==================== block 1
block_1/metal_density.png
The die is cut into 36 by 36 equal tiles; dark blue is low, red is high, scaled to the fullest tile. Values are wire area over tile area, all layers added.
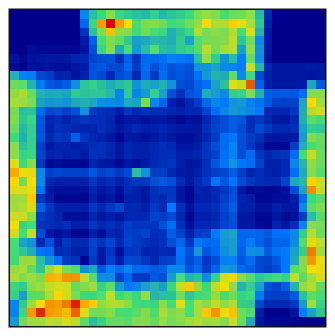

<file path="src/rtl/fire9_squeeze_ofm_writer.sv">
// Consumer end of the fire9Squeeze sample/ram_feedback link: captures each ofm
// vector and writes it word by word into the output feature-map RAM.
module fire9_squeeze_ofm_writer #(
  parameter int unsigned WOUT      = 8,
  parameter int unsigned DSP_NO    = 112,
  parameter int unsigned WIDTH     = 16,
  parameter int unsigned BASE_ADDR = 0,
  parameter int unsigned AW        = 13
) (
  input  logic                    clk,
  input  logic                    rst,
  input  logic                    ofm_sample,
  input  logic [WIDTH*DSP_NO-1:0] ofm_vec,
  output logic                    ram_wr_en,
  output logic [AW-1:0]           ram_wr_addr,
  output logic [WIDTH-1:0]        ram_wr_data,
  output logic                    ram_feedback,
  output logic                    busy,
  output logic                    overflow_err
);

  localparam int unsigned NPIX = WOUT * WOUT;
  localparam int unsigned CW   = (DSP_NO > 1) ? $clog2(DSP_NO) : 1;
  localparam int unsigned PW   = (NPIX > 1) ? $clog2(NPIX) : 1;

  localparam logic [1:0] IDLE  = 2'd0;
  localparam logic [1:0] DRAIN = 2'd1;
  localparam logic [1:0] DONE  = 2'd2;

  localparam logic [CW-1:0] CH_LAST  = CW'(DSP_NO - 1);
  localparam logic [PW-1:0] PIX_LAST = PW'(NPIX - 1);
  localparam logic [AW-1:0] BASE_A   = AW'(BASE_ADDR);
  localparam logic [AW-1:0] DSP_A    = AW'(DSP_NO);

  logic [1:0]              state_q, state_nxt;
  logic [CW-1:0]           ch_q, ch_nxt;
  logic [PW-1:0]           pix_q, pix_nxt;
  logic [WIDTH*DSP_NO-1:0] vec_q;
  logic                    load_c;
  logic                    wr_en_nxt, fb_nxt, busy_nxt, ovf_nxt;
  logic [AW-1:0]           addr_nxt;
  logic [WIDTH-1:0]        data_nxt;

  // Next-state, counter and output-register decode
  always_comb begin
    state_nxt = state_q;
    ch_nxt    = ch_q;
    pix_nxt   = pix_q;
    load_c    = 1'b0;
    wr_en_nxt = 1'b0;
    fb_nxt    = 1'b0;
    busy_nxt  = 1'b0;
    ovf_nxt   = overflow_err;
    addr_nxt  = ram_wr_addr;
    data_nxt  = ram_wr_data;
    case (state_q)
      IDLE: begin
        if (ofm_sample) begin
          load_c    = 1'b1;
          ch_nxt    = '0;
          state_nxt = DRAIN;
        end
      end
      DRAIN: begin
        wr_en_nxt = 1'b1;
        busy_nxt  = 1'b1;
        addr_nxt  = BASE_A + AW'(pix_q) * DSP_A + AW'(ch_q);
        data_nxt  = vec_q[32'(ch_q) * WIDTH +: WIDTH];
        if (ch_q == CH_LAST) begin
          ch_nxt = '0;
          if (pix_q == PIX_LAST) begin
            // Final word of the layer: counters wrap here and only here
            pix_nxt   = '0;
            state_nxt = DONE;
            if (ofm_sample) ovf_nxt = 1'b1;
          end else begin
            pix_nxt = pix_q + PW'(1);
            if (ofm_sample) load_c = 1'b1;
            else            state_nxt = IDLE;
          end
        end else begin
          ch_nxt = ch_q + CW'(1);
          if (ofm_sample) ovf_nxt = 1'b1;
        end
      end
      DONE: begin
        fb_nxt = 1'b1;
        if (ofm_sample) ovf_nxt = 1'b1;
      end
      default: state_nxt = IDLE;
    endcase
  end

  always_ff @(posedge clk or posedge rst) begin
    if (rst) begin
      state_q      <= IDLE;
      ch_q         <= '0;
      pix_q        <= '0;
      ram_wr_en    <= 1'b0;
      ram_wr_addr  <= '0;
      ram_wr_data  <= '0;
      ram_feedback <= 1'b0;
      busy         <= 1'b0;
      overflow_err <= 1'b0;
    end else begin
      state_q      <= state_nxt;
      ch_q         <= ch_nxt;
      pix_q        <= pix_nxt;
      ram_wr_en    <= wr_en_nxt;
      ram_wr_addr  <= addr_nxt;
      ram_wr_data  <= data_nxt;
      ram_feedback <= fb_nxt;
      busy         <= busy_nxt;
      overflow_err <= ovf_nxt;
    end
  end

  // Capture buffer needs no reset; its contents only matter after a load
  always_ff @(posedge clk) begin
    if (load_c) vec_q <= ofm_vec;
  end

endmodule

</file>
<file path="config.mk">
export PLATFORM = sky130hd
export DESIGN_NAME = fire9_squeeze_ofm_writer
export DESIGN_NICKNAME = d
export VERILOG_FILES = /design/src/rtl/fire9_squeeze_ofm_writer.sv
export SDC_FILE = /design/constraint.sdc
export NUM_CORES = 2
export LEC_CHECK = 0
export CORE_AREA = 10 10 710 712
export CTS_CLUSTER_SIZE = 30
export DETAILED_ROUTE_END_ITERATION = 12
export DIE_AREA = 0 0 720 722
export SLEW_MARGIN = 20
export SYNTH_ARGS = -nofsm -noshare
export SYNTH_HDL_FRONTEND = slang
export SYNTH_SLANG_ARGS = --single-unit
export TNS_END_PERCENT = 100
</file>
<file path="constraint.sdc">
create_clock -name clk -period 80.5 [get_ports clk]
set_input_delay 8.05 -clock clk [delete_from_list [all_inputs] [get_ports clk]]
set_output_delay 8.05 -clock clk [all_outputs]
set_load 0.02 [all_outputs]
</file>
==================== block 2
[config.mk]
export PLATFORM = sky130hd
export DESIGN_NAME = addsub_seq
export DESIGN_NICKNAME = d
export VERILOG_FILES = /design/src/rtl/addsub_seq_pkg.sv /design/src/rtl/addsub_chunk.sv /design/src/rtl/full_adder_1bit.sv /design/src/rtl/addsub_seq.sv
export SDC_FILE = /design/constraint.sdc
export NUM_CORES = 1
export LEC_CHECK = 0
export CORE_MARGIN = 1
export CORE_UTILIZATION = 30
export DETAILED_ROUTE_END_ITERATION = 8
export PLACE_DENSITY = 0.55
export SLEW_MARGIN = 40
export SYNTH_ARGS = -nofsm -noshare
export SYNTH_HDL_FRONTEND = slang
export SYNTH_SLANG_ARGS = --single-unit
[constraint.sdc]
create_clock -name clk -period 10.6 [get_ports clk]
set_clock_uncertainty 0.2 [all_clocks]
set_input_delay 1.59 -clock clk [delete_from_list [all_inputs] [get_ports clk]]
set_output_delay 1.59 -clock clk [all_outputs]
set_load 0.03 [all_outputs]
[src/rtl/addsub_seq_pkg.sv]
// ---------------------------------------------------------------------------
// addsub_seq_pkg
// Shared definitions for the chunk-serial adder/subtractor:
//   - FSM state encoding (IDLE / RUN / DONE)
//   - bit positions of the captured {packed, sat, sub} mode word
//   - encode_mode(): packs the three mode inputs into that word
// ---------------------------------------------------------------------------
package addsub_seq_pkg;

    typedef enum logic [1:0] {
        IDLE = 2'd0,
        RUN  = 2'd1,
        DONE = 2'd2
    } state_e;

    localparam int unsigned MODE_SUB    = 0;
    localparam int unsigned MODE_SAT    = 1;
    localparam int unsigned MODE_PACKED = 2;
    localparam int unsigned MODE_W      = 3;

    typedef logic [MODE_W-1:0] mode_t;

    function automatic mode_t encode_mode(input logic packed_en,
                                          input logic sat,
                                          input logic sub);
        mode_t m;
        m              = '0;
        m[MODE_PACKED] = packed_en;
        m[MODE_SAT]    = sat;
        m[MODE_SUB]    = sub;
        return m;
    endfunction

endpackage

[src/rtl/addsub_chunk.sv]
// ---------------------------------------------------------------------------
// addsub_chunk
// CHUNK-bit ripple adder built from full_adder_1bit. The caller supplies the
// already-inverted B operand for subtraction; this block only adds.
//   a_i, b_i : CHUNK-bit addends
//   cin_i    : carry into bit 0
//   s_o      : CHUNK-bit sum
//   cout_o   : carry out of the MSB
//   cmsb_o   : carry into the MSB (XOR with cout_o gives signed overflow)
// ---------------------------------------------------------------------------
module addsub_chunk #(
    parameter int unsigned CHUNK = 4
) (
    input  logic [CHUNK-1:0] a_i,
    input  logic [CHUNK-1:0] b_i,
    input  logic             cin_i,
    output logic [CHUNK-1:0] s_o,
    output logic             cout_o,
    output logic             cmsb_o
);

    logic [CHUNK:0] c;

    assign c[0] = cin_i;

    for (genvar i = 0; i < CHUNK; i++) begin : gen_fa
        full_adder_1bit u_fa (
            .a_i    (a_i[i]),
            .b_i    (b_i[i]),
            .cin_i  (c[i]),
            .s_o    (s_o[i]),
            .cout_o (c[i+1])
        );
    end

    assign cout_o = c[CHUNK];
    assign cmsb_o = c[CHUNK-1];

endmodule

[src/rtl/full_adder_1bit.sv]
// ---------------------------------------------------------------------------
// full_adder_1bit
// Single-bit full adder, the building block of the chunk ripple adder.
//   a_i, b_i, cin_i : addend bits and carry in
//   s_o, cout_o     : sum bit and carry out
// ---------------------------------------------------------------------------
module full_adder_1bit (
    input  logic a_i,
    input  logic b_i,
    input  logic cin_i,
    output logic s_o,
    output logic cout_o
);

    logic p;

    assign p      = a_i ^ b_i;
    assign s_o    = p ^ cin_i;
    assign cout_o = (a_i & b_i) | (cin_i & p);

endmodule

[src/rtl/addsub_seq.sv]
// ---------------------------------------------------------------------------
// addsub_seq
// Chunk-serial two's-complement adder/subtractor with saturation, packed
// lanes and N/Z/V flags. One CHUNK-wide segment is added per RUN cycle
// (LSB first); one further RUN cycle applies saturation and computes flags.
//
// Ports
//   clk, rst           : clock, synchronous active-high reset
//   in_valid/in_ready  : operand handshake (in_ready high only in IDLE)
//   A, B               : WIDTH-bit two's-complement operands
//   sub                : 1 = A-B, 0 = A+B
//   sat                : saturate on overflow (whole word or per lane)
//   packed_en          : independent CHUNK-wide lanes, no inter-lane carry
//                        ("packed" is a reserved word, hence the name)
//   out_valid/out_ready: result handshake
//   Sum, Ovfl, Zero, Neg: result and flags, meaningful while out_valid=1
//
// Timing: accept at edge T, out_valid at edge T+NCHUNK+1.
// WIDTH must be a multiple of CHUNK; CHUNK == WIDTH is legal.
// ---------------------------------------------------------------------------
module addsub_seq
    import addsub_seq_pkg::*;
#(
    parameter int unsigned WIDTH = 16,
    parameter int unsigned CHUNK = 4
) (
    input  logic             clk,
    input  logic             rst,
    input  logic             in_valid,
    output logic             in_ready,
    input  logic [WIDTH-1:0] A,
    input  logic [WIDTH-1:0] B,
    input  logic             sub,
    input  logic             sat,
    input  logic             packed_en,
    output logic             out_valid,
    input  logic             out_ready,
    output logic [WIDTH-1:0] Sum,
    output logic             Ovfl,
    output logic             Zero,
    output logic             Neg
);

    localparam int unsigned NCHUNK = WIDTH / CHUNK;
    // Counter runs 0..NCHUNK: values below NCHUNK select a chunk, NCHUNK is
    // the adjust cycle that keeps saturation off the adder path.
    localparam int unsigned CW      = $clog2(NCHUNK + 1);
    localparam logic [CW-1:0] ADJ_CNT = CW'(NCHUNK);

    localparam logic [CHUNK-1:0] LANE_MAX = {CHUNK{1'b1}} >> 1;
    localparam logic [CHUNK-1:0] LANE_MIN = ~LANE_MAX;
    localparam logic [WIDTH-1:0] WORD_MAX = {WIDTH{1'b1}} >> 1;
    localparam logic [WIDTH-1:0] WORD_MIN = ~WORD_MAX;

    state_e            state_q, state_d;
    logic [CW-1:0]     cnt_q;
    logic              carry_q;
    logic [WIDTH-1:0]  a_q;
    logic [WIDTH-1:0]  bx_q;
    mode_t             mode_q;
    logic [WIDTH-1:0]  sum_q;
    logic [NCHUNK-1:0] v_q;
    logic              ovfl_q, zero_q, neg_q;

    logic [CHUNK-1:0]  a_chunk, b_chunk, s_chunk;
    logic              cin, cout, cmsb, v_cur;
    logic [WIDTH-1:0]  sum_run, sum_fin;
    logic [NCHUNK-1:0] v_run;
    logic              ovfl_fin;
    logic              accept;

    assign accept = in_valid && in_ready;

    // ------------------------------------------------------------------
    // FSM: state register
    // ------------------------------------------------------------------
    always_ff @(posedge clk) begin
        // NOTE: sequential state uses non-blocking assignments so every
        // register samples pre-edge values regardless of statement order.
        if (rst) state_q <= IDLE;
        else     state_q <= state_d;
    end

    // ------------------------------------------------------------------
    // FSM: next state
    // ------------------------------------------------------------------
    always_comb begin
        // NOTE: assigning a default before the case keeps every path
        // covered, so no latch is inferred.
        state_d = state_q;
        case (state_q)
            IDLE:    if (accept)            state_d = RUN;
            RUN:     if (cnt_q == ADJ_CNT)  state_d = DONE;
            DONE:    if (out_ready)         state_d = IDLE;
            default:                        state_d = IDLE;
        endcase
    end

    // ------------------------------------------------------------------
    // FSM: outputs
    // ------------------------------------------------------------------
    always_comb begin
        in_ready  = (state_q == IDLE);
        out_valid = (state_q == DONE);
    end

    // ------------------------------------------------------------------
    // Chunk select and per-chunk result merge
    // ------------------------------------------------------------------
    always_comb begin
        a_chunk = '0;
        b_chunk = '0;
        for (int i = 0; i < NCHUNK; i++) begin
            if (cnt_q == CW'(i)) begin
                a_chunk = a_q[i*CHUNK +: CHUNK];
                b_chunk = bx_q[i*CHUNK +: CHUNK];
            end
        end
    end

    // Packed lanes each restart with cin=sub; word mode chains the carry.
    assign cin = mode_q[MODE_PACKED] ? mode_q[MODE_SUB] : carry_q;

    addsub_chunk #(.CHUNK(CHUNK)) u_chunk (
        .a_i    (a_chunk),
        .b_i    (b_chunk),
        .cin_i  (cin),
        .s_o    (s_chunk),
        .cout_o (cout),
        .cmsb_o (cmsb)
    );

    assign v_cur = cmsb ^ cout;

    always_comb begin
        sum_run = sum_q;
        v_run   = v_q;
        for (int i = 0; i < NCHUNK; i++) begin
            if (cnt_q == CW'(i)) begin
                sum_run[i*CHUNK +: CHUNK] = s_chunk;
                v_run[i]                  = v_cur;
            end
        end
    end

    // ------------------------------------------------------------------
    // Final adjust: saturation direction follows the sign of A (of the
    // lane), which is the true sign of an overflowed add or subtract.
    // ------------------------------------------------------------------
    always_comb begin
        sum_fin  = sum_q;
        ovfl_fin = 1'b0;
        if (mode_q[MODE_PACKED]) begin
            ovfl_fin = |v_q;
            if (mode_q[MODE_SAT]) begin
                for (int i = 0; i < NCHUNK; i++) begin
                    if (v_q[i]) begin
                        sum_fin[i*CHUNK +: CHUNK] =
                            a_q[i*CHUNK + CHUNK - 1] ? LANE_MIN : LANE_MAX;
                    end
                end
            end
        end else begin
            ovfl_fin = v_q[NCHUNK-1];
            if (mode_q[MODE_SAT] && v_q[NCHUNK-1]) begin
                sum_fin = a_q[WIDTH-1] ? WORD_MIN : WORD_MAX;
            end
        end
    end

    // ------------------------------------------------------------------
    // Datapath registers
    // ------------------------------------------------------------------
    always_ff @(posedge clk) begin
        if (rst) begin
            // NOTE: the operand and result registers are cleared too: the
            // visible Sum/flags must read zero after reset, and clearing the
            // operands keeps the whole datapath in a known state.
            cnt_q   <= '0;
            carry_q <= 1'b0;
            a_q     <= '0;
            bx_q    <= '0;
            mode_q  <= '0;
            sum_q   <= '0;
            v_q     <= '0;
            ovfl_q  <= 1'b0;
            zero_q  <= 1'b0;
            neg_q   <= 1'b0;
        end else begin
            case (state_q)
                IDLE: begin
                    if (accept) begin
                        a_q     <= A;
                        bx_q    <= B ^ {WIDTH{sub}};
                        mode_q  <= encode_mode(packed_en, sat, sub);
                        cnt_q   <= '0;
                        carry_q <= sub;
                        v_q     <= '0;
                    end
                end
                RUN: begin
                    if (cnt_q != ADJ_CNT) begin
                        sum_q   <= sum_run;
                        v_q     <= v_run;
                        carry_q <= cout;
                        cnt_q   <= cnt_q + 1'b1;
                    end else begin
                        sum_q  <= sum_fin;
                        ovfl_q <= ovfl_fin;
                        zero_q <= (sum_fin == '0);
                        neg_q  <= sum_fin[WIDTH-1];
                    end
                end
                default: ;
            endcase
        end
    end

    assign Sum  = sum_q;
    assign Ovfl = ovfl_q;
    assign Zero = zero_q;
    assign Neg  = neg_q;

endmodule

block_2/metal_density.png
The die is cut into 21 by 21 equal tiles; dark blue is low, red is high, scaled to the fullest tile. Values are wire area over tile area, all layers added.
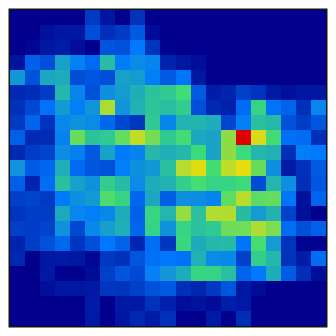
fullest tile	0.57
densest ninth of the die	middle
mean over tiles	0.12

==> git commit body, block 2 <==
Update PnR metrics after Yosys + OpenROAD run

* Yosys top cell by instances: sky130_fd_sc_hd__nand2_1
- Max-slew headroom at the worst pin: a little over half
- Cell area after synthesis: between 0.003 and 0.004 mm^2
- Endpoint with the worst hold slack: a_q[0]$_SDFFE_PP0P_
- Vias: between 2k and 3k
- For the pin with the worst max-slew slack, the measured transition is a little over 0.7 ns.
- After Yosys synthesis, AND-OR and OR-AND compound gates account for roughly 23% of the synthesized area.
* Clock net sink count: 64
- Routed met2 length: around 3.8 mm
* Shortest clock period the worst path allows after layout: ~4.1 ns
* Ant. Diodes: 0
* Fa+ha+maj area frac: 4.36%
* Category of the critical setup timing path: reg -> reg
* Post-synthesis instance total: between 400 and 500
- Per the detail_route report, vias per standard cell equal between 4 and 5.
- Area of the core: 0.0105 mm^2
- According to the floorplan report, the die height is about 110 um.
* Setup bufs post-CTS: 0
* Critical Path, Cell by Cell: ha_1 -> ha_1 -> nor2_1 -> a22oi_1 -> fa_1 -> inv_1 -> fa_1 -> inv_1 -> fa_1 -> fa_1 -> nand2_1 -> o31a_1 -> o22ai_1 -> nor2_1
- Per the run summary, max-cap violations total 0.
- The detailed router put a total of 3.99 mm of wire on met1.
* Post-synth mux share: around 1.5%
- The run finished with clean final reports.
- Clk root buf: sky130_fd_sc_hd__clkbuf_8
- Kind of capture point of the worst setup path: flop
* Total negative slack: 0 ns
* Tightest Hold Check Type: reg -> reg
* Number of tap cells inserted: about 140
- The finished cells cover about 0.0041 mm^2.
- Launching point of the worst reg2reg path: cnt_q[0]$_SDFFE_PP0P_
* Switching pwr: around 0.17 mW
- The skew report gives the latency at the later pin of the worst-skew pair as roughly 0.35 ns.
* Layout clock buffer count: 9
- Looking at the global route congestion table, the highest-usage layer is met2.
- STA lists the endpoint of the worst register-to-register path as Sum[15]$_SDFFE_PP0P_.
* CTS buffer count: 9
- Antenna violation net count after detailed routing: 0
- Number of warning messages in the yosys log: 0
* Peak ir drop on the vdd network: just under 0.07 mV
- Reg-to-reg setup timing slack: between 6 and 7 ns
- For met2 alone, demand over resource in global routing was between 20 and 30%.
- Maximum cell stage delay along the critical path: 0.50 ns
* Antenna violations before repair: 0
- Nature of the critical path startpoint: flop
- The initialized floorplan defines 37 standard-cell rows.
- Routed wirelength normalized by instance count: between 10 and 15 um
- Non-filler cells, final: 602
* Post-synth tally of flip-flops with integrated enable: 0
- In this run, power in combinational logic comes to between 0.1 and 0.15 mW.
* Number of cells traversed by the worst register-to-register path: 14
- The initial utilization of the core area, before any placement, comes to 31.2%.
- The via count of the first global-routing pass came to 2814.
- The synthesized netlist contains between 40 and 50 unique library cells.
- In the synthesized netlist, the cells that appear most often are 74 x sky130_fd_sc_hd__nand2_1, 64 x sky130_fd_sc_hd__dfxtp_1, 51 x sky130_fd_sc_hd__nor2_1, 42 x sky130_fd_sc_hd__a21oi_1, 23 x sky130_fd_sc_hd__o21ai_0.
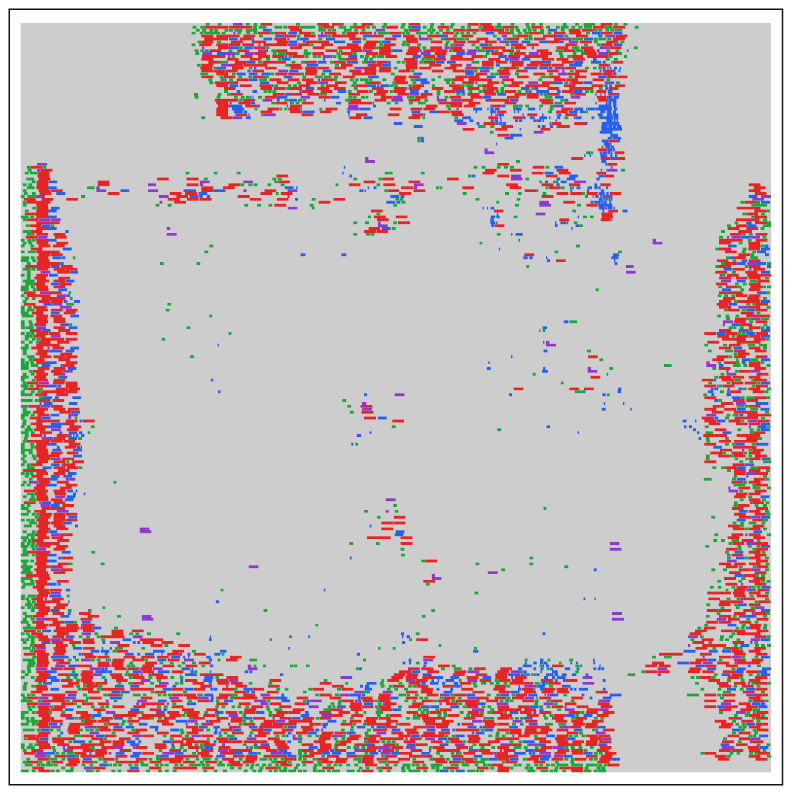
block_1/placement_by_type.png
Fill, decap, tap and diode cells in grey.
class	colour	cells	share of their area
clock drivers and dummy loads	purple	383	7.2%
other buffers and delay cells	green	1933	20%
combinational and other logic	blue	1099	15%
flops	red	1839	57%

## Picture notes: block_1/metal_density.png
nearly empty tiles	9.0%
densest ninth of the die	bottom left
tiles over half the peak	22%
mean over tiles	0.12
fullest tile	0.43
emptiest ninth of the die	middle

==> git commit body, block 1 <==
Update PnR metrics after Yosys + OpenROAD run

- Status: finished clean
- The capture point of the critical path was reported as vec_q[847]$_DFFE_PP_.
* Placed Cells incl. Taps: between 10k and 15k
- Counting plain and timing-repair buffers in the layout gives roughly 1.9k.
- Power per Cell Area: 20.4 mW/mm^2
- Yosys printed 0 warnings.
- Biggest register: vec_q
- For this configuration, the core starts out at a cell density of between 10% and 20%.
- Sorting the synthesis cell report by count puts at the top sky130_fd_sc_hd__edfxtp_1.
* Flip-flop cell with the highest count after synthesis: sky130_fd_sc_hd__edfxtp_1
* Commonest cells after routing, fill and taps aside: 1827 x sky130_fd_sc_hd__clkdlybuf4s50_1, 1792 x sky130_fd_sc_hd__edfxtp_1, 446 x sky130_fd_sc_hd__mux4_2, 209 x sky130_fd_sc_hd__clkbuf_16, 126 x sky130_fd_sc_hd__a22oi_1
- Post-Layout Inst Area: roughly 0.10 mm^2
- Post-synthesis share of cell area spent on and, or, nand and nor gates: under 10%
- Multi-input gates account for between 10% and 20% of the area.
- # hold bufs at CTS: 0
* Clock latency on the worst-skew pair: roughly 0.96 ns

==================== block 3
$ cat src/rtl/obi_mem_arbiter.sv
// Shares one OBI memory port between instruction-fetch and data requesters,
// with round-robin address arbitration and in-order response routing by ID FIFO.
//
// state    | meaning
// IDLE     | no held request; arbitrate fresh requests each cycle
// WAIT_GNT | a request was presented but not granted; selection is locked
module obi_mem_arbiter #(
    parameter int MAX_OUTSTANDING = 2,
    parameter int ADDR_WIDTH      = 32,
    parameter int DATA_WIDTH      = 32
) (
    input  logic                    clk_i,
    input  logic                    rst_i,

    input  logic                    instr_req_i,
    output logic                    instr_gnt_o,
    input  logic [ADDR_WIDTH-1:0]   instr_addr_i,
    output logic                    instr_rvalid_o,
    output logic [DATA_WIDTH-1:0]   instr_rdata_o,

    input  logic                    data_req_i,
    output logic                    data_gnt_o,
    input  logic [ADDR_WIDTH-1:0]   data_addr_i,
    input  logic                    data_we_i,
    input  logic [DATA_WIDTH/8-1:0] data_be_i,
    input  logic [DATA_WIDTH-1:0]   data_wdata_i,
    output logic                    data_rvalid_o,
    output logic [DATA_WIDTH-1:0]   data_rdata_o,

    output logic                    mem_req_o,
    input  logic                    mem_gnt_i,
    output logic [ADDR_WIDTH-1:0]   mem_addr_o,
    output logic                    mem_we_o,
    output logic [DATA_WIDTH/8-1:0] mem_be_o,
    output logic [DATA_WIDTH-1:0]   mem_wdata_o,
    input  logic                    mem_rvalid_i,
    input  logic [DATA_WIDTH-1:0]   mem_rdata_i,

    output logic [2:0]              outstanding_o,
    output logic                    protocol_err_o
);

    localparam int BE_W  = DATA_WIDTH / 8;
    localparam int PTR_W = (MAX_OUTSTANDING > 1) ? $clog2(MAX_OUTSTANDING) : 1;
    localparam logic [2:0] MAX_CNT = 3'(MAX_OUTSTANDING);
    localparam logic SIDE_INSTR = 1'b0;
    localparam logic SIDE_DATA  = 1'b1;

    typedef enum logic {IDLE, WAIT_GNT} state_t;

    state_t             state, state_next;
    logic               sel, last;
    logic               cur_sel, winner;
    logic [2:0]         count;
    logic               full, push, pop, head;
    logic [PTR_W-1:0]   wr_ptr, rd_ptr;
    logic               id_mem [MAX_OUTSTANDING];
    logic               err;

    function automatic logic [PTR_W-1:0] ptr_next(input logic [PTR_W-1:0] p);
        return (p == PTR_W'(MAX_OUTSTANDING - 1)) ? '0 : p + 1'b1;
    endfunction

    assign full = (count == MAX_CNT);

    // Lone requester wins; on a tie the side that did not win last time goes.
    always_comb begin
        winner = SIDE_INSTR;
        if (instr_req_i && data_req_i) winner = ~last;
        else if (data_req_i)           winner = SIDE_DATA;
    end

    always_comb begin
        state_next = state;
        mem_req_o  = 1'b0;
        cur_sel    = sel;
        case (state)
            IDLE: begin
                cur_sel = winner;
                if (!full && (instr_req_i || data_req_i)) begin
                    mem_req_o = 1'b1;
                    if (!mem_gnt_i) state_next = WAIT_GNT;
                end
            end
            WAIT_GNT: begin
                mem_req_o = 1'b1;
                if (mem_gnt_i) state_next = IDLE;
            end
            default: state_next = IDLE;
        endcase
    end

    always_comb begin
        mem_addr_o  = instr_addr_i;
        mem_we_o    = 1'b0;
        mem_be_o    = {BE_W{1'b1}};
        mem_wdata_o = '0;
        if (cur_sel == SIDE_DATA) begin
            mem_addr_o  = data_addr_i;
            mem_we_o    = data_we_i;
            mem_be_o    = data_be_i;
            mem_wdata_o = data_wdata_i;
        end
    end

    assign push        = mem_req_o & mem_gnt_i;
    assign instr_gnt_o = push & (cur_sel == SIDE_INSTR);
    assign data_gnt_o  = push & (cur_sel == SIDE_DATA);

    // A response only pops entries that existed before this cycle's push.
    assign pop  = mem_rvalid_i & (count != 3'd0);
    assign head = id_mem[rd_ptr];

    assign instr_rvalid_o = pop & (head == SIDE_INSTR);
    assign data_rvalid_o  = pop & (head == SIDE_DATA);
    assign instr_rdata_o  = mem_rdata_i;
    assign data_rdata_o   = mem_rdata_i;

    assign outstanding_o  = count;
    assign protocol_err_o = err;

    always_ff @(posedge clk_i) begin
        if (rst_i) state <= IDLE;
        else       state <= state_next;
    end

    always_ff @(posedge clk_i) begin
        if (rst_i) begin
            sel    <= SIDE_INSTR;
            last   <= SIDE_INSTR;
            count  <= 3'd0;
            wr_ptr <= '0;
            rd_ptr <= '0;
            err    <= 1'b0;
        end else begin
            if (state == IDLE && mem_req_o && !mem_gnt_i) sel <= winner;
            if (push) begin
                last   <= cur_sel;
                wr_ptr <= ptr_next(wr_ptr);
            end
            if (pop) rd_ptr <= ptr_next(rd_ptr);
            if (push && !pop)      count <= count + 3'd1;
            else if (pop && !push) count <= count - 3'd1;
            if (mem_rvalid_i && count == 3'd0) err <= 1'b1;
        end
    end

    always_ff @(posedge clk_i) begin
        if (push) id_mem[wr_ptr] <= cur_sel;
    end

endmodule

$ cat config.mk
export PLATFORM = sky130hd
export DESIGN_NAME = obi_mem_arbiter
export DESIGN_NICKNAME = d
export VERILOG_FILES = /design/src/rtl/obi_mem_arbiter.sv
export SDC_FILE = /design/constraint.sdc
export NUM_CORES = 1
export LEC_CHECK = 0
export CORE_AREA = 5 5 107 109
export CTS_CLUSTER_SIZE = 28
export DETAILED_ROUTE_END_ITERATION = 16
export DIE_AREA = 0 0 112 114
export GPL_ROUTABILITY_DRIVEN = 1
export PLACE_DENSITY_LB_ADDON = 0.15
export SYNTH_ARGS = -nofsm -noshare
export SYNTH_HDL_FRONTEND = slang
export SYNTH_SLANG_ARGS = --single-unit
$ cat constraint.sdc
create_clock -name clk_i -period 6.6 [get_ports clk_i]
set_input_delay 1.98 -clock clk_i [delete_from_list [all_inputs] [get_ports clk_i]]
set_output_delay 1.98 -clock clk_i [all_outputs]
set_load 0.02 [all_outputs]
==================== block 4
File: config.mk
export PLATFORM = sky130hd
export DESIGN_NAME = stopwatch_ctrl
export DESIGN_NICKNAME = d
export VERILOG_FILES = /design/src/rtl/stopwatch_ctrl.sv
export SDC_FILE = /design/constraint.sdc
export NUM_CORES = 1
export LEC_CHECK = 0
export CORE_ASPECT_RATIO = 1.75
export CORE_MARGIN = 2
export CORE_UTILIZATION = 30
export CTS_BUF_LIST = sky130_fd_sc_hd__clkbuf_4
export CTS_CLUSTER_DIAMETER = 50
export CTS_CLUSTER_SIZE = 28
export DETAILED_ROUTE_END_ITERATION = 16
export HOLD_SLACK_MARGIN = 0.05
export PLACE_DENSITY = 0.6
export REMOVE_ABC_BUFFERS = 1
export SYNTH_ARGS = -nofsm -noshare
export SYNTH_HDL_FRONTEND = slang
export SYNTH_SLANG_ARGS = --single-unit
File: constraint.sdc
create_clock -name clk -period 2.95 [get_ports clk]
set_input_delay 0.4425 -clock clk [delete_from_list [all_inputs] [get_ports clk]]
set_output_delay 0.4425 -clock clk [all_outputs]
set_load 0.01 [all_outputs]
File: src/rtl/stopwatch_ctrl.sv
// Stopwatch controller: up/down counter with start/pause, clear and done detection.
// Optional lap-capture register enabled by defining STOPWATCH_LAP_EN.
module stopwatch_ctrl #(
    parameter int unsigned MAX_COUNT = 99
) (
    input  logic       clk,
    input  logic       rstn,
    input  logic       tick,
    input  logic       btn_start,
    input  logic       btn_clr,
    input  logic       btn_lap,
    input  logic       mode,
    input  logic [6:0] preset,
    output logic [6:0] count,
    output logic [1:0] q,
    output logic       wrap,
    output logic       done,
    output logic [6:0] lap_val
);

    localparam int unsigned CW = 7;
    localparam logic [CW-1:0] MAX_C = CW'(MAX_COUNT);

    localparam logic [1:0] Q_UP     = 2'b10;
    localparam logic [1:0] Q_DOWN   = 2'b00;
    localparam logic [1:0] Q_PAUSED = 2'b11;
    localparam logic [1:0] Q_IDLE   = 2'b01;

    typedef enum logic [2:0] {
        S_IDLE,
        S_RUN_UP,
        S_RUN_DOWN,
        S_PAUSE,
        S_DONE
    } state_e;

    state_e          state_q, state_d;
    logic            dir_up_q, dir_up_d;
    logic [CW-1:0]   count_q, count_d;
    logic [1:0]      q_q, q_d;
    logic            wrap_q, wrap_d;
    logic            done_q, done_d;
    logic [CW-1:0]   start_val_c;

    // Down-count start value clamped to MAX_COUNT
    assign start_val_c = (preset > MAX_C) ? MAX_C : preset;

    // State and saved-direction register
    always_ff @(posedge clk or negedge rstn) begin
        if (!rstn) begin
            state_q  <= S_IDLE;
            dir_up_q <= 1'b1;
        end else begin
            state_q  <= state_d;
            dir_up_q <= dir_up_d;
        end
    end

    // Next-state logic; clear dominates everything, reaching zero dominates pause
    always_comb begin
        state_d  = state_q;
        dir_up_d = dir_up_q;
        if (btn_clr) begin
            state_d = S_IDLE;
        end else begin
            case (state_q)
                S_IDLE: begin
                    if (btn_start) begin
                        dir_up_d = mode;
                        if (mode) begin
                            state_d = S_RUN_UP;
                        end else if (start_val_c == '0) begin
                            state_d = S_DONE;
                        end else begin
                            state_d = S_RUN_DOWN;
                        end
                    end
                end
                S_RUN_UP: begin
                    if (btn_start) state_d = S_PAUSE;
                end
                S_RUN_DOWN: begin
                    if (tick && count_q <= CW'(1)) begin
                        state_d = S_DONE;
                    end else if (btn_start) begin
                        state_d = S_PAUSE;
                    end
                end
                S_PAUSE: begin
                    if (btn_start) state_d = dir_up_q ? S_RUN_UP : S_RUN_DOWN;
                end
                S_DONE: begin
                    state_d = S_DONE;
                end
                default: state_d = S_IDLE;
            endcase
        end
    end

    // Output next-values: count arithmetic, wrap pulse, status encoding
    always_comb begin
        count_d = count_q;
        wrap_d  = 1'b0;
        if (btn_clr) begin
            count_d = '0;
        end else begin
            case (state_q)
                S_IDLE: begin
                    if (btn_start) count_d = mode ? '0 : start_val_c;
                end
                S_RUN_UP: begin
                    if (tick) begin
                        if (count_q >= MAX_C) begin
                            count_d = '0;
                            wrap_d  = 1'b1;
                        end else begin
                            count_d = count_q + CW'(1);
                        end
                    end
                end
                S_RUN_DOWN: begin
                    if (tick && count_q != '0) count_d = count_q - CW'(1);
                end
                S_DONE: begin
                    count_d = '0;
                end
                default: count_d = count_q;
            endcase
        end

        case (state_d)
            S_RUN_UP:   q_d = Q_UP;
            S_RUN_DOWN: q_d = Q_DOWN;
            S_PAUSE:    q_d = Q_PAUSED;
            default:    q_d = Q_IDLE;
        endcase
        done_d = (state_d == S_DONE);
    end

    // Output registers
    always_ff @(posedge clk or negedge rstn) begin
        if (!rstn) begin
            count_q <= '0;
            q_q     <= Q_IDLE;
            wrap_q  <= 1'b0;
            done_q  <= 1'b0;
        end else begin
            count_q <= count_d;
            q_q     <= q_d;
            wrap_q  <= wrap_d;
            done_q  <= done_d;
        end
    end

    assign count = count_q;
    assign q     = q_q;
    assign wrap  = wrap_q;
    assign done  = done_q;

`ifdef STOPWATCH_LAP_EN
    logic [CW-1:0] lap_val_q, lap_val_d;

    // Lap capture of the pre-update count while running or paused
    always_comb begin
        lap_val_d = lap_val_q;
        if (btn_clr) begin
            lap_val_d = '0;
        end else if (btn_lap && (state_q == S_RUN_UP || state_q == S_RUN_DOWN ||
                                 state_q == S_PAUSE)) begin
            lap_val_d = count_q;
        end
    end

    // Lap register
    always_ff @(posedge clk or negedge rstn) begin
        if (!rstn) lap_val_q <= '0;
        else       lap_val_q <= lap_val_d;
    end

    assign lap_val = lap_val_q;
`else
    logic lap_unused;
    assign lap_unused = btn_lap;
    assign lap_val    = '0;
`endif

endmodule

==================== block 5
===== src/rtl/chipper_flit_injector.sv =====
// Local-side load-frame initiator for the chipper router: buffers one flit per port and
// plays out N/S/E/W strobes plus a clksig launch. Optional macro: CHIPPER_INJ_HIZ_EN.
module chipper_flit_injector #(
  parameter int DATA_W      = 7,
  parameter int SETUP_CYC   = 1,
  parameter int AUTO_LAUNCH = 0
) (
  input  logic              clk,
  input  logic              rst,
  input  logic              in_valid,
  output logic              in_ready,
  input  logic [1:0]        in_port,
  input  logic [DATA_W-1:0] in_data,
  input  logic              launch_req,
  input  logic              cachemiss,
  output logic [DATA_W-1:0] inc,
  output logic              nsig,
  output logic              ssig,
  output logic              esig,
  output logic              wsig,
  output logic              clksig,
  output logic              busy,
  output logic              frame_done,
  output logic [3:0]        occ
);

  typedef enum logic [3:0] {
    IDLE, N_SETUP, N_STB, S_SETUP, S_STB, E_SETUP, E_STB, W_SETUP, W_STB, LAUNCH
  } state_e;

  localparam logic [3:0] SETUP_M1 = (SETUP_CYC == 0) ? 4'd0 : 4'(SETUP_CYC - 1);

  state_e            state_q, state_d;
  logic [3:0]        cnt_q, cnt_d;
  logic [3:0]        occ_q, occ_d;
  logic [DATA_W-1:0] slot_q [4];
  logic [DATA_W-1:0] slot_d [4];
  logic [DATA_W-1:0] inc_q, inc_d;
  logic              inc_vld_q, inc_vld_d;
  logic [3:0]        strb_q, strb_d;
  logic              launch_q, launch_d;
  logic              busy_q, busy_d;
  logic [1:0]        port_d;

  function automatic logic [1:0] port_of(input state_e s);
    case (s)
      N_SETUP, N_STB: port_of = 2'd0;
      S_SETUP, S_STB: port_of = 2'd1;
      E_SETUP, E_STB: port_of = 2'd2;
      default:        port_of = 2'd3;
    endcase
  endfunction

  // SETUP_CYC=0 jumps straight into the strobe state of the port.
  function automatic state_e port_entry(input logic [1:0] p);
    if (SETUP_CYC == 0) port_entry = state_e'({1'b0, p, 1'b0} + 4'd2);
    else                port_entry = state_e'({1'b0, p, 1'b0} + 4'd1);
  endfunction

  assign in_ready = (state_q == IDLE) && !occ_q[in_port];

  always_comb begin
    state_d = state_q;
    cnt_d   = cnt_q;
    occ_d   = occ_q;
    slot_d  = slot_q;
    if (in_valid && in_ready) begin
      slot_d[in_port] = in_data;
      occ_d[in_port]  = 1'b1;
    end

    // A strobe or launch state only advances once its pulse has been seen with no stall.
    case (state_q)
      IDLE: begin
        if (launch_req || ((AUTO_LAUNCH != 0) && (&occ_d))) begin
          state_d = port_entry(2'd0);
          cnt_d   = SETUP_M1;
        end
      end
      N_SETUP, S_SETUP, E_SETUP, W_SETUP: begin
        if (!cachemiss) begin
          if (cnt_q == 4'd0) state_d = state_e'(state_q + 4'd1);
          else               cnt_d   = cnt_q - 4'd1;
        end
      end
      N_STB, S_STB, E_STB: begin
        if (!cachemiss && (|strb_q)) begin
          state_d = port_entry(port_of(state_q) + 2'd1);
          cnt_d   = SETUP_M1;
        end
      end
      W_STB: begin
        if (!cachemiss && (|strb_q)) state_d = LAUNCH;
      end
      LAUNCH: begin
        if (!cachemiss && launch_q) begin
          state_d = IDLE;
          occ_d   = '0;
        end
      end
      default: state_d = IDLE;
    endcase

    port_d    = port_of(state_d);
    inc_vld_d = (state_d != IDLE) && (state_d != LAUNCH) && occ_d[port_d];
    inc_d     = inc_vld_d ? slot_d[port_d] : '0;
    strb_d    = '0;
    if (!cachemiss && (state_d inside {N_STB, S_STB, E_STB, W_STB})) strb_d[port_d] = 1'b1;
    launch_d  = (state_d == LAUNCH) && !cachemiss;
    busy_d    = (state_d != IDLE);
  end

  always_ff @(posedge clk or posedge rst) begin
    if (rst) begin
      state_q   <= IDLE;
      cnt_q     <= '0;
      occ_q     <= '0;
      slot_q    <= '{default: '0};
      inc_q     <= '0;
      inc_vld_q <= 1'b0;
      strb_q    <= '0;
      launch_q  <= 1'b0;
      busy_q    <= 1'b0;
    end else begin
      state_q   <= state_d;
      cnt_q     <= cnt_d;
      occ_q     <= occ_d;
      slot_q    <= slot_d;
      inc_q     <= inc_d;
      inc_vld_q <= inc_vld_d;
      strb_q    <= strb_d;
      launch_q  <= launch_d;
      busy_q    <= busy_d;
    end
  end

`ifdef CHIPPER_INJ_HIZ_EN
  assign inc = inc_vld_q ? inc_q : {DATA_W{1'bz}};
`else
  assign inc = inc_vld_q ? inc_q : '0;
`endif

  assign nsig       = strb_q[0];
  assign ssig       = strb_q[1];
  assign esig       = strb_q[2];
  assign wsig       = strb_q[3];
  assign clksig     = launch_q;
  assign frame_done = launch_q;
  assign busy       = busy_q;
  assign occ        = occ_q;

endmodule


===== config.mk =====
export PLATFORM = sky130hd
export DESIGN_NAME = chipper_flit_injector
export DESIGN_NICKNAME = d
export VERILOG_FILES = /design/src/rtl/chipper_flit_injector.sv
export SDC_FILE = /design/constraint.sdc
export NUM_CORES = 1
export LEC_CHECK = 0
export CORE_ASPECT_RATIO = 1.25
export CORE_UTILIZATION = 48
export DETAILED_ROUTE_END_ITERATION = 10
export GPL_TIMING_DRIVEN = 0
export PLACE_DENSITY = 0.66
export SLEW_MARGIN = 20
export SYNTH_ARGS = -nofsm -noshare
export SYNTH_HDL_FRONTEND = slang
export SYNTH_SLANG_ARGS = --single-unit

===== constraint.sdc =====
create_clock -name clk -period 7.2 [get_ports clk]
set_input_delay 1.44 -clock clk [delete_from_list [all_inputs] [get_ports clk]]
set_output_delay 1.44 -clock clk [all_outputs]
set_load 0.01 [all_outputs]

==================== block 6
--- config.mk ---
export PLATFORM = sky130hd
export DESIGN_NAME = dcp_dump
export DESIGN_NICKNAME = d
export VERILOG_FILES = /design/src/rtl/dcp_dump.sv
export SDC_FILE = /design/constraint.sdc
export NUM_CORES = 1
export LEC_CHECK = 0
export CAP_MARGIN = 20
export CORE_ASPECT_RATIO = 1.75
export CORE_MARGIN = 2
export CORE_UTILIZATION = 47
export CTS_CLUSTER_DIAMETER = 100
export DETAILED_ROUTE_END_ITERATION = 7
export PLACE_DENSITY_LB_ADDON = 0.12
export SLEW_MARGIN = 20
export SYNTH_ARGS = -nofsm -noshare
export SYNTH_HDL_FRONTEND = slang
export SYNTH_SLANG_ARGS = --single-unit
--- constraint.sdc ---
create_clock -name clk -period 2.18 [get_ports clk]
set_input_delay 0.327 -clock clk [delete_from_list [all_inputs] [get_ports clk]]
set_output_delay 0.327 -clock clk [all_outputs]
set_load 0.1 [all_outputs]
--- src/rtl/dcp_dump.sv ---
// Debug-console block dump: scans a start address, then prints NUM_WORDS
// lines of "address, data, newline" over the TX channel.
module dcp_dump #(
  parameter int AW        = 32,
  parameter int DW        = 32,
  parameter int TXW       = 32,
  parameter int NUM_WORDS = 4,
  parameter int ADDR_STEP = 1,
  parameter int RD_LAT    = 1
) (
  input  logic           clk,
  input  logic           rstn,
  input  logic [7:0]     sel_mode,
  input  logic [7:0]     cmd_code,
  output logic           finish,
  input  logic [TXW-1:0] din_rx,
  output logic           req_rx,
  output logic           type_rx,
  input  logic           flag_rx,
  input  logic           ack_rx,
  output logic           req_tx,
  output logic           type_tx,
  input  logic           ack_tx,
  output logic [AW-1:0]  addr,
  input  logic [DW-1:0]  dout_rf,
  output logic [TXW-1:0] dout,
  output logic [7:0]     cs
);

  typedef enum logic [3:0] {
    IDLE   = 4'd0,
    SCAN   = 4'd1,
    WAITS  = 4'd2,
    RD     = 4'd3,
    WAITRD = 4'd4,
    PRINT  = 4'd5,
    WAITP  = 4'd6,
    NEXT   = 4'd7,
    DONE   = 4'd8
  } state_t;

  localparam logic [AW-1:0] STEP   = AW'(ADDR_STEP);
  localparam logic [AW-1:0] SPAN   = AW'(NUM_WORDS * ADDR_STEP);
  localparam logic [7:0]    LAST_W = 8'(NUM_WORDS - 1);
  localparam logic [2:0]    LAT    = 3'(RD_LAT);

  state_t          state;
  logic [AW-1:0]   last_addr;
  logic [7:0]      word_cnt;
  logic [1:0]      item;
  logic [2:0]      lat_cnt;
  logic [DW-1:0]   data_q;
  logic            selected;

  assign selected = (sel_mode == cmd_code);
  assign cs       = {4'b0, state};

  always_ff @(posedge clk or negedge rstn) begin
    if (!rstn) begin
      state     <= IDLE;
      last_addr <= '0;
      word_cnt  <= '0;
      item      <= '0;
      lat_cnt   <= '0;
      data_q    <= '0;
      finish    <= 1'b0;
      req_rx    <= 1'b0;
      type_rx   <= 1'b0;
      req_tx    <= 1'b0;
      type_tx   <= 1'b0;
      addr      <= '0;
      dout      <= '0;
    end else if (!selected || state == IDLE) begin
      // Deselect aborts from any state; last_addr survives so a later
      // empty scan continues from the last scanned/advanced address.
      state    <= selected ? SCAN : IDLE;
      word_cnt <= '0;
      item     <= '0;
      lat_cnt  <= '0;
      finish   <= 1'b0;
      req_rx   <= 1'b0;
      type_rx  <= 1'b0;
      req_tx   <= 1'b0;
      type_tx  <= 1'b0;
      addr     <= '0;
      dout     <= '0;
    end else begin
      case (state)
        SCAN: begin
          req_rx  <= 1'b1;
          type_rx <= 1'b1;
          state   <= WAITS;
        end
        WAITS: begin
          if (ack_rx) begin
            req_rx <= 1'b0;
            if (!flag_rx)
              last_addr <= din_rx[AW-1:0];
            word_cnt <= '0;
            state    <= RD;
          end
        end
        RD: begin
          addr    <= last_addr + AW'(word_cnt) * STEP;
          lat_cnt <= '0;
          state   <= WAITRD;
        end
        WAITRD: begin
          if (lat_cnt == LAT) begin
            data_q <= dout_rf;
            item   <= '0;
            state  <= PRINT;
          end else begin
            lat_cnt <= lat_cnt + 3'd1;
          end
        end
        PRINT: begin
          req_tx <= 1'b1;
          case (item)
            2'd0: begin
              dout    <= TXW'(addr);
              type_tx <= 1'b1;
            end
            2'd1: begin
              dout    <= TXW'(data_q);
              type_tx <= 1'b1;
            end
            default: begin
              dout    <= TXW'(8'h0A);
              type_tx <= 1'b0;
            end
          endcase
          state <= WAITP;
        end
        WAITP: begin
          if (ack_tx) begin
            req_tx <= 1'b0;
            if (item < 2'd2) begin
              item  <= item + 2'd1;
              state <= PRINT;
            end else begin
              state <= NEXT;
            end
          end
        end
        NEXT: begin
          if (word_cnt < LAST_W) begin
            word_cnt <= word_cnt + 8'd1;
            state    <= RD;
          end else begin
            last_addr <= last_addr + SPAN;
            state     <= DONE;
          end
        end
        DONE: begin
          finish <= 1'b1;
        end
        default: state <= IDLE;
      endcase
    end
  end

endmodule

==================== block 7
`src/rtl/frac_lut4_cfg_loader.sv`:
```
// Configuration-chain loader for a column of fractured 4-LUT blocks: takes words over valid/ready
// and shifts them LSB-first onto ccff_head. Optional checksum port: define FRAC_LUT4_CFG_CHKSUM_EN.
module frac_lut4_cfg_loader #(
  parameter int CHAIN_LEN = 136,
  parameter int WORD_W    = 8
) (
  input  logic              prog_clk,
  input  logic              pReset,
  input  logic              start,
  input  logic [WORD_W-1:0] cfg_data,
  input  logic              cfg_valid,
  output logic              cfg_ready,
  output logic              ccff_head,
  output logic              ccff_en,
  output logic              busy,
  output logic              done,
  output logic              err
`ifdef FRAC_LUT4_CFG_CHKSUM_EN
  ,
  output logic [15:0]       chksum
`endif
);

  localparam int BDW = $clog2(CHAIN_LEN + 1);
  localparam int WBW = $clog2(WORD_W + 1);

  typedef enum logic [1:0] {S_IDLE, S_LOAD, S_SHIFT, S_DONE} state_t;

  state_t            state_q, state_d;
  logic [BDW-1:0]    bits_done_q, bits_done_d;
  logic [WBW-1:0]    wcnt_q, wcnt_d;
  logic [WBW-1:0]    word_bits_q, word_bits_d;
  logic [WORD_W-1:0] shreg_q, shreg_d;
  logic              err_q, err_d;
  logic [31:0]       rem;
  logic              chain_last, word_last, accept_start, idle_or_done;

  assign idle_or_done = (state_q == S_IDLE) || (state_q == S_DONE);
  assign accept_start = start && idle_or_done;
  assign rem          = 32'(CHAIN_LEN) - 32'(bits_done_q);
  assign chain_last   = (bits_done_q == BDW'(CHAIN_LEN - 1));
  assign word_last    = ((wcnt_q + WBW'(1)) == word_bits_q);

  always_ff @(posedge prog_clk) begin
    if (pReset) state_q <= S_IDLE;
    else        state_q <= state_d;
  end

  always_comb begin
    state_d = state_q;
    case (state_q)
      S_IDLE:  if (start) state_d = S_LOAD;
      S_LOAD:  if (cfg_valid) state_d = S_SHIFT;
      // The chain terminal count wins over the per-word count so partial words stop early.
      S_SHIFT: if (chain_last) state_d = S_DONE;
               else if (word_last) state_d = S_LOAD;
      S_DONE:  if (start) state_d = S_LOAD;
      default: state_d = S_IDLE;
    endcase
  end

  always_comb begin
    cfg_ready = (state_q == S_LOAD);
    ccff_en   = (state_q == S_SHIFT);
    ccff_head = (state_q == S_SHIFT) && shreg_q[0];
    busy      = (state_q == S_LOAD) || (state_q == S_SHIFT);
    done      = (state_q == S_DONE);
    err       = err_q;
  end

  always_comb begin
    bits_done_d = bits_done_q;
    wcnt_d      = wcnt_q;
    word_bits_d = word_bits_q;
    shreg_d     = shreg_q;
    err_d       = err_q;
    if (accept_start) begin
      bits_done_d = '0;
      wcnt_d      = '0;
      err_d       = 1'b0;
    end else if (start && !idle_or_done) begin
      err_d = 1'b1;
    end
    if (state_q == S_LOAD && cfg_valid) begin
      shreg_d     = cfg_data;
      wcnt_d      = '0;
      word_bits_d = (rem < 32'(WORD_W)) ? WBW'(rem) : WBW'(WORD_W);
    end
    if (state_q == S_SHIFT) begin
      shreg_d     = shreg_q >> 1;
      bits_done_d = bits_done_q + BDW'(1);
      wcnt_d      = wcnt_q + WBW'(1);
    end
  end

  always_ff @(posedge prog_clk) begin
    if (pReset) begin
      bits_done_q <= '0;
      wcnt_q      <= '0;
      word_bits_q <= '0;
      shreg_q     <= '0;
      err_q       <= 1'b0;
    end else begin
      bits_done_q <= bits_done_d;
      wcnt_q      <= wcnt_d;
      word_bits_q <= word_bits_d;
      shreg_q     <= shreg_d;
      err_q       <= err_d;
    end
  end

`ifdef FRAC_LUT4_CFG_CHKSUM_EN
  logic [15:0] chksum_q, chksum_d;

  always_comb begin
    chksum_d = chksum_q;
    if (accept_start)            chksum_d = '0;
    else if (state_q == S_SHIFT) chksum_d = chksum_q + 16'(shreg_q[0]);
  end

  always_ff @(posedge prog_clk) begin
    if (pReset) chksum_q <= '0;
    else        chksum_q <= chksum_d;
  end

  assign chksum = chksum_q;
`endif

endmodule
```
`config.mk`:
```
export PLATFORM = sky130hd
export DESIGN_NAME = frac_lut4_cfg_loader
export DESIGN_NICKNAME = d
export VERILOG_FILES = /design/src/rtl/frac_lut4_cfg_loader.sv
export SDC_FILE = /design/constraint.sdc
export NUM_CORES = 1
export LEC_CHECK = 0
export CORE_MARGIN = 2
export CORE_UTILIZATION = 35
export DETAILED_ROUTE_END_ITERATION = 12
export PLACE_DENSITY = 0.52
export RECOVER_POWER = 25
export SYNTH_ARGS = -nofsm -noshare
export SYNTH_HDL_FRONTEND = slang
export SYNTH_SLANG_ARGS = --single-unit
```
`constraint.sdc`:
```
create_clock -name prog_clk -period 4.7 [get_ports prog_clk]
set_clock_uncertainty 0.1 [all_clocks]
set_input_delay 0.94 -clock prog_clk [delete_from_list [all_inputs] [get_ports prog_clk]]
set_output_delay 0.94 -clock prog_clk [all_outputs]
set_load 0.005 [all_outputs]
```
block_5/metal_density.png
The die is cut into 15 by 18 equal tiles; dark blue is low, red is high, scaled to the fullest tile. Values are wire area over tile area, all layers added.
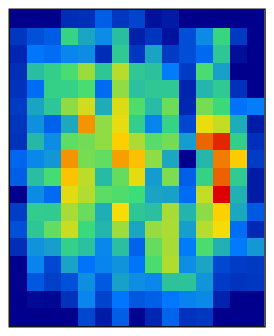
densest ninth of the die	middle
nearly empty tiles	11%
tiles over half the peak	24%
fullest tile	0.48
emptiest ninth of the die	top right

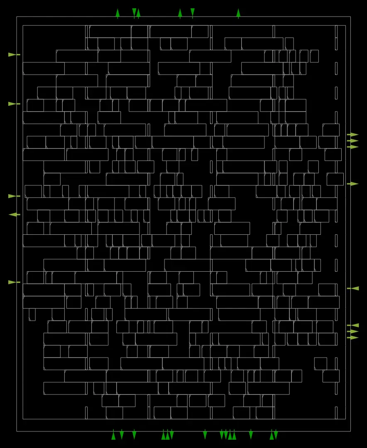
block_5/placement.png
fill cell count: 564
proportion of cell area occupied by registers: 37.2%

==> git commit body, block 5 <==
Update PnR metrics after Yosys + OpenROAD run

* Status: finished clean
- Buffers outside the clock tree occupy 11.3% of the routed design's cell area.
- Clock latency on the worst-skew pair: ~0.31 ns
- Area fraction of clock buffers and clock inverters: 3.03%
- The first global-routing pass estimated roughly 11 mm of wire.
- Flip-flop and latch count after synthesis: 54
- Yosys top cell by area: sky130_fd_sc_hd__dfrtp_1
* Number of cells on the critical path: 4
* Number of maximum-capacitance constraint violations: 0
* Post-synthesis share of cell area spent on and, or, nand and nor gates: ~19%
- Synth Area per Inst: roughly 10 um^2
* Category of the critical setup timing path: in -> out
- Data on the critical path arrives at its endpoint at approximately 3.2 ns.
* Yosys top cell by instances: sky130_fd_sc_hd__dfrtp_1
- Placed Cells incl. Taps: between 400 and 500
- For the sequential group, total power comes out at between 0.4 and 0.5 mW.
- Buffer levels on the longest clock path: 2
* TritonCTS clock tree: yes
* Startpoint of the worst hold path: slot_q[4]$_DFF_PP0_
- Per the gpl log, the routability congestion estimate is ~0.86.
- The initial antenna violation count came to 0.
* Dominant combinational cell family by area after synthesis: simple AND/OR/NAND/NOR gates
- Total die area: 0.00677 mm^2
- Resize count post-CTS: 0
- The share of total power dissipated in the clock network is between 10% and 20%.
- Largest cell class by area: multi-input combinational cells
- Reg-to-reg setup timing slack: between 3 and 4 ns
* Total negative slack: 0 ns
* Top cell family by delay on the critical path: buffers and inverters
- In the synthesized netlist the dominant register cell turns out to be sky130_fd_sc_hd__dfrtp_1.
- Summing every instance area after synthesis gives 0.00309 mm^2.
- The final timing report derives a shortest allowable period of 4.65 ns.
* Total half-perimeter wirelength after legalization and detailed placement: approximately 5 mm
- Most numerous logic cell after layout: sky130_fd_sc_hd__dfrtp_1
- Lkg Pwr: 1.74 nW
* Tightest Hold Check Type: reg -> reg
- Cell count listed in synth_stat.txt: a little under 300
* Top-Level Pins: 33
- Per STA, the endpoint of the critical path is in_ready.
- Post-layout power: ~1.2 mW
* Logic inverters: 31
* Post-synthesis instance total: between 200 and 300
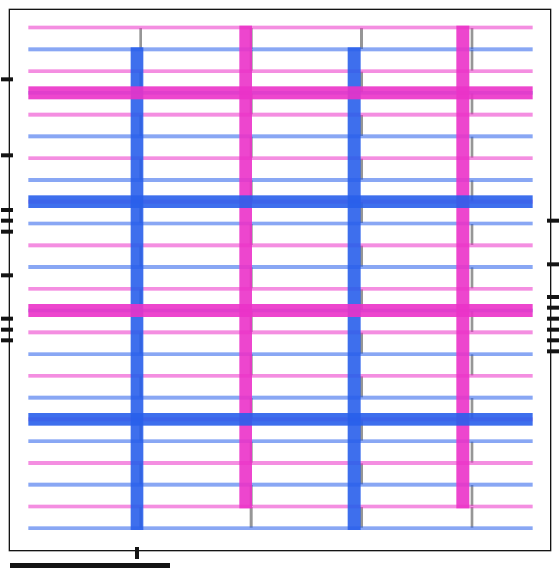
block_7/power_grid.png
The bar under the picture is 20 um long. Pins as bars on the die edge. Tap cells in grey.
net	colour
VSS	blue
VDD	magenta
tap cells	50
rows	23

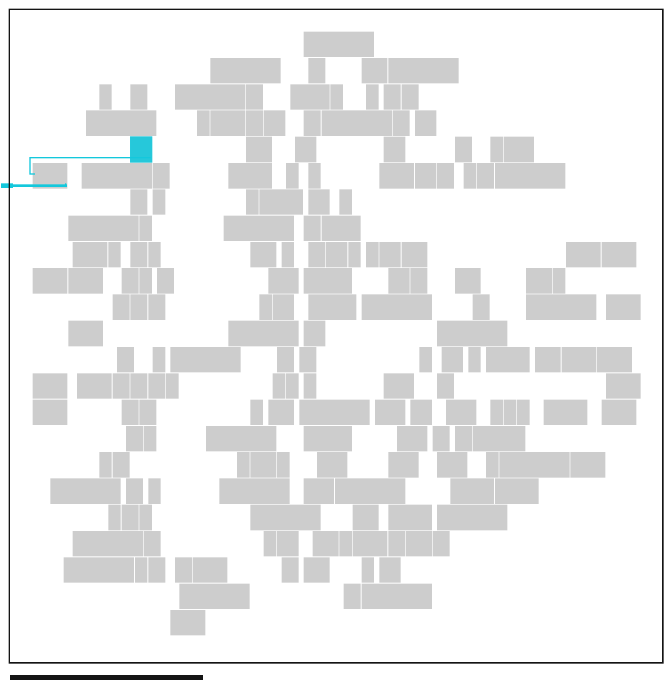
block_7/io_fan.png
The bar under the picture is 20 um long.
port	colour	bits	direction	end cells	buffers	wire
ccff_head	cyan	1	output	1	1	20.0 um

==> git commit body, block 7 <==
Update PnR metrics after Yosys + OpenROAD run

- Top cell family by delay on the critical path: buffers and inverters
* Maximum cell stage delay along the critical path: 0.49 ns
- The flow reports power dissipated in sequential cells as 0.276 mW.
- For this design the total switching power over the nets is approximately 0.26 mW.
- Flip-flop and latch count after synthesis: 27
- Setup bufs post-CTS: 0
- CTS buffer count: 3
* Top layer in use: met4
- Seq_cells: 27
* Status: finished clean
- Post-Layout Inst Area: between 0.0015 and 0.002 mm^2
- Min setup slack post-route: 1.78 ns
* Combinational group power: around 0.29 mW
- TritonRoute reported its final design rule violation total as 0.
* Dominant combinational cell family by area after synthesis: simple AND/OR/NAND/NOR gates
- Number of maximum-capacitance constraint violations: 0
* Non-clock buffers: 18
* Final number of max-transition violations: 0
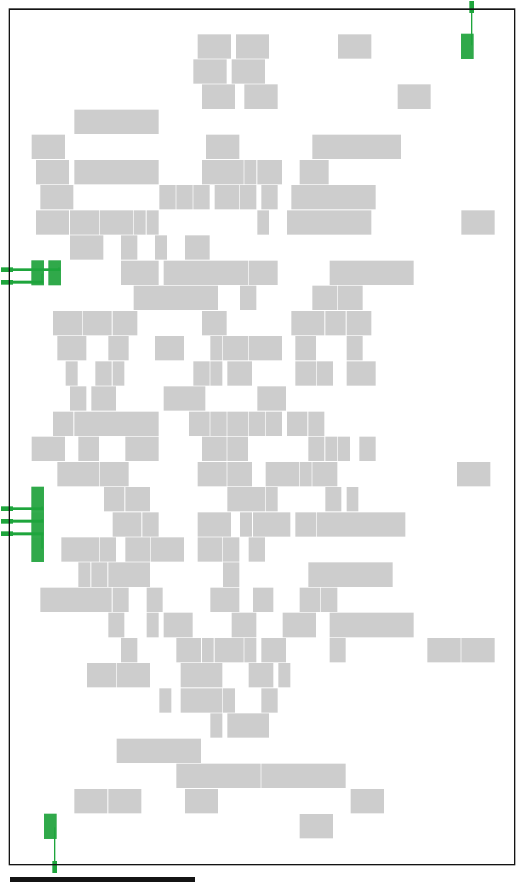
block_4/io_fan.png
The bar under the picture is 20 um long.
port	colour	bits	direction	end cells	buffers	wire
lap_val	green	7	output	7	0	26.8 um

==> git commit body, block 4 <==
Update PnR metrics after Yosys + OpenROAD run

- Per the post-synthesis stats, the area per cell is between 8 and 9 um^2.
* Combinational group power: between 0.6 and 0.7 mW
* H-tree depth: 1
- From left edge to right edge, the die measures 54.5 um.
- Counting only logic cells after layout, the most numerous master is sky130_fd_sc_hd__clkdlybuf4s50_1.
- The min-delay analysis places its worst path in the category reg -> reg.
* Buffer levels on the longest clock path: 2
- The flow reports that sequential cells draw 34.5% of the design power.
* Placed cell areas: between 0.0015 and 0.002 mm^2
- For the worst flop-to-flop path, the logic depth is 7.
- Slew at the pin with the worst max-slew slack: 0.748 ns
* Max reg flops: 7
- met1 track demand over resource after global routing is roughly a fifth.
* Biggest fanout along the worst timing path: 11
- Launching point of the worst reg2reg path: count[0]$_DFFE_PN0P_
- Layout clock buffer count: 3
* Status: finished clean
- Before CTS, the worst setup slack after placement is 0.555 ns.
- Portion of the clock cycle consumed by the worst path in the final layout: between 70% and 80%
- The most common cell in the synthesized netlist is sky130_fd_sc_hd__dfrtp_1.
- For this run, the number of Yosys warnings is 0.
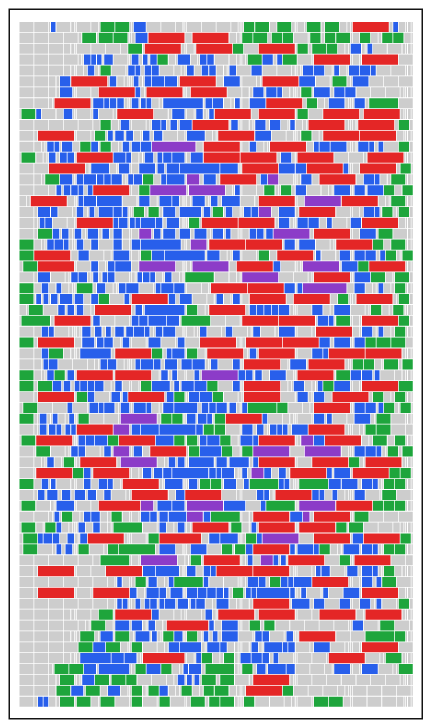
block_6/placement_by_type.png
Fill, decap, tap and diode cells in grey.
class	colour	cells	share of their area
clock drivers and dummy loads	purple	32	5.6%
other buffers and delay cells	green	243	21%
flops	red	150	35%
combinational and other logic	blue	620	39%

==> git commit body, block 6 <==
Update PnR metrics after Yosys + OpenROAD run

- Status: finished clean
- Largest cell class by area: multi-input combinational cells
* Kind of capture point of the worst setup path: flop
- Switching fraction of total power: 23.4%
- Data required, critical path: 2.47 ns
- Synth Area per Inst: 9.63 um^2
* Total global routing overflow: 0
- H-tree depth: 4
* Launching point of the worst reg2reg path: last_addr[0]$_DFFE_PN0P_
- Post-synthesis instance total: 834
* Number of maximum-capacitance constraint violations: 0
- The registers of the reported paths see a clock transition of around 0.070 ns.
- Largest net degree at the start of global routing: about 56
* Most numerous logic cell after layout: sky130_fd_sc_hd__dfrtp_1
- In the final layout, the fill cell count is between 1k and 1.5k.
- The final antenna diode tally reported by the flow is 0.
- Non-clock inverters in the final layout number 12.
* Fa+ha+maj area frac: between 2 and 2.5%
* Critical path launch point: last_addr[0]$_DFFE_PN0P_
- Vias: between 7k and 8k
* Yosys top cell by area: sky130_fd_sc_hd__dfrtp_1
- Width of the die: 103 um
- Nets still carrying antenna violations after routing amount to 0.
* Total met3 wirelength after detailed routing: 1.14 mm
- Routed met2 length: 12.0 mm
- Cell count listed in synth_stat.txt: ~830
- Area fraction in xor and xnor cells: between 4 and 5%
* Share of total power in sequential cells: 45.4%
* Total half-perimeter wirelength after legalization and detailed placement: ~17 mm
* Post-layout power: between 6 and 7 mW
- According to the cell report, the number of logic gates is between 600 and 700.
* Top-Level Pins: 162
- Once the clock tree was built, the setup fixing pass inserted 4 buffers.
- After synthesis, flip-flops and latches occupy ~47% of the total area.
- The die is 177 um tall.
- Yosys reports a chip area of 0.00804 mm^2.
- Seq_cells: around 150
- Comb/total area: a little under two fifths
- The flow reports an fmax of between 400 and 500 MHz.
- Area occupied by multi-input gates: slightly above 0.004 mm^2
- The final timing summary puts the cycle share of the worst path at ~100%.
* GRT Total Usage: about a quarter
- Tightest Hold Check Type: in -> async
- The transition time recorded at the tightest slew-check pin is roughly 0.83 ns.
- Dominant combinational cell family by area after synthesis: AND-OR/OR-AND gates
- Post-synth mux share: about 4.8%
* Layout overhead on the synthesized area: 37.7%
- Setup repair after global routing could not meet its margin everywhere.
* Met2 Usage GRT: between 40% and 50%
* TritonCTS clock tree: yes
* Proportion of cell area occupied by registers: 34.1%
- Global-route layer with the greatest usage: met2
* Detailed-router iteration count before antenna repair: 5
- Total negative slack: 0 ns
* Internal: roughly 4.7 mW
* Maximum cell stage delay along the critical path: ~0.38 ns
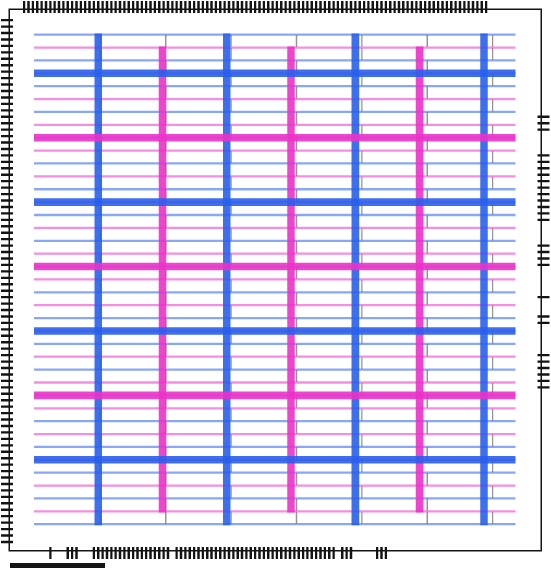
block_3/power_grid.png
The bar under the picture is 20 um long. Pins as bars on the die edge. Tap cells in grey.
net	colour
VDD	magenta
VSS	blue
signal pins	281
met4 straps	7
met5 straps	7

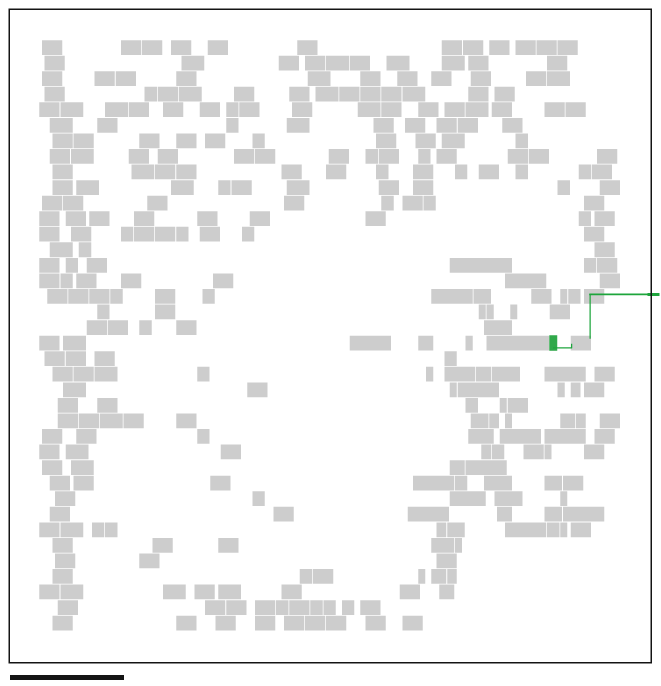
block_3/io_fan.png
The bar under the picture is 20 um long.
port	colour	bits	direction	end cells	buffers	wire
instr_gnt_o	green	1	output	1	1	21.9 um

==> git commit body, block 3 <==
Update PnR metrics after Yosys + OpenROAD run

* Layout clock buffer count: 4
* Number of instances on the worst hold path: 2
- Post-Layout Inst Area: roughly 0.0033 mm^2
- The data required time reported for the critical path is 4.62 ns.
- The final weighted congestion recorded by global placement is approximately 0.79.
- The synth_stat.txt file lists the number of cells as 200.
- The power report attributes to the combinational group a share of a little over two thirds.
* Number of logged tool warnings: 26
- Cell area after synthesis: between 0.0015 and 0.002 mm^2
- The switching portion of total power comes to roughly two fifths.
* Pre-CTS WS: 0.335 ns
- GR Layer Usage met3: 4.40%
* Slowest-stage cell, CP: sky130_fd_sc_hd__clkdlybuf4s50_1
- Vert. Die Dim: between 100 and 150 um
- Per STA, the endpoint of the critical path is mem_addr_o[5].
- Per the OpenROAD floorplan log, the area of the core is 0.0105 mm^2.
* Power group with the highest consumption: combinational logic
* Total half-perimeter wirelength after legalization and detailed placement: roughly 6.7 mm
- Syn_nets: ~340
- Average vias per placed instance: approximately 3.8
- Clock distribution power: 0.0702 mW
* Arrival time at the worst endpoint: ~4.3 ns
- Looking at the clock tree report, the maximum root-to-sink buffer count equals 2.
* Global-route track usage on met1: roughly 11%
- The analysis attributes to cell leakage a power of 1.20 nW.
- Non-clock buffers: 186
- Largest net degree at the start of global routing: between 40 and 50
- Status: finished clean
* # hold bufs at CTS: 0
- Nature of the critical path startpoint: input pin
- Of the total synthesized cell area, the portion taken by AND, OR, NAND and NOR gates is a little under a quarter.
- Sequential elements use around 15% of the synthesized area.
* Seq_cells: 12
- Placed Cells incl. Taps: 454
* Critical path launch point: data_req_i
- Once the clock tree was built, the resizer swapped 0 gates to a different size.
- The flow reports that the clock network draws between 10% and 20% of the design power.
- Largest cell class by area: non-clock buffers
- Critical Path, Cell by Cell: clkdlybuf4s50_1 -> a21boi_1 -> mux2i_1 -> inv_2 -> buf_4 -> mux2_2 -> clkdlybuf4s50_1
* Kind of capture point of the worst setup path: primary output
* Routed wirelength normalized by instance count: 16.7 um
* Number of cells traversed by the worst register-to-register path: 7
- For this run, the script counts the antenna cells in the layout as 0.
- Sequential Power: around 0.12 mW
- Maximum achievable frequency: between 150 and 200 MHz
- Power per Cell Area: about 190 mW/mm^2
- The stat command in Yosys gives a chip area of ~0.0017 mm^2.
* Post-synth tally of flip-flops with integrated enable: 2
- After layout, the setup clock skew is reported as 0.000505 ns.
- Flip-flop and latch count after synthesis: 12
- Met2 Usage GRT: between 20% and 30%
- Compound-cell area share of the yosys netlist: under 10%
- The synthesis run identifies the leading combinational cell family as buffers and inverters.
- Endpoint with the worst hold slack: sel$_SDFFE_PP0P_
* Slew at the pin with the worst max-slew slack: 0.675 ns
* Clock net sink count: 12
* Peak ir drop on the vdd network: around 0.14 mV

==================== block 8
block_8/power_grid.png
The bar under the picture is 20 um long. Pins as bars on the die edge. Tap cells in grey.
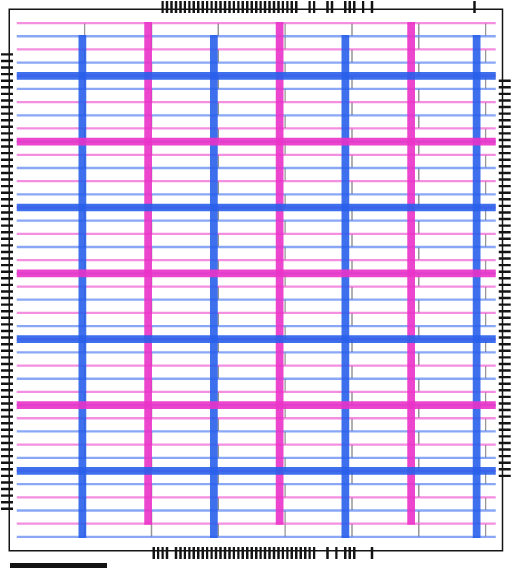

## src/rtl/multdiv_ctrl_pkg.sv

```systemverilog
// Shared encodings for the multiply/divide sequencer: FSM states and $rstatus codes.
// Build option MULTDIV_TIMEOUT_EN turns on the RUN-state watchdog.
package multdiv_ctrl_pkg;

    typedef enum logic [1:0] {
        IDLE = 2'd0,
        RUN  = 2'd1,
        DONE = 2'd2
    } state_t;

    localparam logic [4:0]  RSTATUS_REG     = 5'd30;
    localparam logic [31:0] RSTATUS_MUL     = 32'd4;
    localparam logic [31:0] RSTATUS_DIV     = 32'd5;
    localparam logic [31:0] RSTATUS_TIMEOUT = 32'd6;

`ifdef MULTDIV_TIMEOUT_EN
    localparam bit TIMEOUT_EN = 1'b1;
`else
    localparam bit TIMEOUT_EN = 1'b0;
`endif

    function automatic logic [31:0] exception_code(input logic is_div);
        return is_div ? RSTATUS_DIV : RSTATUS_MUL;
    endfunction

endpackage

```

## src/rtl/multdiv_watchdog.sv

```systemverilog
// RUN-cycle counter with expiry flag; expiry only fires when MULTDIV_TIMEOUT_EN is defined,
// the counter itself is always present.
module multdiv_watchdog
    import multdiv_ctrl_pkg::*;
#(
    parameter int TIMEOUT_CYCLES = 64,
    parameter int CNT_W          = 7
) (
    input  logic             clock,
    input  logic             reset,
    input  logic             clear,
    input  logic             enable,
    output logic [CNT_W-1:0] count,
    output logic             expired
);

    always_ff @(posedge clock or negedge reset) begin
        if (!reset) begin
            count <= '0;
        end else if (clear) begin
            count <= '0;
        end else if (enable) begin
            count <= count + 1'b1;
        end
    end

    // The count starts at 0 in the first RUN cycle, so TIMEOUT_CYCLES-1 marks the last allowed cycle.
    assign expired = TIMEOUT_EN && enable && (count == CNT_W'(TIMEOUT_CYCLES - 1));

endmodule

```

## src/rtl/multdiv_ctrl.sv

```systemverilog
// Execute-stage sequencer for the multicycle mul/div unit: issue, stall, single-cycle writeback.
// MULTDIV_TIMEOUT_EN enables the watchdog that forces completion with $rstatus code 6.
module multdiv_ctrl
    import multdiv_ctrl_pkg::*;
#(
    parameter int TIMEOUT_CYCLES = 64,
    parameter int CNT_W          = 7
) (
    input  logic        clock,
    input  logic        reset,
    input  logic        ex_valid,
    input  logic        ex_is_mul,
    input  logic        ex_is_div,
    input  logic [4:0]  ex_rd,
    input  logic [31:0] ex_operand_a,
    input  logic [31:0] ex_operand_b,
    input  logic        md_ready,
    input  logic        md_exception,
    input  logic [31:0] md_result,
    output logic        md_start_mult,
    output logic        md_start_div,
    output logic [31:0] md_data_a,
    output logic [31:0] md_data_b,
    output logic        stall,
    output logic        wb_valid,
    output logic [4:0]  wb_rd,
    output logic [31:0] wb_data,
    output logic        timeout_err
);

    state_t           state;
    state_t           state_next;
    logic             issue;
    logic             start_cycle;
    logic             accept;
    logic             timeout_hit;
    logic             op_div;
    logic [4:0]       rd_q;
    logic [CNT_W-1:0] run_count;
    logic             expired;

    assign issue       = (state == IDLE) && ex_valid && (ex_is_mul || ex_is_div);
    assign start_cycle = md_start_mult || md_start_div;
    // md_ready takes priority over an expiring watchdog in the same cycle.
    assign accept      = (state == RUN) && !start_cycle && md_ready;
    assign timeout_hit = (state == RUN) && !start_cycle && !md_ready && expired;

    assign stall    = issue || (state == RUN);
    assign wb_valid = (state == DONE);

    multdiv_watchdog #(
        .TIMEOUT_CYCLES(TIMEOUT_CYCLES),
        .CNT_W         (CNT_W)
    ) u_watchdog (
        .clock  (clock),
        .reset  (reset),
        .clear  (issue),
        .enable (state == RUN),
        .count  (run_count),
        .expired(expired)
    );

    always_ff @(posedge clock or negedge reset) begin
        if (!reset) begin
            state <= IDLE;
        end else begin
            state <= state_next;
        end
    end

    always_comb begin
        state_next = state;
        case (state)
            IDLE:    if (issue) state_next = RUN;
            RUN:     if (accept || timeout_hit) state_next = DONE;
            DONE:    state_next = IDLE;
            default: state_next = IDLE;
        endcase
    end

    always_ff @(posedge clock or negedge reset) begin
        if (!reset) begin
            md_start_mult <= 1'b0;
            md_start_div  <= 1'b0;
            md_data_a     <= '0;
            md_data_b     <= '0;
            op_div        <= 1'b0;
            rd_q          <= '0;
            wb_rd         <= '0;
            wb_data       <= '0;
            timeout_err   <= 1'b0;
        end else begin
            md_start_mult <= issue && ex_is_mul;
            md_start_div  <= issue && ex_is_div;
            if (issue) begin
                md_data_a <= ex_operand_a;
                md_data_b <= ex_operand_b;
                op_div    <= ex_is_div;
                rd_q      <= ex_rd;
            end
            if (accept) begin
                if (md_exception) begin
                    wb_rd   <= RSTATUS_REG;
                    wb_data <= exception_code(op_div);
                end else begin
                    wb_rd   <= rd_q;
                    wb_data <= md_result;
                end
            end else if (timeout_hit) begin
                wb_rd       <= RSTATUS_REG;
                wb_data     <= RSTATUS_TIMEOUT;
                timeout_err <= 1'b1;
            end
        end
    end

endmodule

```

## config.mk

```make
export PLATFORM = sky130hd
export DESIGN_NAME = multdiv_ctrl
export DESIGN_NICKNAME = d
export VERILOG_FILES = /design/src/rtl/multdiv_ctrl_pkg.sv /design/src/rtl/multdiv_watchdog.sv /design/src/rtl/multdiv_ctrl.sv
export SDC_FILE = /design/constraint.sdc
export NUM_CORES = 1
export LEC_CHECK = 0
export ABC_AREA = 0
export CORE_ASPECT_RATIO = 1.1
export CORE_UTILIZATION = 41
export CTS_CLUSTER_SIZE = 8
export DETAILED_ROUTE_END_ITERATION = 6
export PLACE_DENSITY = 0.91
export REMOVE_ABC_BUFFERS = 1
export SLEW_MARGIN = 10
export SYNTH_ARGS = -nofsm -noshare
export SYNTH_HDL_FRONTEND = slang
export SYNTH_SLANG_ARGS = --single-unit
```

## constraint.sdc

```tcl
create_clock -name clock -period 2.15 [get_ports clock]
set_input_delay 0.645 -clock clock [delete_from_list [all_inputs] [get_ports clock]]
set_output_delay 0.645 -clock clock [all_outputs]
set_load 0.05 [all_outputs]
```

==================== block 9
## config.mk

```make
export PLATFORM = sky130hd
export DESIGN_NAME = oam_dma_engine_flat
export DESIGN_NICKNAME = d
export VERILOG_FILES = /design/src/rtl/oam_dma_engine_if.sv /design/src/rtl/oam_dma_engine.sv /design/src/flat_wrapper.sv
export SDC_FILE = /design/constraint.sdc
export NUM_CORES = 1
export LEC_CHECK = 0
export CORE_MARGIN = 1
export CORE_UTILIZATION = 25
export DETAILED_ROUTE_END_ITERATION = 6
export PLACE_DENSITY = 0.47
export SYNTH_ARGS = -nofsm -noshare
export SYNTH_HDL_FRONTEND = slang
export SYNTH_SLANG_ARGS = --single-unit
```

## constraint.sdc

```tcl
create_clock -name clk -period 2.5 [get_ports clk]
set_input_delay 0.75 -clock clk [delete_from_list [all_inputs] [get_ports clk]]
set_output_delay 0.75 -clock clk [all_outputs]
set_load 0.02 [all_outputs]
```

## src/rtl/oam_dma_engine_if.sv

```systemverilog
// +----------------------------------------------------------------------------+
// | oam_dma_engine_if : CPU register port and bus-master port of the OAM DMA    |
// | Rev 1.0                                                                    |
// +----------------------------------------------------------------------------+
`default_nettype none

interface oam_dma_engine_if;
  logic [15:0] reg_addr;
  logic [7:0]  reg_wdata;
  logic        reg_we;
  logic        reg_re;
  logic [7:0]  reg_rdata;
  logic        reg_hit;
  logic        m_req;
  logic        m_gnt;
  logic [15:0] m_addr;
  logic [7:0]  m_wdata;
  logic [7:0]  m_rdata;
  logic        m_rd;
  logic        m_wr;

  // DMA engine view
  modport master (
    input  reg_addr, reg_wdata, reg_we, reg_re, m_gnt, m_rdata,
    output reg_rdata, reg_hit, m_req, m_addr, m_wdata, m_rd, m_wr
  );

  // Host / CPU / bus-fabric view
  modport slave (
    output reg_addr, reg_wdata, reg_we, reg_re, m_gnt, m_rdata,
    input  reg_rdata, reg_hit, m_req, m_addr, m_wdata, m_rd, m_wr
  );
endinterface

`default_nettype wire

```

## src/rtl/oam_dma_engine.sv

```systemverilog
// +----------------------------------------------------------------------------+
// | oam_dma_engine : DMG OAM DMA, copies XFER_LEN bytes from {V,00} into OAM    |
// | Optional done pulse: define OAM_DMA_DONE_IRQ_EN.          Rev 1.0          |
// +----------------------------------------------------------------------------+
`default_nettype none

module oam_dma_engine #(
  parameter logic [15:0] DMA_REG_ADDR = 16'hFF46,
  parameter logic [15:0] OAM_BASE     = 16'hFE00,
  parameter int          XFER_LEN     = 160,
  parameter int          START_DELAY  = 1
) (
  input  logic             clk,
  input  logic             reset,
  oam_dma_engine_if.master bus,
  output logic             busy
`ifdef OAM_DMA_DONE_IRQ_EN
  ,
  output logic             dma_done
`endif
);

  localparam int IDX_W = $clog2(XFER_LEN);
  localparam logic [IDX_W-1:0] C_IDX_LAST = IDX_W'(XFER_LEN - 1);
  localparam logic [3:0] C_DLY_LAST = (START_DELAY > 0) ? 4'(START_DELAY - 1) : 4'd0;

  typedef enum logic [2:0] {
    S_IDLE  = 3'd0,
    S_DELAY = 3'd1,
    S_REQ   = 3'd2,
    S_READ  = 3'd3,
    S_WRITE = 3'd4
  } state_t;

  state_t           r_state;
  logic [IDX_W-1:0] r_idx;
  logic [3:0]       r_dly;
  logic [7:0]       r_src_page;
  logic [7:0]       r_reg_value;
  logic             r_m_req;
  logic             r_m_rd;
  logic             r_m_wr;
  logic [15:0]      r_m_addr;
  logic [7:0]       r_m_wdata;
  logic             r_busy;

  state_t           w_state_nxt;
  logic [IDX_W-1:0] w_idx_nxt;
  logic [3:0]       w_dly_nxt;
  logic [7:0]       w_src_nxt;
  logic [7:0]       w_reg_value_nxt;
  logic [7:0]       w_latch_nxt;
  logic [15:0]      w_addr_nxt;
  logic             w_done_nxt;
  logic             w_hit;
  logic             w_trig;

  assign w_hit         = (bus.reg_addr == DMA_REG_ADDR);
  assign w_trig        = bus.reg_we && w_hit;
  assign bus.reg_hit   = w_hit;
  assign bus.reg_rdata = (bus.reg_re && w_hit) ? r_reg_value : 8'h00;

  always_comb begin
    w_state_nxt     = r_state;
    w_idx_nxt       = r_idx;
    w_dly_nxt       = r_dly;
    w_src_nxt       = r_src_page;
    w_reg_value_nxt = r_reg_value;
    w_latch_nxt     = r_m_wdata;
    w_done_nxt      = 1'b0;

    case (r_state)
      S_IDLE: ;
      S_DELAY: begin
        if (r_dly == C_DLY_LAST) begin
          w_state_nxt = S_REQ;
          w_dly_nxt   = 4'd0;
        end else begin
          w_dly_nxt   = r_dly + 4'd1;
        end
      end
      S_REQ: begin
        if (bus.m_gnt) w_state_nxt = S_READ;
      end
      S_READ: begin
        w_latch_nxt = bus.m_rdata;
        w_state_nxt = S_WRITE;
      end
      S_WRITE: begin
        if (r_idx == C_IDX_LAST) begin
          w_state_nxt = S_IDLE;
          w_done_nxt  = 1'b1;
        end else begin
          w_idx_nxt   = r_idx + 1'b1;
          w_state_nxt = bus.m_gnt ? S_READ : S_REQ;
        end
      end
      default: w_state_nxt = S_IDLE;
    endcase

    // A trigger overrides whatever the sequencer chose, dropping an in-flight byte.
    if (w_trig) begin
      w_reg_value_nxt = bus.reg_wdata;
      w_src_nxt       = (bus.reg_wdata >= 8'hE0) ? (bus.reg_wdata - 8'h20) : bus.reg_wdata;
      w_idx_nxt       = '0;
      w_dly_nxt       = 4'd0;
      w_state_nxt     = (START_DELAY == 0) ? S_REQ : S_DELAY;
    end

    // Master outputs are precomputed from next-state so they leave flops directly.
    case (w_state_nxt)
      S_READ:  w_addr_nxt = {w_src_nxt, 8'h00} + 16'(w_idx_nxt);
      S_WRITE: w_addr_nxt = OAM_BASE + 16'(w_idx_nxt);
      default: w_addr_nxt = 16'h0000;
    endcase
  end

  always_ff @(posedge clk or posedge reset) begin
    if (reset) begin
      r_state     <= S_IDLE;
      r_idx       <= '0;
      r_dly       <= 4'd0;
      r_src_page  <= 8'h00;
      r_reg_value <= 8'hFF;
      r_m_req     <= 1'b0;
      r_m_rd      <= 1'b0;
      r_m_wr      <= 1'b0;
      r_m_addr    <= 16'h0000;
      r_m_wdata   <= 8'h00;
      r_busy      <= 1'b0;
    end else begin
      r_state     <= w_state_nxt;
      r_idx       <= w_idx_nxt;
      r_dly       <= w_dly_nxt;
      r_src_page  <= w_src_nxt;
      r_reg_value <= w_reg_value_nxt;
      r_m_req     <= (w_state_nxt == S_REQ) || (w_state_nxt == S_READ) ||
                     (w_state_nxt == S_WRITE);
      r_m_rd      <= (w_state_nxt == S_READ);
      r_m_wr      <= (w_state_nxt == S_WRITE);
      r_m_addr    <= w_addr_nxt;
      r_m_wdata   <= w_latch_nxt;
      r_busy      <= (w_state_nxt != S_IDLE);
    end
  end

  assign bus.m_req   = r_m_req;
  assign bus.m_rd    = r_m_rd;
  assign bus.m_wr    = r_m_wr;
  assign bus.m_addr  = r_m_addr;
  assign bus.m_wdata = r_m_wdata;
  assign busy        = r_busy;

`ifdef OAM_DMA_DONE_IRQ_EN
  logic r_done;

  always_ff @(posedge clk or posedge reset) begin
    if (reset) r_done <= 1'b0;
    else       r_done <= w_done_nxt;
  end

  assign dma_done = r_done;
`else
  logic w_done_unused;
  assign w_done_unused = w_done_nxt;
`endif

endmodule

`default_nettype wire
```

## src/flat_wrapper.sv

```systemverilog
// flat-port wrapper written by rule: the top's interface ports become plain ports
module oam_dma_engine_flat 
#(
  parameter logic [15:0] DMA_REG_ADDR = 16'hFF46,
  parameter logic [15:0] OAM_BASE     = 16'hFE00,
  parameter int          XFER_LEN     = 160,
  parameter int          START_DELAY  = 1
)
  (clk, reset, busy, bus_reg_addr, bus_reg_wdata, bus_reg_we, bus_reg_re, bus_m_gnt, bus_m_rdata, bus_reg_rdata, bus_reg_hit, bus_m_req, bus_m_addr, bus_m_wdata, bus_m_rd, bus_m_wr);
  oam_dma_engine_if bus_i ();
  input  logic clk;
  input  logic reset;
  output logic busy;
  input wire logic [$bits(bus_i.reg_addr)-1:0] bus_reg_addr;
  input wire logic [$bits(bus_i.reg_wdata)-1:0] bus_reg_wdata;
  input wire logic [$bits(bus_i.reg_we)-1:0] bus_reg_we;
  input wire logic [$bits(bus_i.reg_re)-1:0] bus_reg_re;
  input wire logic [$bits(bus_i.m_gnt)-1:0] bus_m_gnt;
  input wire logic [$bits(bus_i.m_rdata)-1:0] bus_m_rdata;
  output wire logic [$bits(bus_i.reg_rdata)-1:0] bus_reg_rdata;
  output wire logic [$bits(bus_i.reg_hit)-1:0] bus_reg_hit;
  output wire logic [$bits(bus_i.m_req)-1:0] bus_m_req;
  output wire logic [$bits(bus_i.m_addr)-1:0] bus_m_addr;
  output wire logic [$bits(bus_i.m_wdata)-1:0] bus_m_wdata;
  output wire logic [$bits(bus_i.m_rd)-1:0] bus_m_rd;
  output wire logic [$bits(bus_i.m_wr)-1:0] bus_m_wr;
  assign bus_i.reg_addr = bus_reg_addr;
  assign bus_i.reg_wdata = bus_reg_wdata;
  assign bus_i.reg_we = bus_reg_we;
  assign bus_i.reg_re = bus_reg_re;
  assign bus_i.m_gnt = bus_m_gnt;
  assign bus_i.m_rdata = bus_m_rdata;
  assign bus_reg_rdata = bus_i.reg_rdata;
  assign bus_reg_hit = bus_i.reg_hit;
  assign bus_m_req = bus_i.m_req;
  assign bus_m_addr = bus_i.m_addr;
  assign bus_m_wdata = bus_i.m_wdata;
  assign bus_m_rd = bus_i.m_rd;
  assign bus_m_wr = bus_i.m_wr;
  oam_dma_engine #(.DMA_REG_ADDR(DMA_REG_ADDR), .OAM_BASE(OAM_BASE), .XFER_LEN(XFER_LEN), .START_DELAY(START_DELAY)) u_core (.clk(clk), .reset(reset), .bus(bus_i), .busy(busy));
endmodule
```

==================== block 10
## src/rtl/ddr_sdram_local_arbiter.sv

```systemverilog
// Two-port round-robin arbiter in front of the DDR SDRAM controller local interface.
// Splits word addresses into row/bank/col and steers in-order read data back via a tag FIFO.
module ddr_sdram_local_arbiter #(
    parameter int DATA_W    = 32,
    parameter int AWIDTH    = 23,
    parameter int TAG_DEPTH = 8
) (
    input  logic                clk,
    input  logic                reset,
    input  logic                a_read,
    input  logic                a_write,
    input  logic [AWIDTH-1:0]   a_addr,
    input  logic [1:0]          a_size,
    input  logic                a_burstbegin,
    input  logic [DATA_W-1:0]   a_wdata,
    input  logic [DATA_W/8-1:0] a_be,
    output logic                a_waitrequest,
    output logic [DATA_W-1:0]   a_rdata,
    output logic                a_rdata_valid,
    input  logic                b_read,
    input  logic                b_write,
    input  logic [AWIDTH-1:0]   b_addr,
    input  logic [1:0]          b_size,
    input  logic                b_burstbegin,
    input  logic [DATA_W-1:0]   b_wdata,
    input  logic [DATA_W/8-1:0] b_be,
    output logic                b_waitrequest,
    output logic [DATA_W-1:0]   b_rdata,
    output logic                b_rdata_valid,
    input  logic                local_ready,
    input  logic                local_init_done,
    input  logic [DATA_W-1:0]   local_rdata,
    input  logic                local_rdata_valid,
    output logic                local_read_req,
    output logic                local_write_req,
    output logic                local_burstbegin,
    output logic [1:0]          local_size,
    output logic [12:0]         local_row_addr,
    output logic [1:0]          local_bank_addr,
    output logic [7:0]          local_col_addr,
    output logic                local_cs_addr,
    output logic [DATA_W-1:0]   local_wdata,
    output logic [DATA_W/8-1:0] local_be,
    output logic                rd_err
);
    localparam int PW = $clog2(TAG_DEPTH);

    typedef enum logic [1:0] {IDLE, OWN_A, OWN_B} state_t;

    state_t              state_q, state_d;
    logic                last_grant_q, last_grant_d;   // 1 = B was granted last
    logic                beat_q, beat_d;
    logic                ret_beat_q, ret_beat_d;
    logic                rd_err_q, rd_err_d;
    logic [PW-1:0]       wr_ptr_q, wr_ptr_d, rd_ptr_q, rd_ptr_d;
    logic [PW:0]         count_q, count_d;
    logic [1:0]          tag_mem_q [TAG_DEPTH];        // {owner_is_b, two_beats}

    logic                own_a, own_b, own, req_a, req_b;
    logic                sel_rd, sel_wr, sel_two, sel_bb;
    logic [AWIDTH-1:0]   sel_addr;
    logic [1:0]          sel_size;
    logic [DATA_W-1:0]   sel_wdata;
    logic [DATA_W/8-1:0] sel_be;
    logic                fifo_empty, fifo_full, ret_beat, pop, push;
    logic                cmd_rd, issue_rd, issue_wr, blocked, accept;
    logic [1:0]          head;

    // Reset gates the grant so outputs take their idle values while reset is held.
    assign own_a = (state_q == OWN_A) && !reset;
    assign own_b = (state_q == OWN_B) && !reset;
    assign own   = own_a || own_b;
    assign req_a = a_read || a_write;
    assign req_b = b_read || b_write;

    always_comb begin : cmd_mux
        sel_rd    = a_read;
        sel_wr    = a_write;
        sel_addr  = a_addr;
        sel_size  = a_size;
        sel_bb    = a_burstbegin;
        sel_wdata = a_wdata;
        sel_be    = a_be;
        if (own_b) begin
            sel_rd    = b_read;
            sel_wr    = b_write;
            sel_addr  = b_addr;
            sel_size  = b_size;
            sel_bb    = b_burstbegin;
            sel_wdata = b_wdata;
            sel_be    = b_be;
        end
        sel_two = (sel_size == 2'd2) || (sel_size == 2'd3);
    end

    assign head       = tag_mem_q[rd_ptr_q];
    assign fifo_empty = (count_q == '0);
    assign fifo_full  = (count_q == (PW+1)'(TAG_DEPTH));
    assign ret_beat   = local_rdata_valid && !fifo_empty && !reset;
    assign pop        = ret_beat && (ret_beat_q == head[0]);

    // Reads are not allowed to interrupt a write burst already in progress.
    assign issue_wr = own && sel_wr;
    assign cmd_rd   = own && sel_rd && !sel_wr && !beat_q;
    assign blocked  = cmd_rd && fifo_full && !pop;
    assign issue_rd = cmd_rd && !blocked;
    assign accept   = local_ready && (issue_rd || issue_wr);
    assign push     = accept && issue_rd;

    always_ff @(posedge clk) begin
        if (reset) begin
            state_q      <= IDLE;
            last_grant_q <= 1'b1;
            beat_q       <= 1'b0;
            ret_beat_q   <= 1'b0;
            rd_err_q     <= 1'b0;
            wr_ptr_q     <= '0;
            rd_ptr_q     <= '0;
            count_q      <= '0;
        end else begin
            state_q      <= state_d;
            last_grant_q <= last_grant_d;
            beat_q       <= beat_d;
            ret_beat_q   <= ret_beat_d;
            rd_err_q     <= rd_err_d;
            wr_ptr_q     <= wr_ptr_d;
            rd_ptr_q     <= rd_ptr_d;
            count_q      <= count_d;
        end
    end

    always_ff @(posedge clk) begin
        if (push) begin
            tag_mem_q[wr_ptr_q] <= {own_b, sel_two};
        end
    end

    always_comb begin : fsm_next
        state_d      = state_q;
        last_grant_d = last_grant_q;
        beat_d       = beat_q;
        case (state_q)
            IDLE: begin
                if (local_init_done) begin
                    if (req_a && (!req_b || last_grant_q)) begin
                        state_d      = OWN_A;
                        last_grant_d = 1'b0;
                    end else if (req_b) begin
                        state_d      = OWN_B;
                        last_grant_d = 1'b1;
                    end
                end
            end
            OWN_A, OWN_B: begin
                if (accept) begin
                    if (issue_rd) begin
                        state_d = IDLE;
                    end else if (beat_q == sel_two) begin
                        state_d = IDLE;
                        beat_d  = 1'b0;
                    end else begin
                        beat_d = 1'b1;
                    end
                end else if (!beat_q && !sel_rd && !sel_wr) begin
                    // Requester withdrew before any beat; release rather than wait forever.
                    state_d = IDLE;
                end
            end
            default: state_d = IDLE;
        endcase
    end

    always_comb begin : tag_fifo_next
        wr_ptr_d   = wr_ptr_q + PW'(push);
        rd_ptr_d   = rd_ptr_q + PW'(pop);
        count_d    = count_q + (PW+1)'(push) - (PW+1)'(pop);
        ret_beat_d = ret_beat_q;
        if (pop) begin
            ret_beat_d = 1'b0;
        end else if (ret_beat) begin
            ret_beat_d = 1'b1;
        end
        rd_err_d = rd_err_q || (local_rdata_valid && fifo_empty);
    end

    always_comb begin : outputs
        a_waitrequest    = !(own_a && accept);
        b_waitrequest    = !(own_b && accept);
        local_read_req   = issue_rd;
        local_write_req  = issue_wr;
        local_burstbegin = (issue_rd || issue_wr) && sel_bb;
        local_size       = 2'd0;
        local_row_addr   = '0;
        local_bank_addr  = '0;
        local_col_addr   = '0;
        local_wdata      = '0;
        local_be         = '0;
        if (own) begin
            local_size      = sel_two ? 2'd2 : 2'd1;
            local_row_addr  = sel_addr[22:10];
            local_bank_addr = sel_addr[9:8];
            local_col_addr  = sel_addr[7:0];
            local_wdata     = sel_wdata;
            local_be        = sel_be;
        end
        local_cs_addr = 1'b0;
        a_rdata       = local_rdata;
        b_rdata       = local_rdata;
        a_rdata_valid = ret_beat && !head[1];
        b_rdata_valid = ret_beat && head[1];
        rd_err        = rd_err_q;
    end
endmodule

```

## config.mk

```make
export PLATFORM = sky130hd
export DESIGN_NAME = ddr_sdram_local_arbiter
export DESIGN_NICKNAME = d
export VERILOG_FILES = /design/src/rtl/ddr_sdram_local_arbiter.sv
export SDC_FILE = /design/constraint.sdc
export NUM_CORES = 1
export LEC_CHECK = 0
export CORE_AREA = 4 4 114 116
export DETAILED_ROUTE_END_ITERATION = 8
export DIE_AREA = 0 0 118 120
export PLACE_DENSITY = 0.73
export SLEW_MARGIN = 20
export SYNTH_ARGS = -nofsm -noshare
export SYNTH_HDL_FRONTEND = slang
export SYNTH_SLANG_ARGS = --single-unit
export TNS_END_PERCENT = 1
```

## constraint.sdc

```tcl
create_clock -name clk -period 5.65 [get_ports clk]
set_input_delay 0.565 -clock clk [delete_from_list [all_inputs] [get_ports clk]]
set_output_delay 0.565 -clock clk [all_outputs]
set_load 0.02 [all_outputs]
```

==================== block 11
<file path="src/rtl/valid_pipe_pkg.sv">
// rtl/valid_pipe_pkg.sv - shared sizing helpers for valid_pipe (optional skid: VALID_PIPE_SKID_EN)
package valid_pipe_pkg;

`ifdef VALID_PIPE_SKID_EN
  localparam int SKID_ENTRIES = 1;
`else
  localparam int SKID_ENTRIES = 0;
`endif

  // Occupancy counter is sized for stages plus one skid entry in every build
  function automatic int count_width(input int stages);
    return $clog2(stages + 2);
  endfunction

  // Beats the block can hold at once
  function automatic int capacity(input int stages);
    return stages + SKID_ENTRIES;
  endfunction

endpackage

</file>
<file path="src/rtl/valid_pipe_stage.sv">
// rtl/valid_pipe_stage.sv - one bubble-collapsing valid/data register pair
module valid_pipe_stage #(
  parameter int WIDTH = 4
) (
  input  logic             i_clk,
  input  logic             i_rst_n,
  input  logic             i_flush,
  input  logic             i_valid,
  input  logic [WIDTH-1:0] i_data,
  input  logic             i_rdy_next,
  output logic             o_valid,
  output logic [WIDTH-1:0] o_data,
  output logic             o_rdy
);

  logic             r_valid;
  logic [WIDTH-1:0] r_data;

  // An empty stage can always take a beat, so bubbles collapse forward
  assign o_rdy   = i_rdy_next | ~r_valid;
  assign o_valid = r_valid;
  assign o_data  = r_data;

  // Valid follows the upstream valid when ready; data only moves with a real beat
  always_ff @(posedge i_clk or negedge i_rst_n) begin
    if (!i_rst_n) begin
      r_valid <= 1'b0;
      r_data  <= '0;
    end else begin
      if (i_flush) begin
        r_valid <= 1'b0;
      end else if (o_rdy) begin
        r_valid <= i_valid;
      end
      if (!i_flush && o_rdy && i_valid) begin
        r_data <= i_data;
      end
    end
  end

endmodule

</file>
<file path="src/rtl/valid_pipe.sv">
// rtl/valid_pipe.sv - bubble-collapsing valid/ready pipeline, optional skid via VALID_PIPE_SKID_EN
module valid_pipe
  import valid_pipe_pkg::*;
#(
  parameter int WIDTH  = 4,
  parameter int STAGES = 2
) (
  input  logic                             clk,
  input  logic                             rst,
  input  logic                             flush,
  input  logic                             valid_up,
  input  logic [WIDTH-1:0]                 data_up,
  output logic                             ready_up,
  output logic                             valid_down,
  output logic [WIDTH-1:0]                 data_down,
  input  logic                             ready_down,
  output logic [count_width(STAGES)-1:0]   count
);

  localparam int CW       = count_width(STAGES);
  localparam int CAPACITY = capacity(STAGES);

  logic             w_v    [0:STAGES-1];
  logic [WIDTH-1:0] w_data [0:STAGES-1];
  logic             w_rdy  [0:STAGES];
  logic             w_in_valid;
  logic [WIDTH-1:0] w_in_data;
  logic             w_accept;
  logic             w_pop;

  assign w_rdy[STAGES] = ready_down;

  genvar gi;
  generate
    for (gi = 0; gi < STAGES; gi++) begin : g_stage
      logic             w_src_valid;
      logic [WIDTH-1:0] w_src_data;
      if (gi == 0) begin : g_first
        assign w_src_valid = w_in_valid;
        assign w_src_data  = w_in_data;
      end else begin : g_rest
        assign w_src_valid = w_v[gi-1];
        assign w_src_data  = w_data[gi-1];
      end
      valid_pipe_stage #(.WIDTH(WIDTH)) u_stage (
        .i_clk      (clk),
        .i_rst_n    (rst),
        .i_flush    (flush),
        .i_valid    (w_src_valid),
        .i_data     (w_src_data),
        .i_rdy_next (w_rdy[gi+1]),
        .o_valid    (w_v[gi]),
        .o_data     (w_data[gi]),
        .o_rdy      (w_rdy[gi])
      );
    end
  endgenerate

  assign valid_down = w_v[STAGES-1];
  assign data_down  = w_data[STAGES-1];
  assign w_pop      = valid_down & ready_down;

`ifdef VALID_PIPE_SKID_EN
  logic             r_skid_valid;
  logic [WIDTH-1:0] r_skid_data;
  logic             r_ready_up;

  // A held skid beat always goes to stage 0 ahead of new input
  assign w_in_valid = r_skid_valid | valid_up;
  assign w_in_data  = r_skid_valid ? r_skid_data : data_up;
  assign w_accept   = valid_up & r_ready_up;
  assign ready_up   = r_ready_up;

  // Skid catches a beat stage 0 cannot take; ready_up is kept as a flop mirroring ~skid_valid
  always_ff @(posedge clk or negedge rst) begin
    if (!rst) begin
      r_skid_valid <= 1'b0;
      r_skid_data  <= '0;
      r_ready_up   <= 1'b1;
    end else if (flush) begin
      r_skid_valid <= 1'b0;
      r_ready_up   <= 1'b1;
    end else if (r_skid_valid) begin
      if (w_rdy[0]) begin
        r_skid_valid <= 1'b0;
        r_ready_up   <= 1'b1;
      end
    end else if (w_accept && !w_rdy[0]) begin
      r_skid_valid <= 1'b1;
      r_skid_data  <= data_up;
      r_ready_up   <= 1'b0;
    end
  end
`else
  assign w_in_valid = valid_up;
  assign w_in_data  = data_up;
  assign ready_up   = w_rdy[0];
  assign w_accept   = valid_up & w_rdy[0];
`endif

  // Occupancy: +1 per accept, -1 per pop, cleared by flush
  always_ff @(posedge clk or negedge rst) begin
    if (!rst) begin
      count <= '0;
    end else if (flush) begin
      count <= '0;
    end else if (w_accept && !w_pop && count != CAPACITY[CW-1:0]) begin
      count <= count + 1'b1;
    end else if (w_pop && !w_accept && count != '0) begin
      count <= count - 1'b1;
    end
  end

endmodule

</file>
<file path="config.mk">
export PLATFORM = sky130hd
export DESIGN_NAME = valid_pipe
export DESIGN_NICKNAME = d
export VERILOG_FILES = /design/src/rtl/valid_pipe_pkg.sv /design/src/rtl/valid_pipe_stage.sv /design/src/rtl/valid_pipe.sv
export SDC_FILE = /design/constraint.sdc
export NUM_CORES = 1
export LEC_CHECK = 0
export ABC_AREA = 1
export CAP_MARGIN = 20
export CORE_MARGIN = 8
export CORE_UTILIZATION = 35
export CTS_CLUSTER_DIAMETER = 120
export CTS_CLUSTER_SIZE = 12
export DETAILED_ROUTE_END_ITERATION = 12
export PLACE_DENSITY = 0.66
export SYNTH_ARGS = -nofsm -noshare
export SYNTH_HDL_FRONTEND = slang
export SYNTH_SLANG_ARGS = --single-unit
</file>
<file path="constraint.sdc">
create_clock -name clk -period 0.98 [get_ports clk]
set_input_delay 0.196 -clock clk [delete_from_list [all_inputs] [get_ports clk]]
set_output_delay 0.196 -clock clk [all_outputs]
set_load 0.02 [all_outputs]
</file>
block_11/metal_density.png
The die is cut into 11 by 11 equal tiles; dark blue is low, red is high, scaled to the fullest tile. Values are wire area over tile area, all layers added.
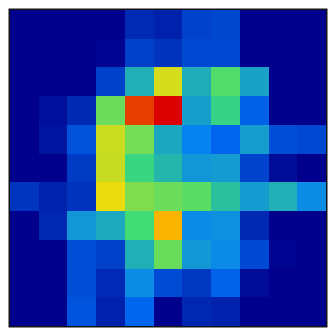
nearly empty tiles	36%
densest ninth of the die	middle
emptiest ninth of the die	top left
fullest tile	0.37

==> git commit body, block 11 <==
Update PnR metrics after Yosys + OpenROAD run

- Layout clock buffer count: 4
- The placement summary gives the final routability congestion estimate as a little under 0.8.
- Per STA, the worst path accumulates the most delay in the family simple AND/OR/NAND/NOR gates.
- Share of Yosys cell area claimed by the top area cell type: 55.8%
- After synthesis, the mean cell area works out to 8.68 um^2.
- Max reg flops: 8
- The horizontal die dimension reported for this design is between 50 and 60 um.
* Number of hold violations in the final report: 0
- Clock net sink count: 12
- STA lists the startpoint of the worst register-to-register path as count[1]$_DFFE_PN0P_.
* Unrepaired setup endpoints after global routing: true
- The synthesis report lists the most area-consuming cells as sky130_fd_sc_hd__dfrtp_1 56%, sky130_fd_sc_hd__nand2_1 9.1%, sky130_fd_sc_hd__a21oi_1 4.7%.
- The critical path in the final layout is reported with a setup slack of -0.180 ns.
* Cell area after synthesis: 538 um^2
- STA classifies the critical path startpoint as a flop.
- After Yosys synthesis, XOR and XNOR cells account for 0% of the synthesized area.
- The final report lists a non-filler cell total of about 110.
- The run finished, with violations left.
* DRC Markers: 0
* Routed length on met1: between 600 and 700 um
* Comb/total area: between 20% and 30%
* Flip-flop cell with the highest count after synthesis: sky130_fd_sc_hd__dfrtp_1
- Non-clock inverters in the final layout number 9.
- Post-synthesis share of cell area spent on and, or, nand and nor gates: around a quarter
- Non-clock buffers: 28
- Post-synthesis chip area from yosys: approximately 540 um^2
- Clk root buf: sky130_fd_sc_hd__clkbuf_4
- The die covers 0.00305 mm^2.
- Number of logged tool warnings: 29
- The checks that failed: negative setup slack.
* Post-synth tally of flip-flops with integrated enable: 0
- Per the power-grid run, VDD falls by no more than ~1.0 mV.
- Setup slack on the worst path after placement came out at -0.649 ns.
* Total half-perimeter wirelength after legalization and detailed placement: about 1.0 mm
- Power per Cell Area: approximately 1700 mW/mm^2
- Yosys reports that the most numerous cell types are 13 x sky130_fd_sc_hd__nand2_1, 12 x sky130_fd_sc_hd__dfrtp_1, 6 x sky130_fd_sc_hd__inv_1, 6 x sky130_fd_sc_hd__nor2_1.
- The via count of the first global-routing pass is ~570.
- Number of warning messages in the yosys log: 0
- Global-route track usage on met1: just under 10%
* Setup-failing EPs final: 20
* Logic gate share of total power: 35.6%
* Vert. Die Dim: ~55 um
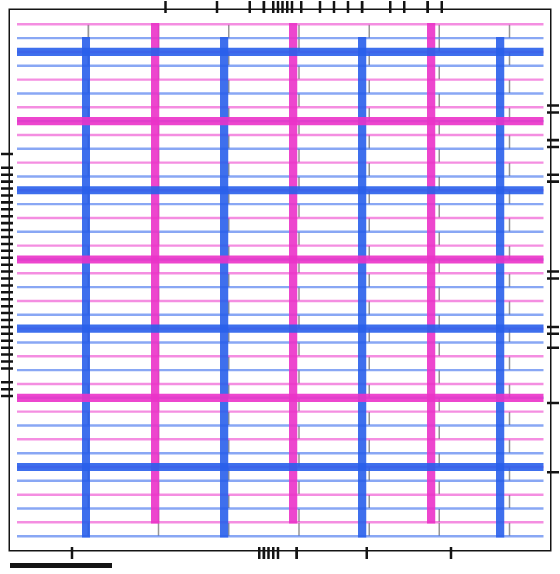
block_9/power_grid.png
The bar under the picture is 20 um long. Pins as bars on the die edge. Tap cells in grey.
net	colour
VDD	magenta
VSS	blue
signal pins	74
met1 rails	38
tap cells	136
rows	37

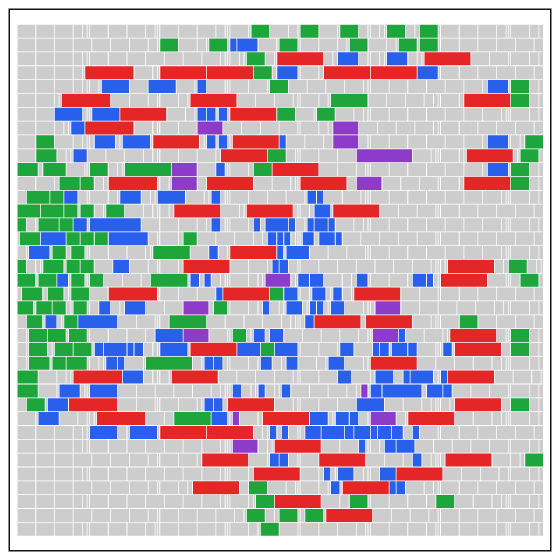
block_9/placement_by_type.png
Fill, decap, tap and diode cells in grey.
class	colour	cells	share of their area
combinational and other logic	blue	150	30%
clock drivers and dummy loads	purple	16	5.5%
flops	red	59	38%
other buffers and delay cells	green	103	27%

==> git commit body, block 9 <==
Update PnR metrics after Yosys + OpenROAD run

* Status: finished, violations left
- Violated checks: negative setup slack
* Area occupied by multi-input gates: 0.00114 mm^2
* Logic inverters: 9
* Largest net degree at the start of global routing: approximately 52
- Cell count listed in synth_stat.txt: ~220
- Sequential Power: 0.969 mW
- The number of cells on the worst hold path is listed as 1.
* Slew at the pin with the worst max-slew slack: about 0.59 ns
* Layout overhead on the synthesized area: 51.6%
* Tightest Hold Check Type: reg -> reg
- Per the synth log, the flip-flop and latch total comes to between 50 and 60.
- Power spread over the standard cell area amounts to between 400 and 500 mW/mm^2.
- Share of Yosys cell area claimed by the top area cell type: 47.0%
* Clock net sink count: between 50 and 60
* Total die area: between 0.01 and 0.015 mm^2
- Antenna violation net count after detailed routing: 0
* Post-synthesis instance total: between 200 and 250
- Measured along the x axis, the die boundary spans between 100 and 150 um.
* Switching pwr: around 0.43 mW
- The post-route netlist has between 30% and 40% of its cells at a drive strength greater than 1.
- After Yosys synthesis, and, or, nand and nor cells account for 16.5% of the synthesized area.
- Tap insertion was completed with approximately 140 tapcells.
- Biggest fanout along the worst timing path: 6
- Clock latency on the worst-skew pair, taken at its later pin, is 0.34 ns.
* Starting Density: approximately a quarter
- Share of total power in sequential cells: between 40 and 50%
- Cell row count: 37
* Min setup slack post-route: -0.313 ns
* Nature of the critical path startpoint: input pin
* Power group with the highest consumption: sequential cells
- Counting the buffers created by CTS gives 9.
* Setup-failing EPs final: 9
* Number of combinational gates with multiple inputs: 141
* Synth async-reset ratio: 100%
- Total negative slack: -2.64 ns
- Synth Area per Inst: between 10 and 15 um^2
- Area fraction of clock buffers and clock inverters: 5.26%
- Cell types with the largest area share after synthesis: sky130_fd_sc_hd__dfrtp_1 47%, sky130_fd_sc_hd__dfstp_2 7.7%, sky130_fd_sc_hd__mux2_4 5.5%
- Endpoint with the worst hold slack: u_core.bus.m_wdata[4]$_DFFE_PP0N_
- Average vias per placed instance: about 4.3
- Top-Level Pins: between 70 and 80
- The signal on the critical path passes through buf_6 -> or4b_4 -> nor4_4 -> buf_4 -> and3_4 -> buf_6.
- Layout clock buffer count: 15
* Post-layout power: 2.04 mW
* RR Endpoint: u_core.bus.m_addr[5]$_DFF_PP0_
- Launching point of the worst reg2reg path: u_core.r_state[0]$_DFF_PP0_
* Final clock skew: between 0.006 and 0.007 ns
* Comb/total area: about 28%
- Clock slew at reported path FFs: ~0.060 ns
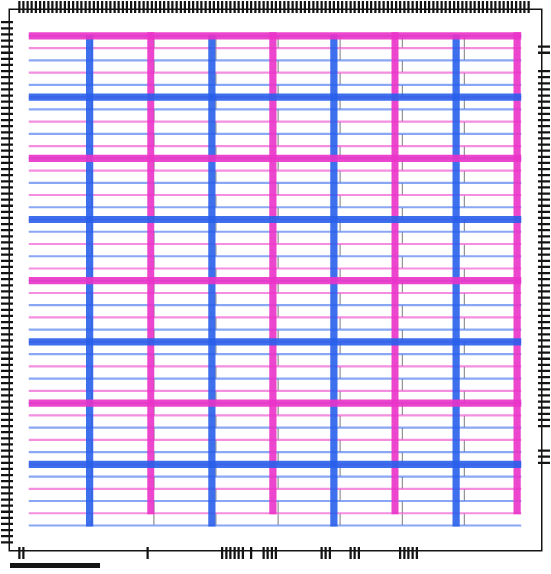
block_10/power_grid.png
The bar under the picture is 20 um long. Pins as bars on the die edge. Tap cells in grey.
net	colour
VSS	blue
VDD	magenta
rows	40
tap cells	147
met1 rails	41
signal pins	299

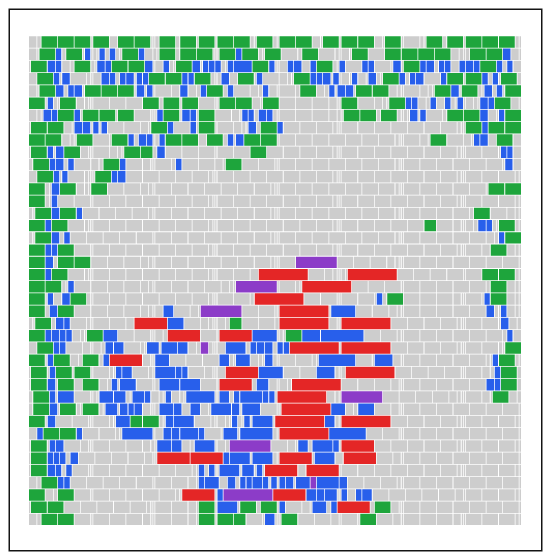
block_10/placement_by_type.png
Fill, decap, tap and diode cells in grey.
class	colour	cells	share of their area
clock drivers and dummy loads	purple	8	3.5%
combinational and other logic	blue	300	36%
flops	red	32	17%
other buffers and delay cells	green	204	43%

==> git commit body, block 10 <==
Update PnR metrics after Yosys + OpenROAD run

* Status: finished clean
- Switching fraction of total power: a little under two fifths
- Layout cell share with drive strength beyond 1: between 5 and 6%
- The report lists the power per cell area as ~260 mW/mm^2.
* Cell row count: 40
- At the pin with the least slew margin, the transition time is ~0.83 ns.
* Clock distribution power: roughly 0.30 mW
- Logic gate share of total power: 54.4%
* Syn_nets: between 500 and 600
- Global-route track usage on met1: around 15%
- Post-layout power: approximately 1.3 mW
* Commonest cells after routing, fill and taps aside: 199 x sky130_fd_sc_hd__clkdlybuf4s50_1, 127 x sky130_fd_sc_hd__nand2_1, 63 x sky130_fd_sc_hd__a21oi_1, 18 x sky130_fd_sc_hd__nor2_1
* Layout overhead on the synthesized area: 59.0%
- The final layout contains slightly above 700 nets.
- Global route summary, busiest routing layer listed as met2.
- Tightest Hold Check Type: reg -> reg
- The global routing report lists combined usage of all routing layers as 14.3%.
- Number of maximum-capacitance constraint violations: 0
- Buffers & Inverters on Critical Path: 5
* Maximum cell stage delay along the critical path: roughly 0.76 ns
- Routed met2 length: between 5 and 6 mm
* Total die area: roughly 0.014 mm^2
* Synth Area per Inst: between 7 and 8 um^2
- Cell area after synthesis: around 0.0031 mm^2
- DRC Markers: 0
- The synthesis report gives the async set-or-reset register share as 0%.
- Timing would allow up to approximately 240 MHz.
- The first routing iteration left between 100 and 150 violations.
- For this run, the leading register cell type out of synthesis is sky130_fd_sc_hd__edfxtp_1.
- Biggest regs: tag_mem_q: 16 flops, count_q: 4 flops
- The number of sequential cells reported for the layout is 32.
- Number of cells traversed by the worst register-to-register path: 12
- H-tree depth: 2
- Post-synth mux share: approximately 6%
- Top-Level Pins: 299
- Power attributed to sequential cells is roughly 0.29 mW.
- Summing over the stages, the warning tally comes to 31.
- The initial utilization of the core area, before any placement, comes to 25.7%.
- Area occupied by multi-input gates: ~0.0017 mm^2
- Ant. Diodes: 0
- Final number of max-transition violations: 0
* Clk root buf: sky130_fd_sc_hd__clkbuf_16
- Final hold slack: roughly 0.50 ns
- The highest layer touched by signal routing is met4.
- Walking the critical path from launch to capture passes 8 cell instances.
* Setup bufs post-CTS: 0
* Signal buf overhead: between 40% and 50%
* Buffer levels on the longest clock path: 2
- Post-synthesis instance total: ~420
* Share of total power in sequential cells: 22.2%
* Category of the critical setup timing path: in -> out
- In the log, the iteration count for the first detailed-route pass is 4.
- Biggest fanout along the worst timing path: approximately 50
- Vias: roughly 3.2k
* Combinational group power: 0.699 mW
- In the final routed layout, each cell accounts on average for about 16 um.
- Entering global routing, the biggest net connects 62 pins.
* # hold bufs at CTS: 0
* Placed Cells incl. Taps: roughly 700
* Average vias per placed instance: around 4.7
* Kind of capture point of the worst setup path: primary output
- Pre-CTS WS: 1.47 ns
* Cell count listed in synth_stat.txt: 420
* Largest cell class by area: non-clock buffers
- The initial antenna violation count was 0.
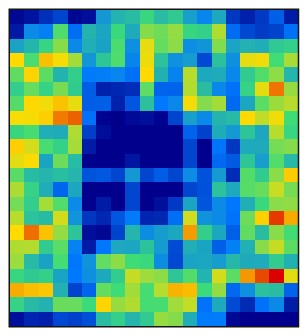
block_8/metal_density.png
The die is cut into 20 by 22 equal tiles; dark blue is low, red is high, scaled to the fullest tile. Values are wire area over tile area, all layers added.
nearly empty tiles	8.9%
mean over tiles	0.16
densest ninth of the die	bottom middle
emptiest ninth of the die	middle
tiles over half the peak	32%
fullest tile	0.40

## Picture notes: block_8/power_grid.png
net	colour
VDD	magenta
VSS	blue
met4 straps	7
tap cells	143

==> git commit body, block 8 <==
Update PnR metrics after Yosys + OpenROAD run

- The flow ran to the end, and the final reports show no timing, DRC or antenna violations.
* Total global routing overflow: 0
* Post-synthesis chip area from yosys: roughly 0.0045 mm^2
- Maximum cell stage delay along the critical path: approximately 0.22 ns
- Clk root buf: sky130_fd_sc_hd__clkbuf_16
- Largest net degree at the start of global routing: roughly 110
* Biggest regs: md_data_a: 32 flops, md_data_b: 32 flops, wb_data: 32 flops
- The placement summary gives the final routability congestion estimate as ~0.75.
* Compound-cell area share of the yosys netlist: less than 1%
- Post-Layout Inst Area: around 0.0070 mm^2
- The tree built by TritonCTS fans out to about 110 sinks.
- For reference, full adder, half adder and majority cells occupy 0% of the area reported after synthesis.
- Layout cell share with drive strength beyond 1: between 30% and 40%
* Total die area: roughly 0.011 mm^2
- The DRC violation total left in the routed layout is recorded as 0.
- Comb/total area: roughly 22%
* Resize count post-CTS: 65
* Fill cell count: ~780
- Share of Yosys cell area claimed by the top area cell type: just over 60%
- The synthesis report lists the Yosys warning total as 0.
- At the end of the flow, the number of nets in the layout was approximately 600.
- Per the area breakdown, the dominant cell category is sequential cells.
- Layout clock buffer count: 11
* Synth Area per Inst: about 15 um^2
* Lkg Pwr: about 3.4 nW
- Non-filler cells, final: approximately 650
- The most used flip-flop cell after synthesis is sky130_fd_sc_hd__dfrtp_1.
- Layout overhead on the synthesized area: 56.2%
- The wire length recorded after detailed routing is about 11 mm.
- Walking the worst path, the cells encountered are dlygate4sd2_1 -> nor3b_4 -> o21ai_1 -> nand2_1 -> buf_12.
- TritonCTS built the clock tree.
- By area the synthesized netlist is led by sky130_fd_sc_hd__dfrtp_1 62%, sky130_fd_sc_hd__mux2_2 25%, sky130_fd_sc_hd__nor2b_1 4.5%.
- The pin closest to its max-slew limit shows a slew of roughly 0.6 ns.
- Summing the sequential cell areas from Yosys gives just over 60% of the chip area.
* Detailed-router iteration count before antenna repair: 3
- Final hold analysis gives a worst-case slack of approximately 0.37 ns.
- TritonRoute output was used to compute an average wire per cell of 16.3 um.
- H-tree depth: 3
- The slowest stage of the critical path is the sky130_fd_sc_hd__nor3b_4 cell.
- CP endpoint: stall
- The fraction of final cell area spent on non-clock buffers in this run is between 30% and 40%.
- The flow reports that sequential cells draw 29.9% of the design power.
- Synthesis produced a netlist whose cell count is 289.
* Post-synth tally of flip-flops with integrated enable: 0
- Counting flops with an async set or reset pin after synthesis yields a share of 100%.
* Sequential Power: ~3.6 mW
- Routed met2 length: approximately 5.4 mm
- According to the timing report, the data required time at the worst endpoint equals ~1.5 ns.
* Routed length on met1: between 3 and 4 mm
* Total negative slack: 0 ns
- Number of cells traversed by the worst register-to-register path: 4
* Total met3 wirelength after detailed routing: around 960 um
* Combinational group power: 6.81 mW
* Yosys top cell by instances: sky130_fd_sc_hd__dfrtp_1

==> gallery <==
Placement view.
picture 1
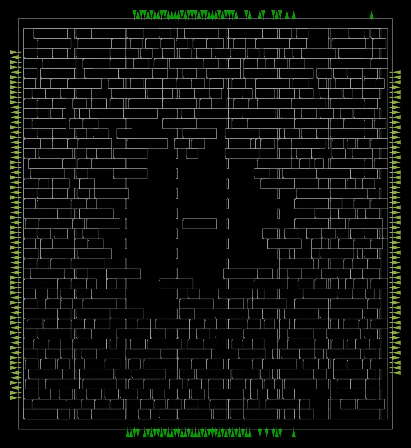
picture 2
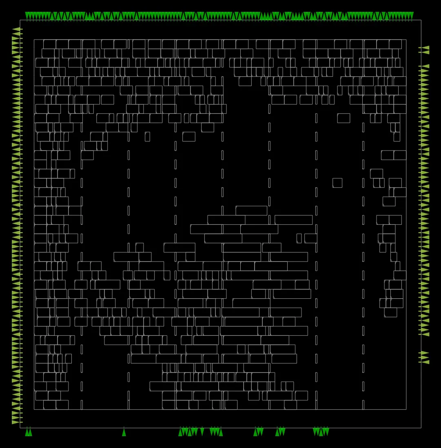
picture 3
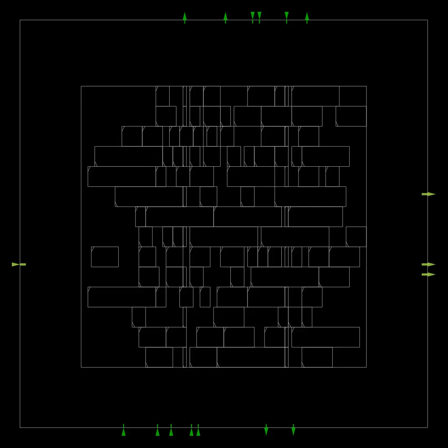
picture 4
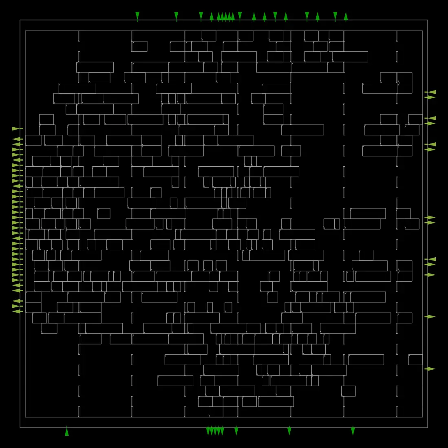
Picture 4 comes from block 9.
Picture 3 comes from block 11.
Picture 2 comes from block 10.
Picture 1 comes from block 8.
Of these, fewest cells: picture 3
Of these, fewest sequential cells: picture 3



==> notes/layouts.md <==
Pictures saved along the way, in no particular order.

Placement view.
Plate I
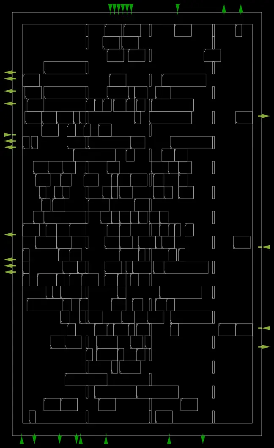
Plate II
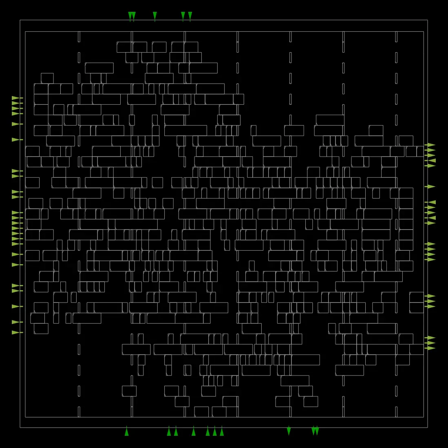
Plate III
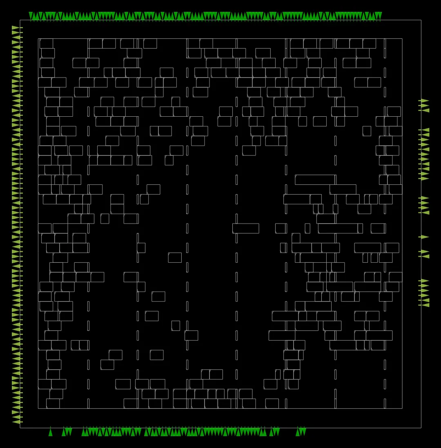
Plate IV
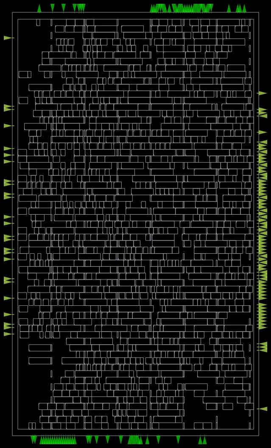
Plate V
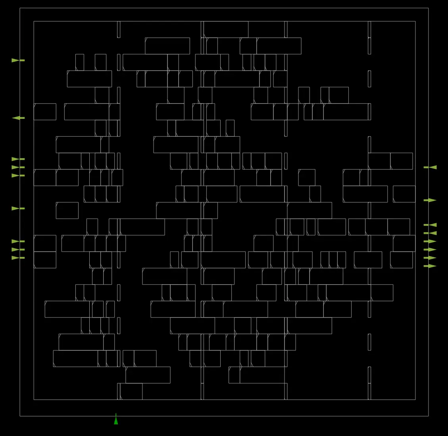
Plate VI
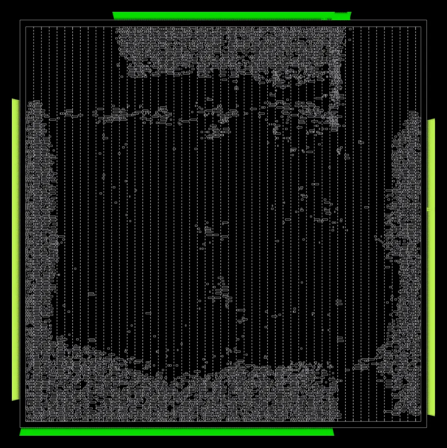
- Plate III = block 3
- Plate IV = block 6
- Plate VI = block 1
- Plate II = block 2
- Plate V = block 7
- Plate I = block 4
The one with the most sequential cells is Plate VI.
The one with the lowest utilization is Plate VI.


==> gallery <==
Placement by cell class.
Fill, decap, tap and diode cells in grey.
panel A
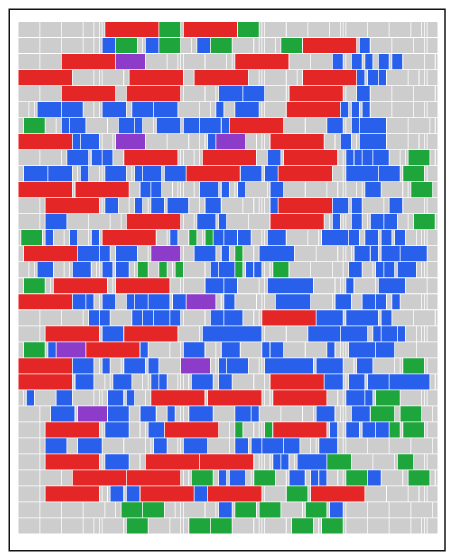
panel B
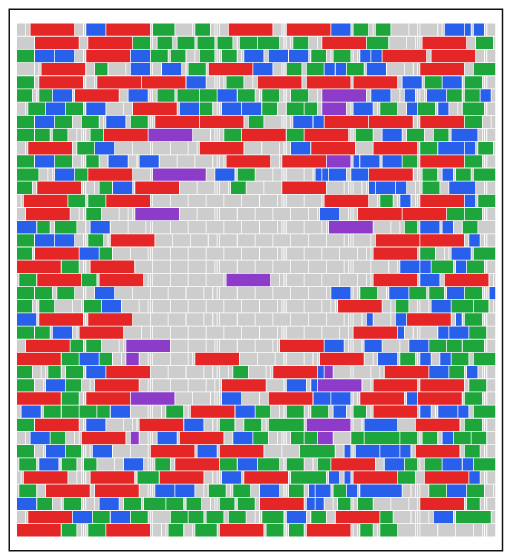
panel C
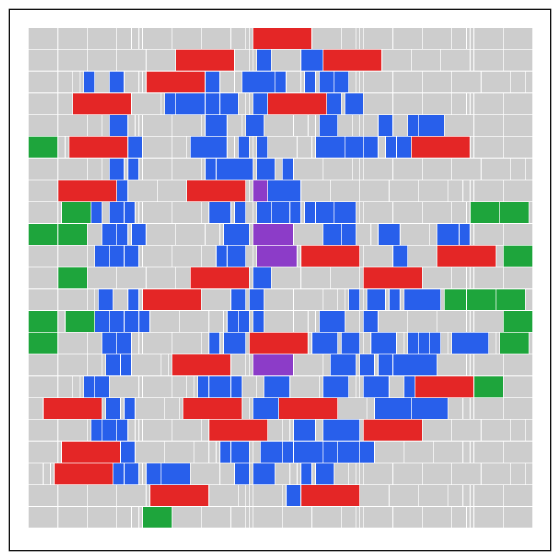
panel D
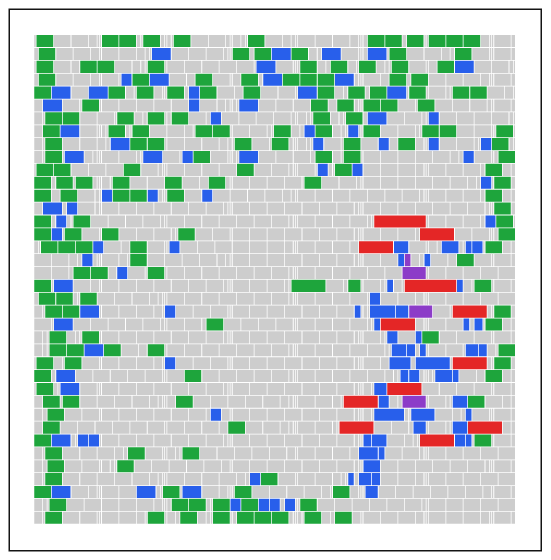
panel E
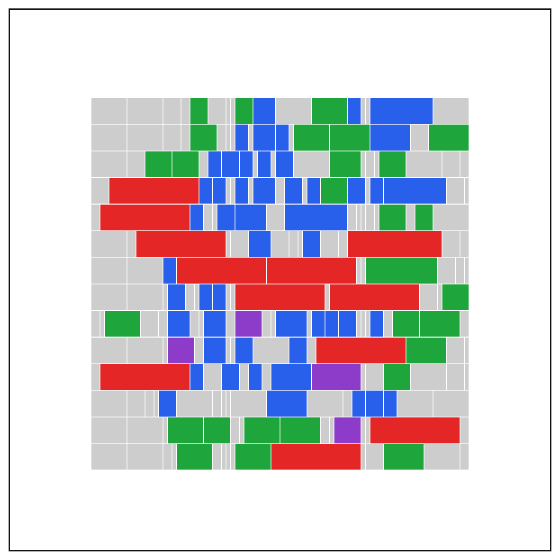
panel F
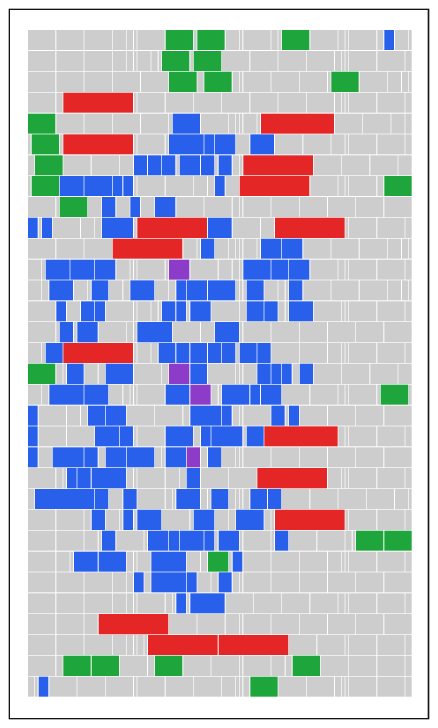
block 5: panel A
block 3: panel D
block 11: panel E
block 4: panel F
block 7: panel C
block 8: panel B
Of these, most cells: panel B

No activity file was given, so power comes from the tool's default toggle rates.
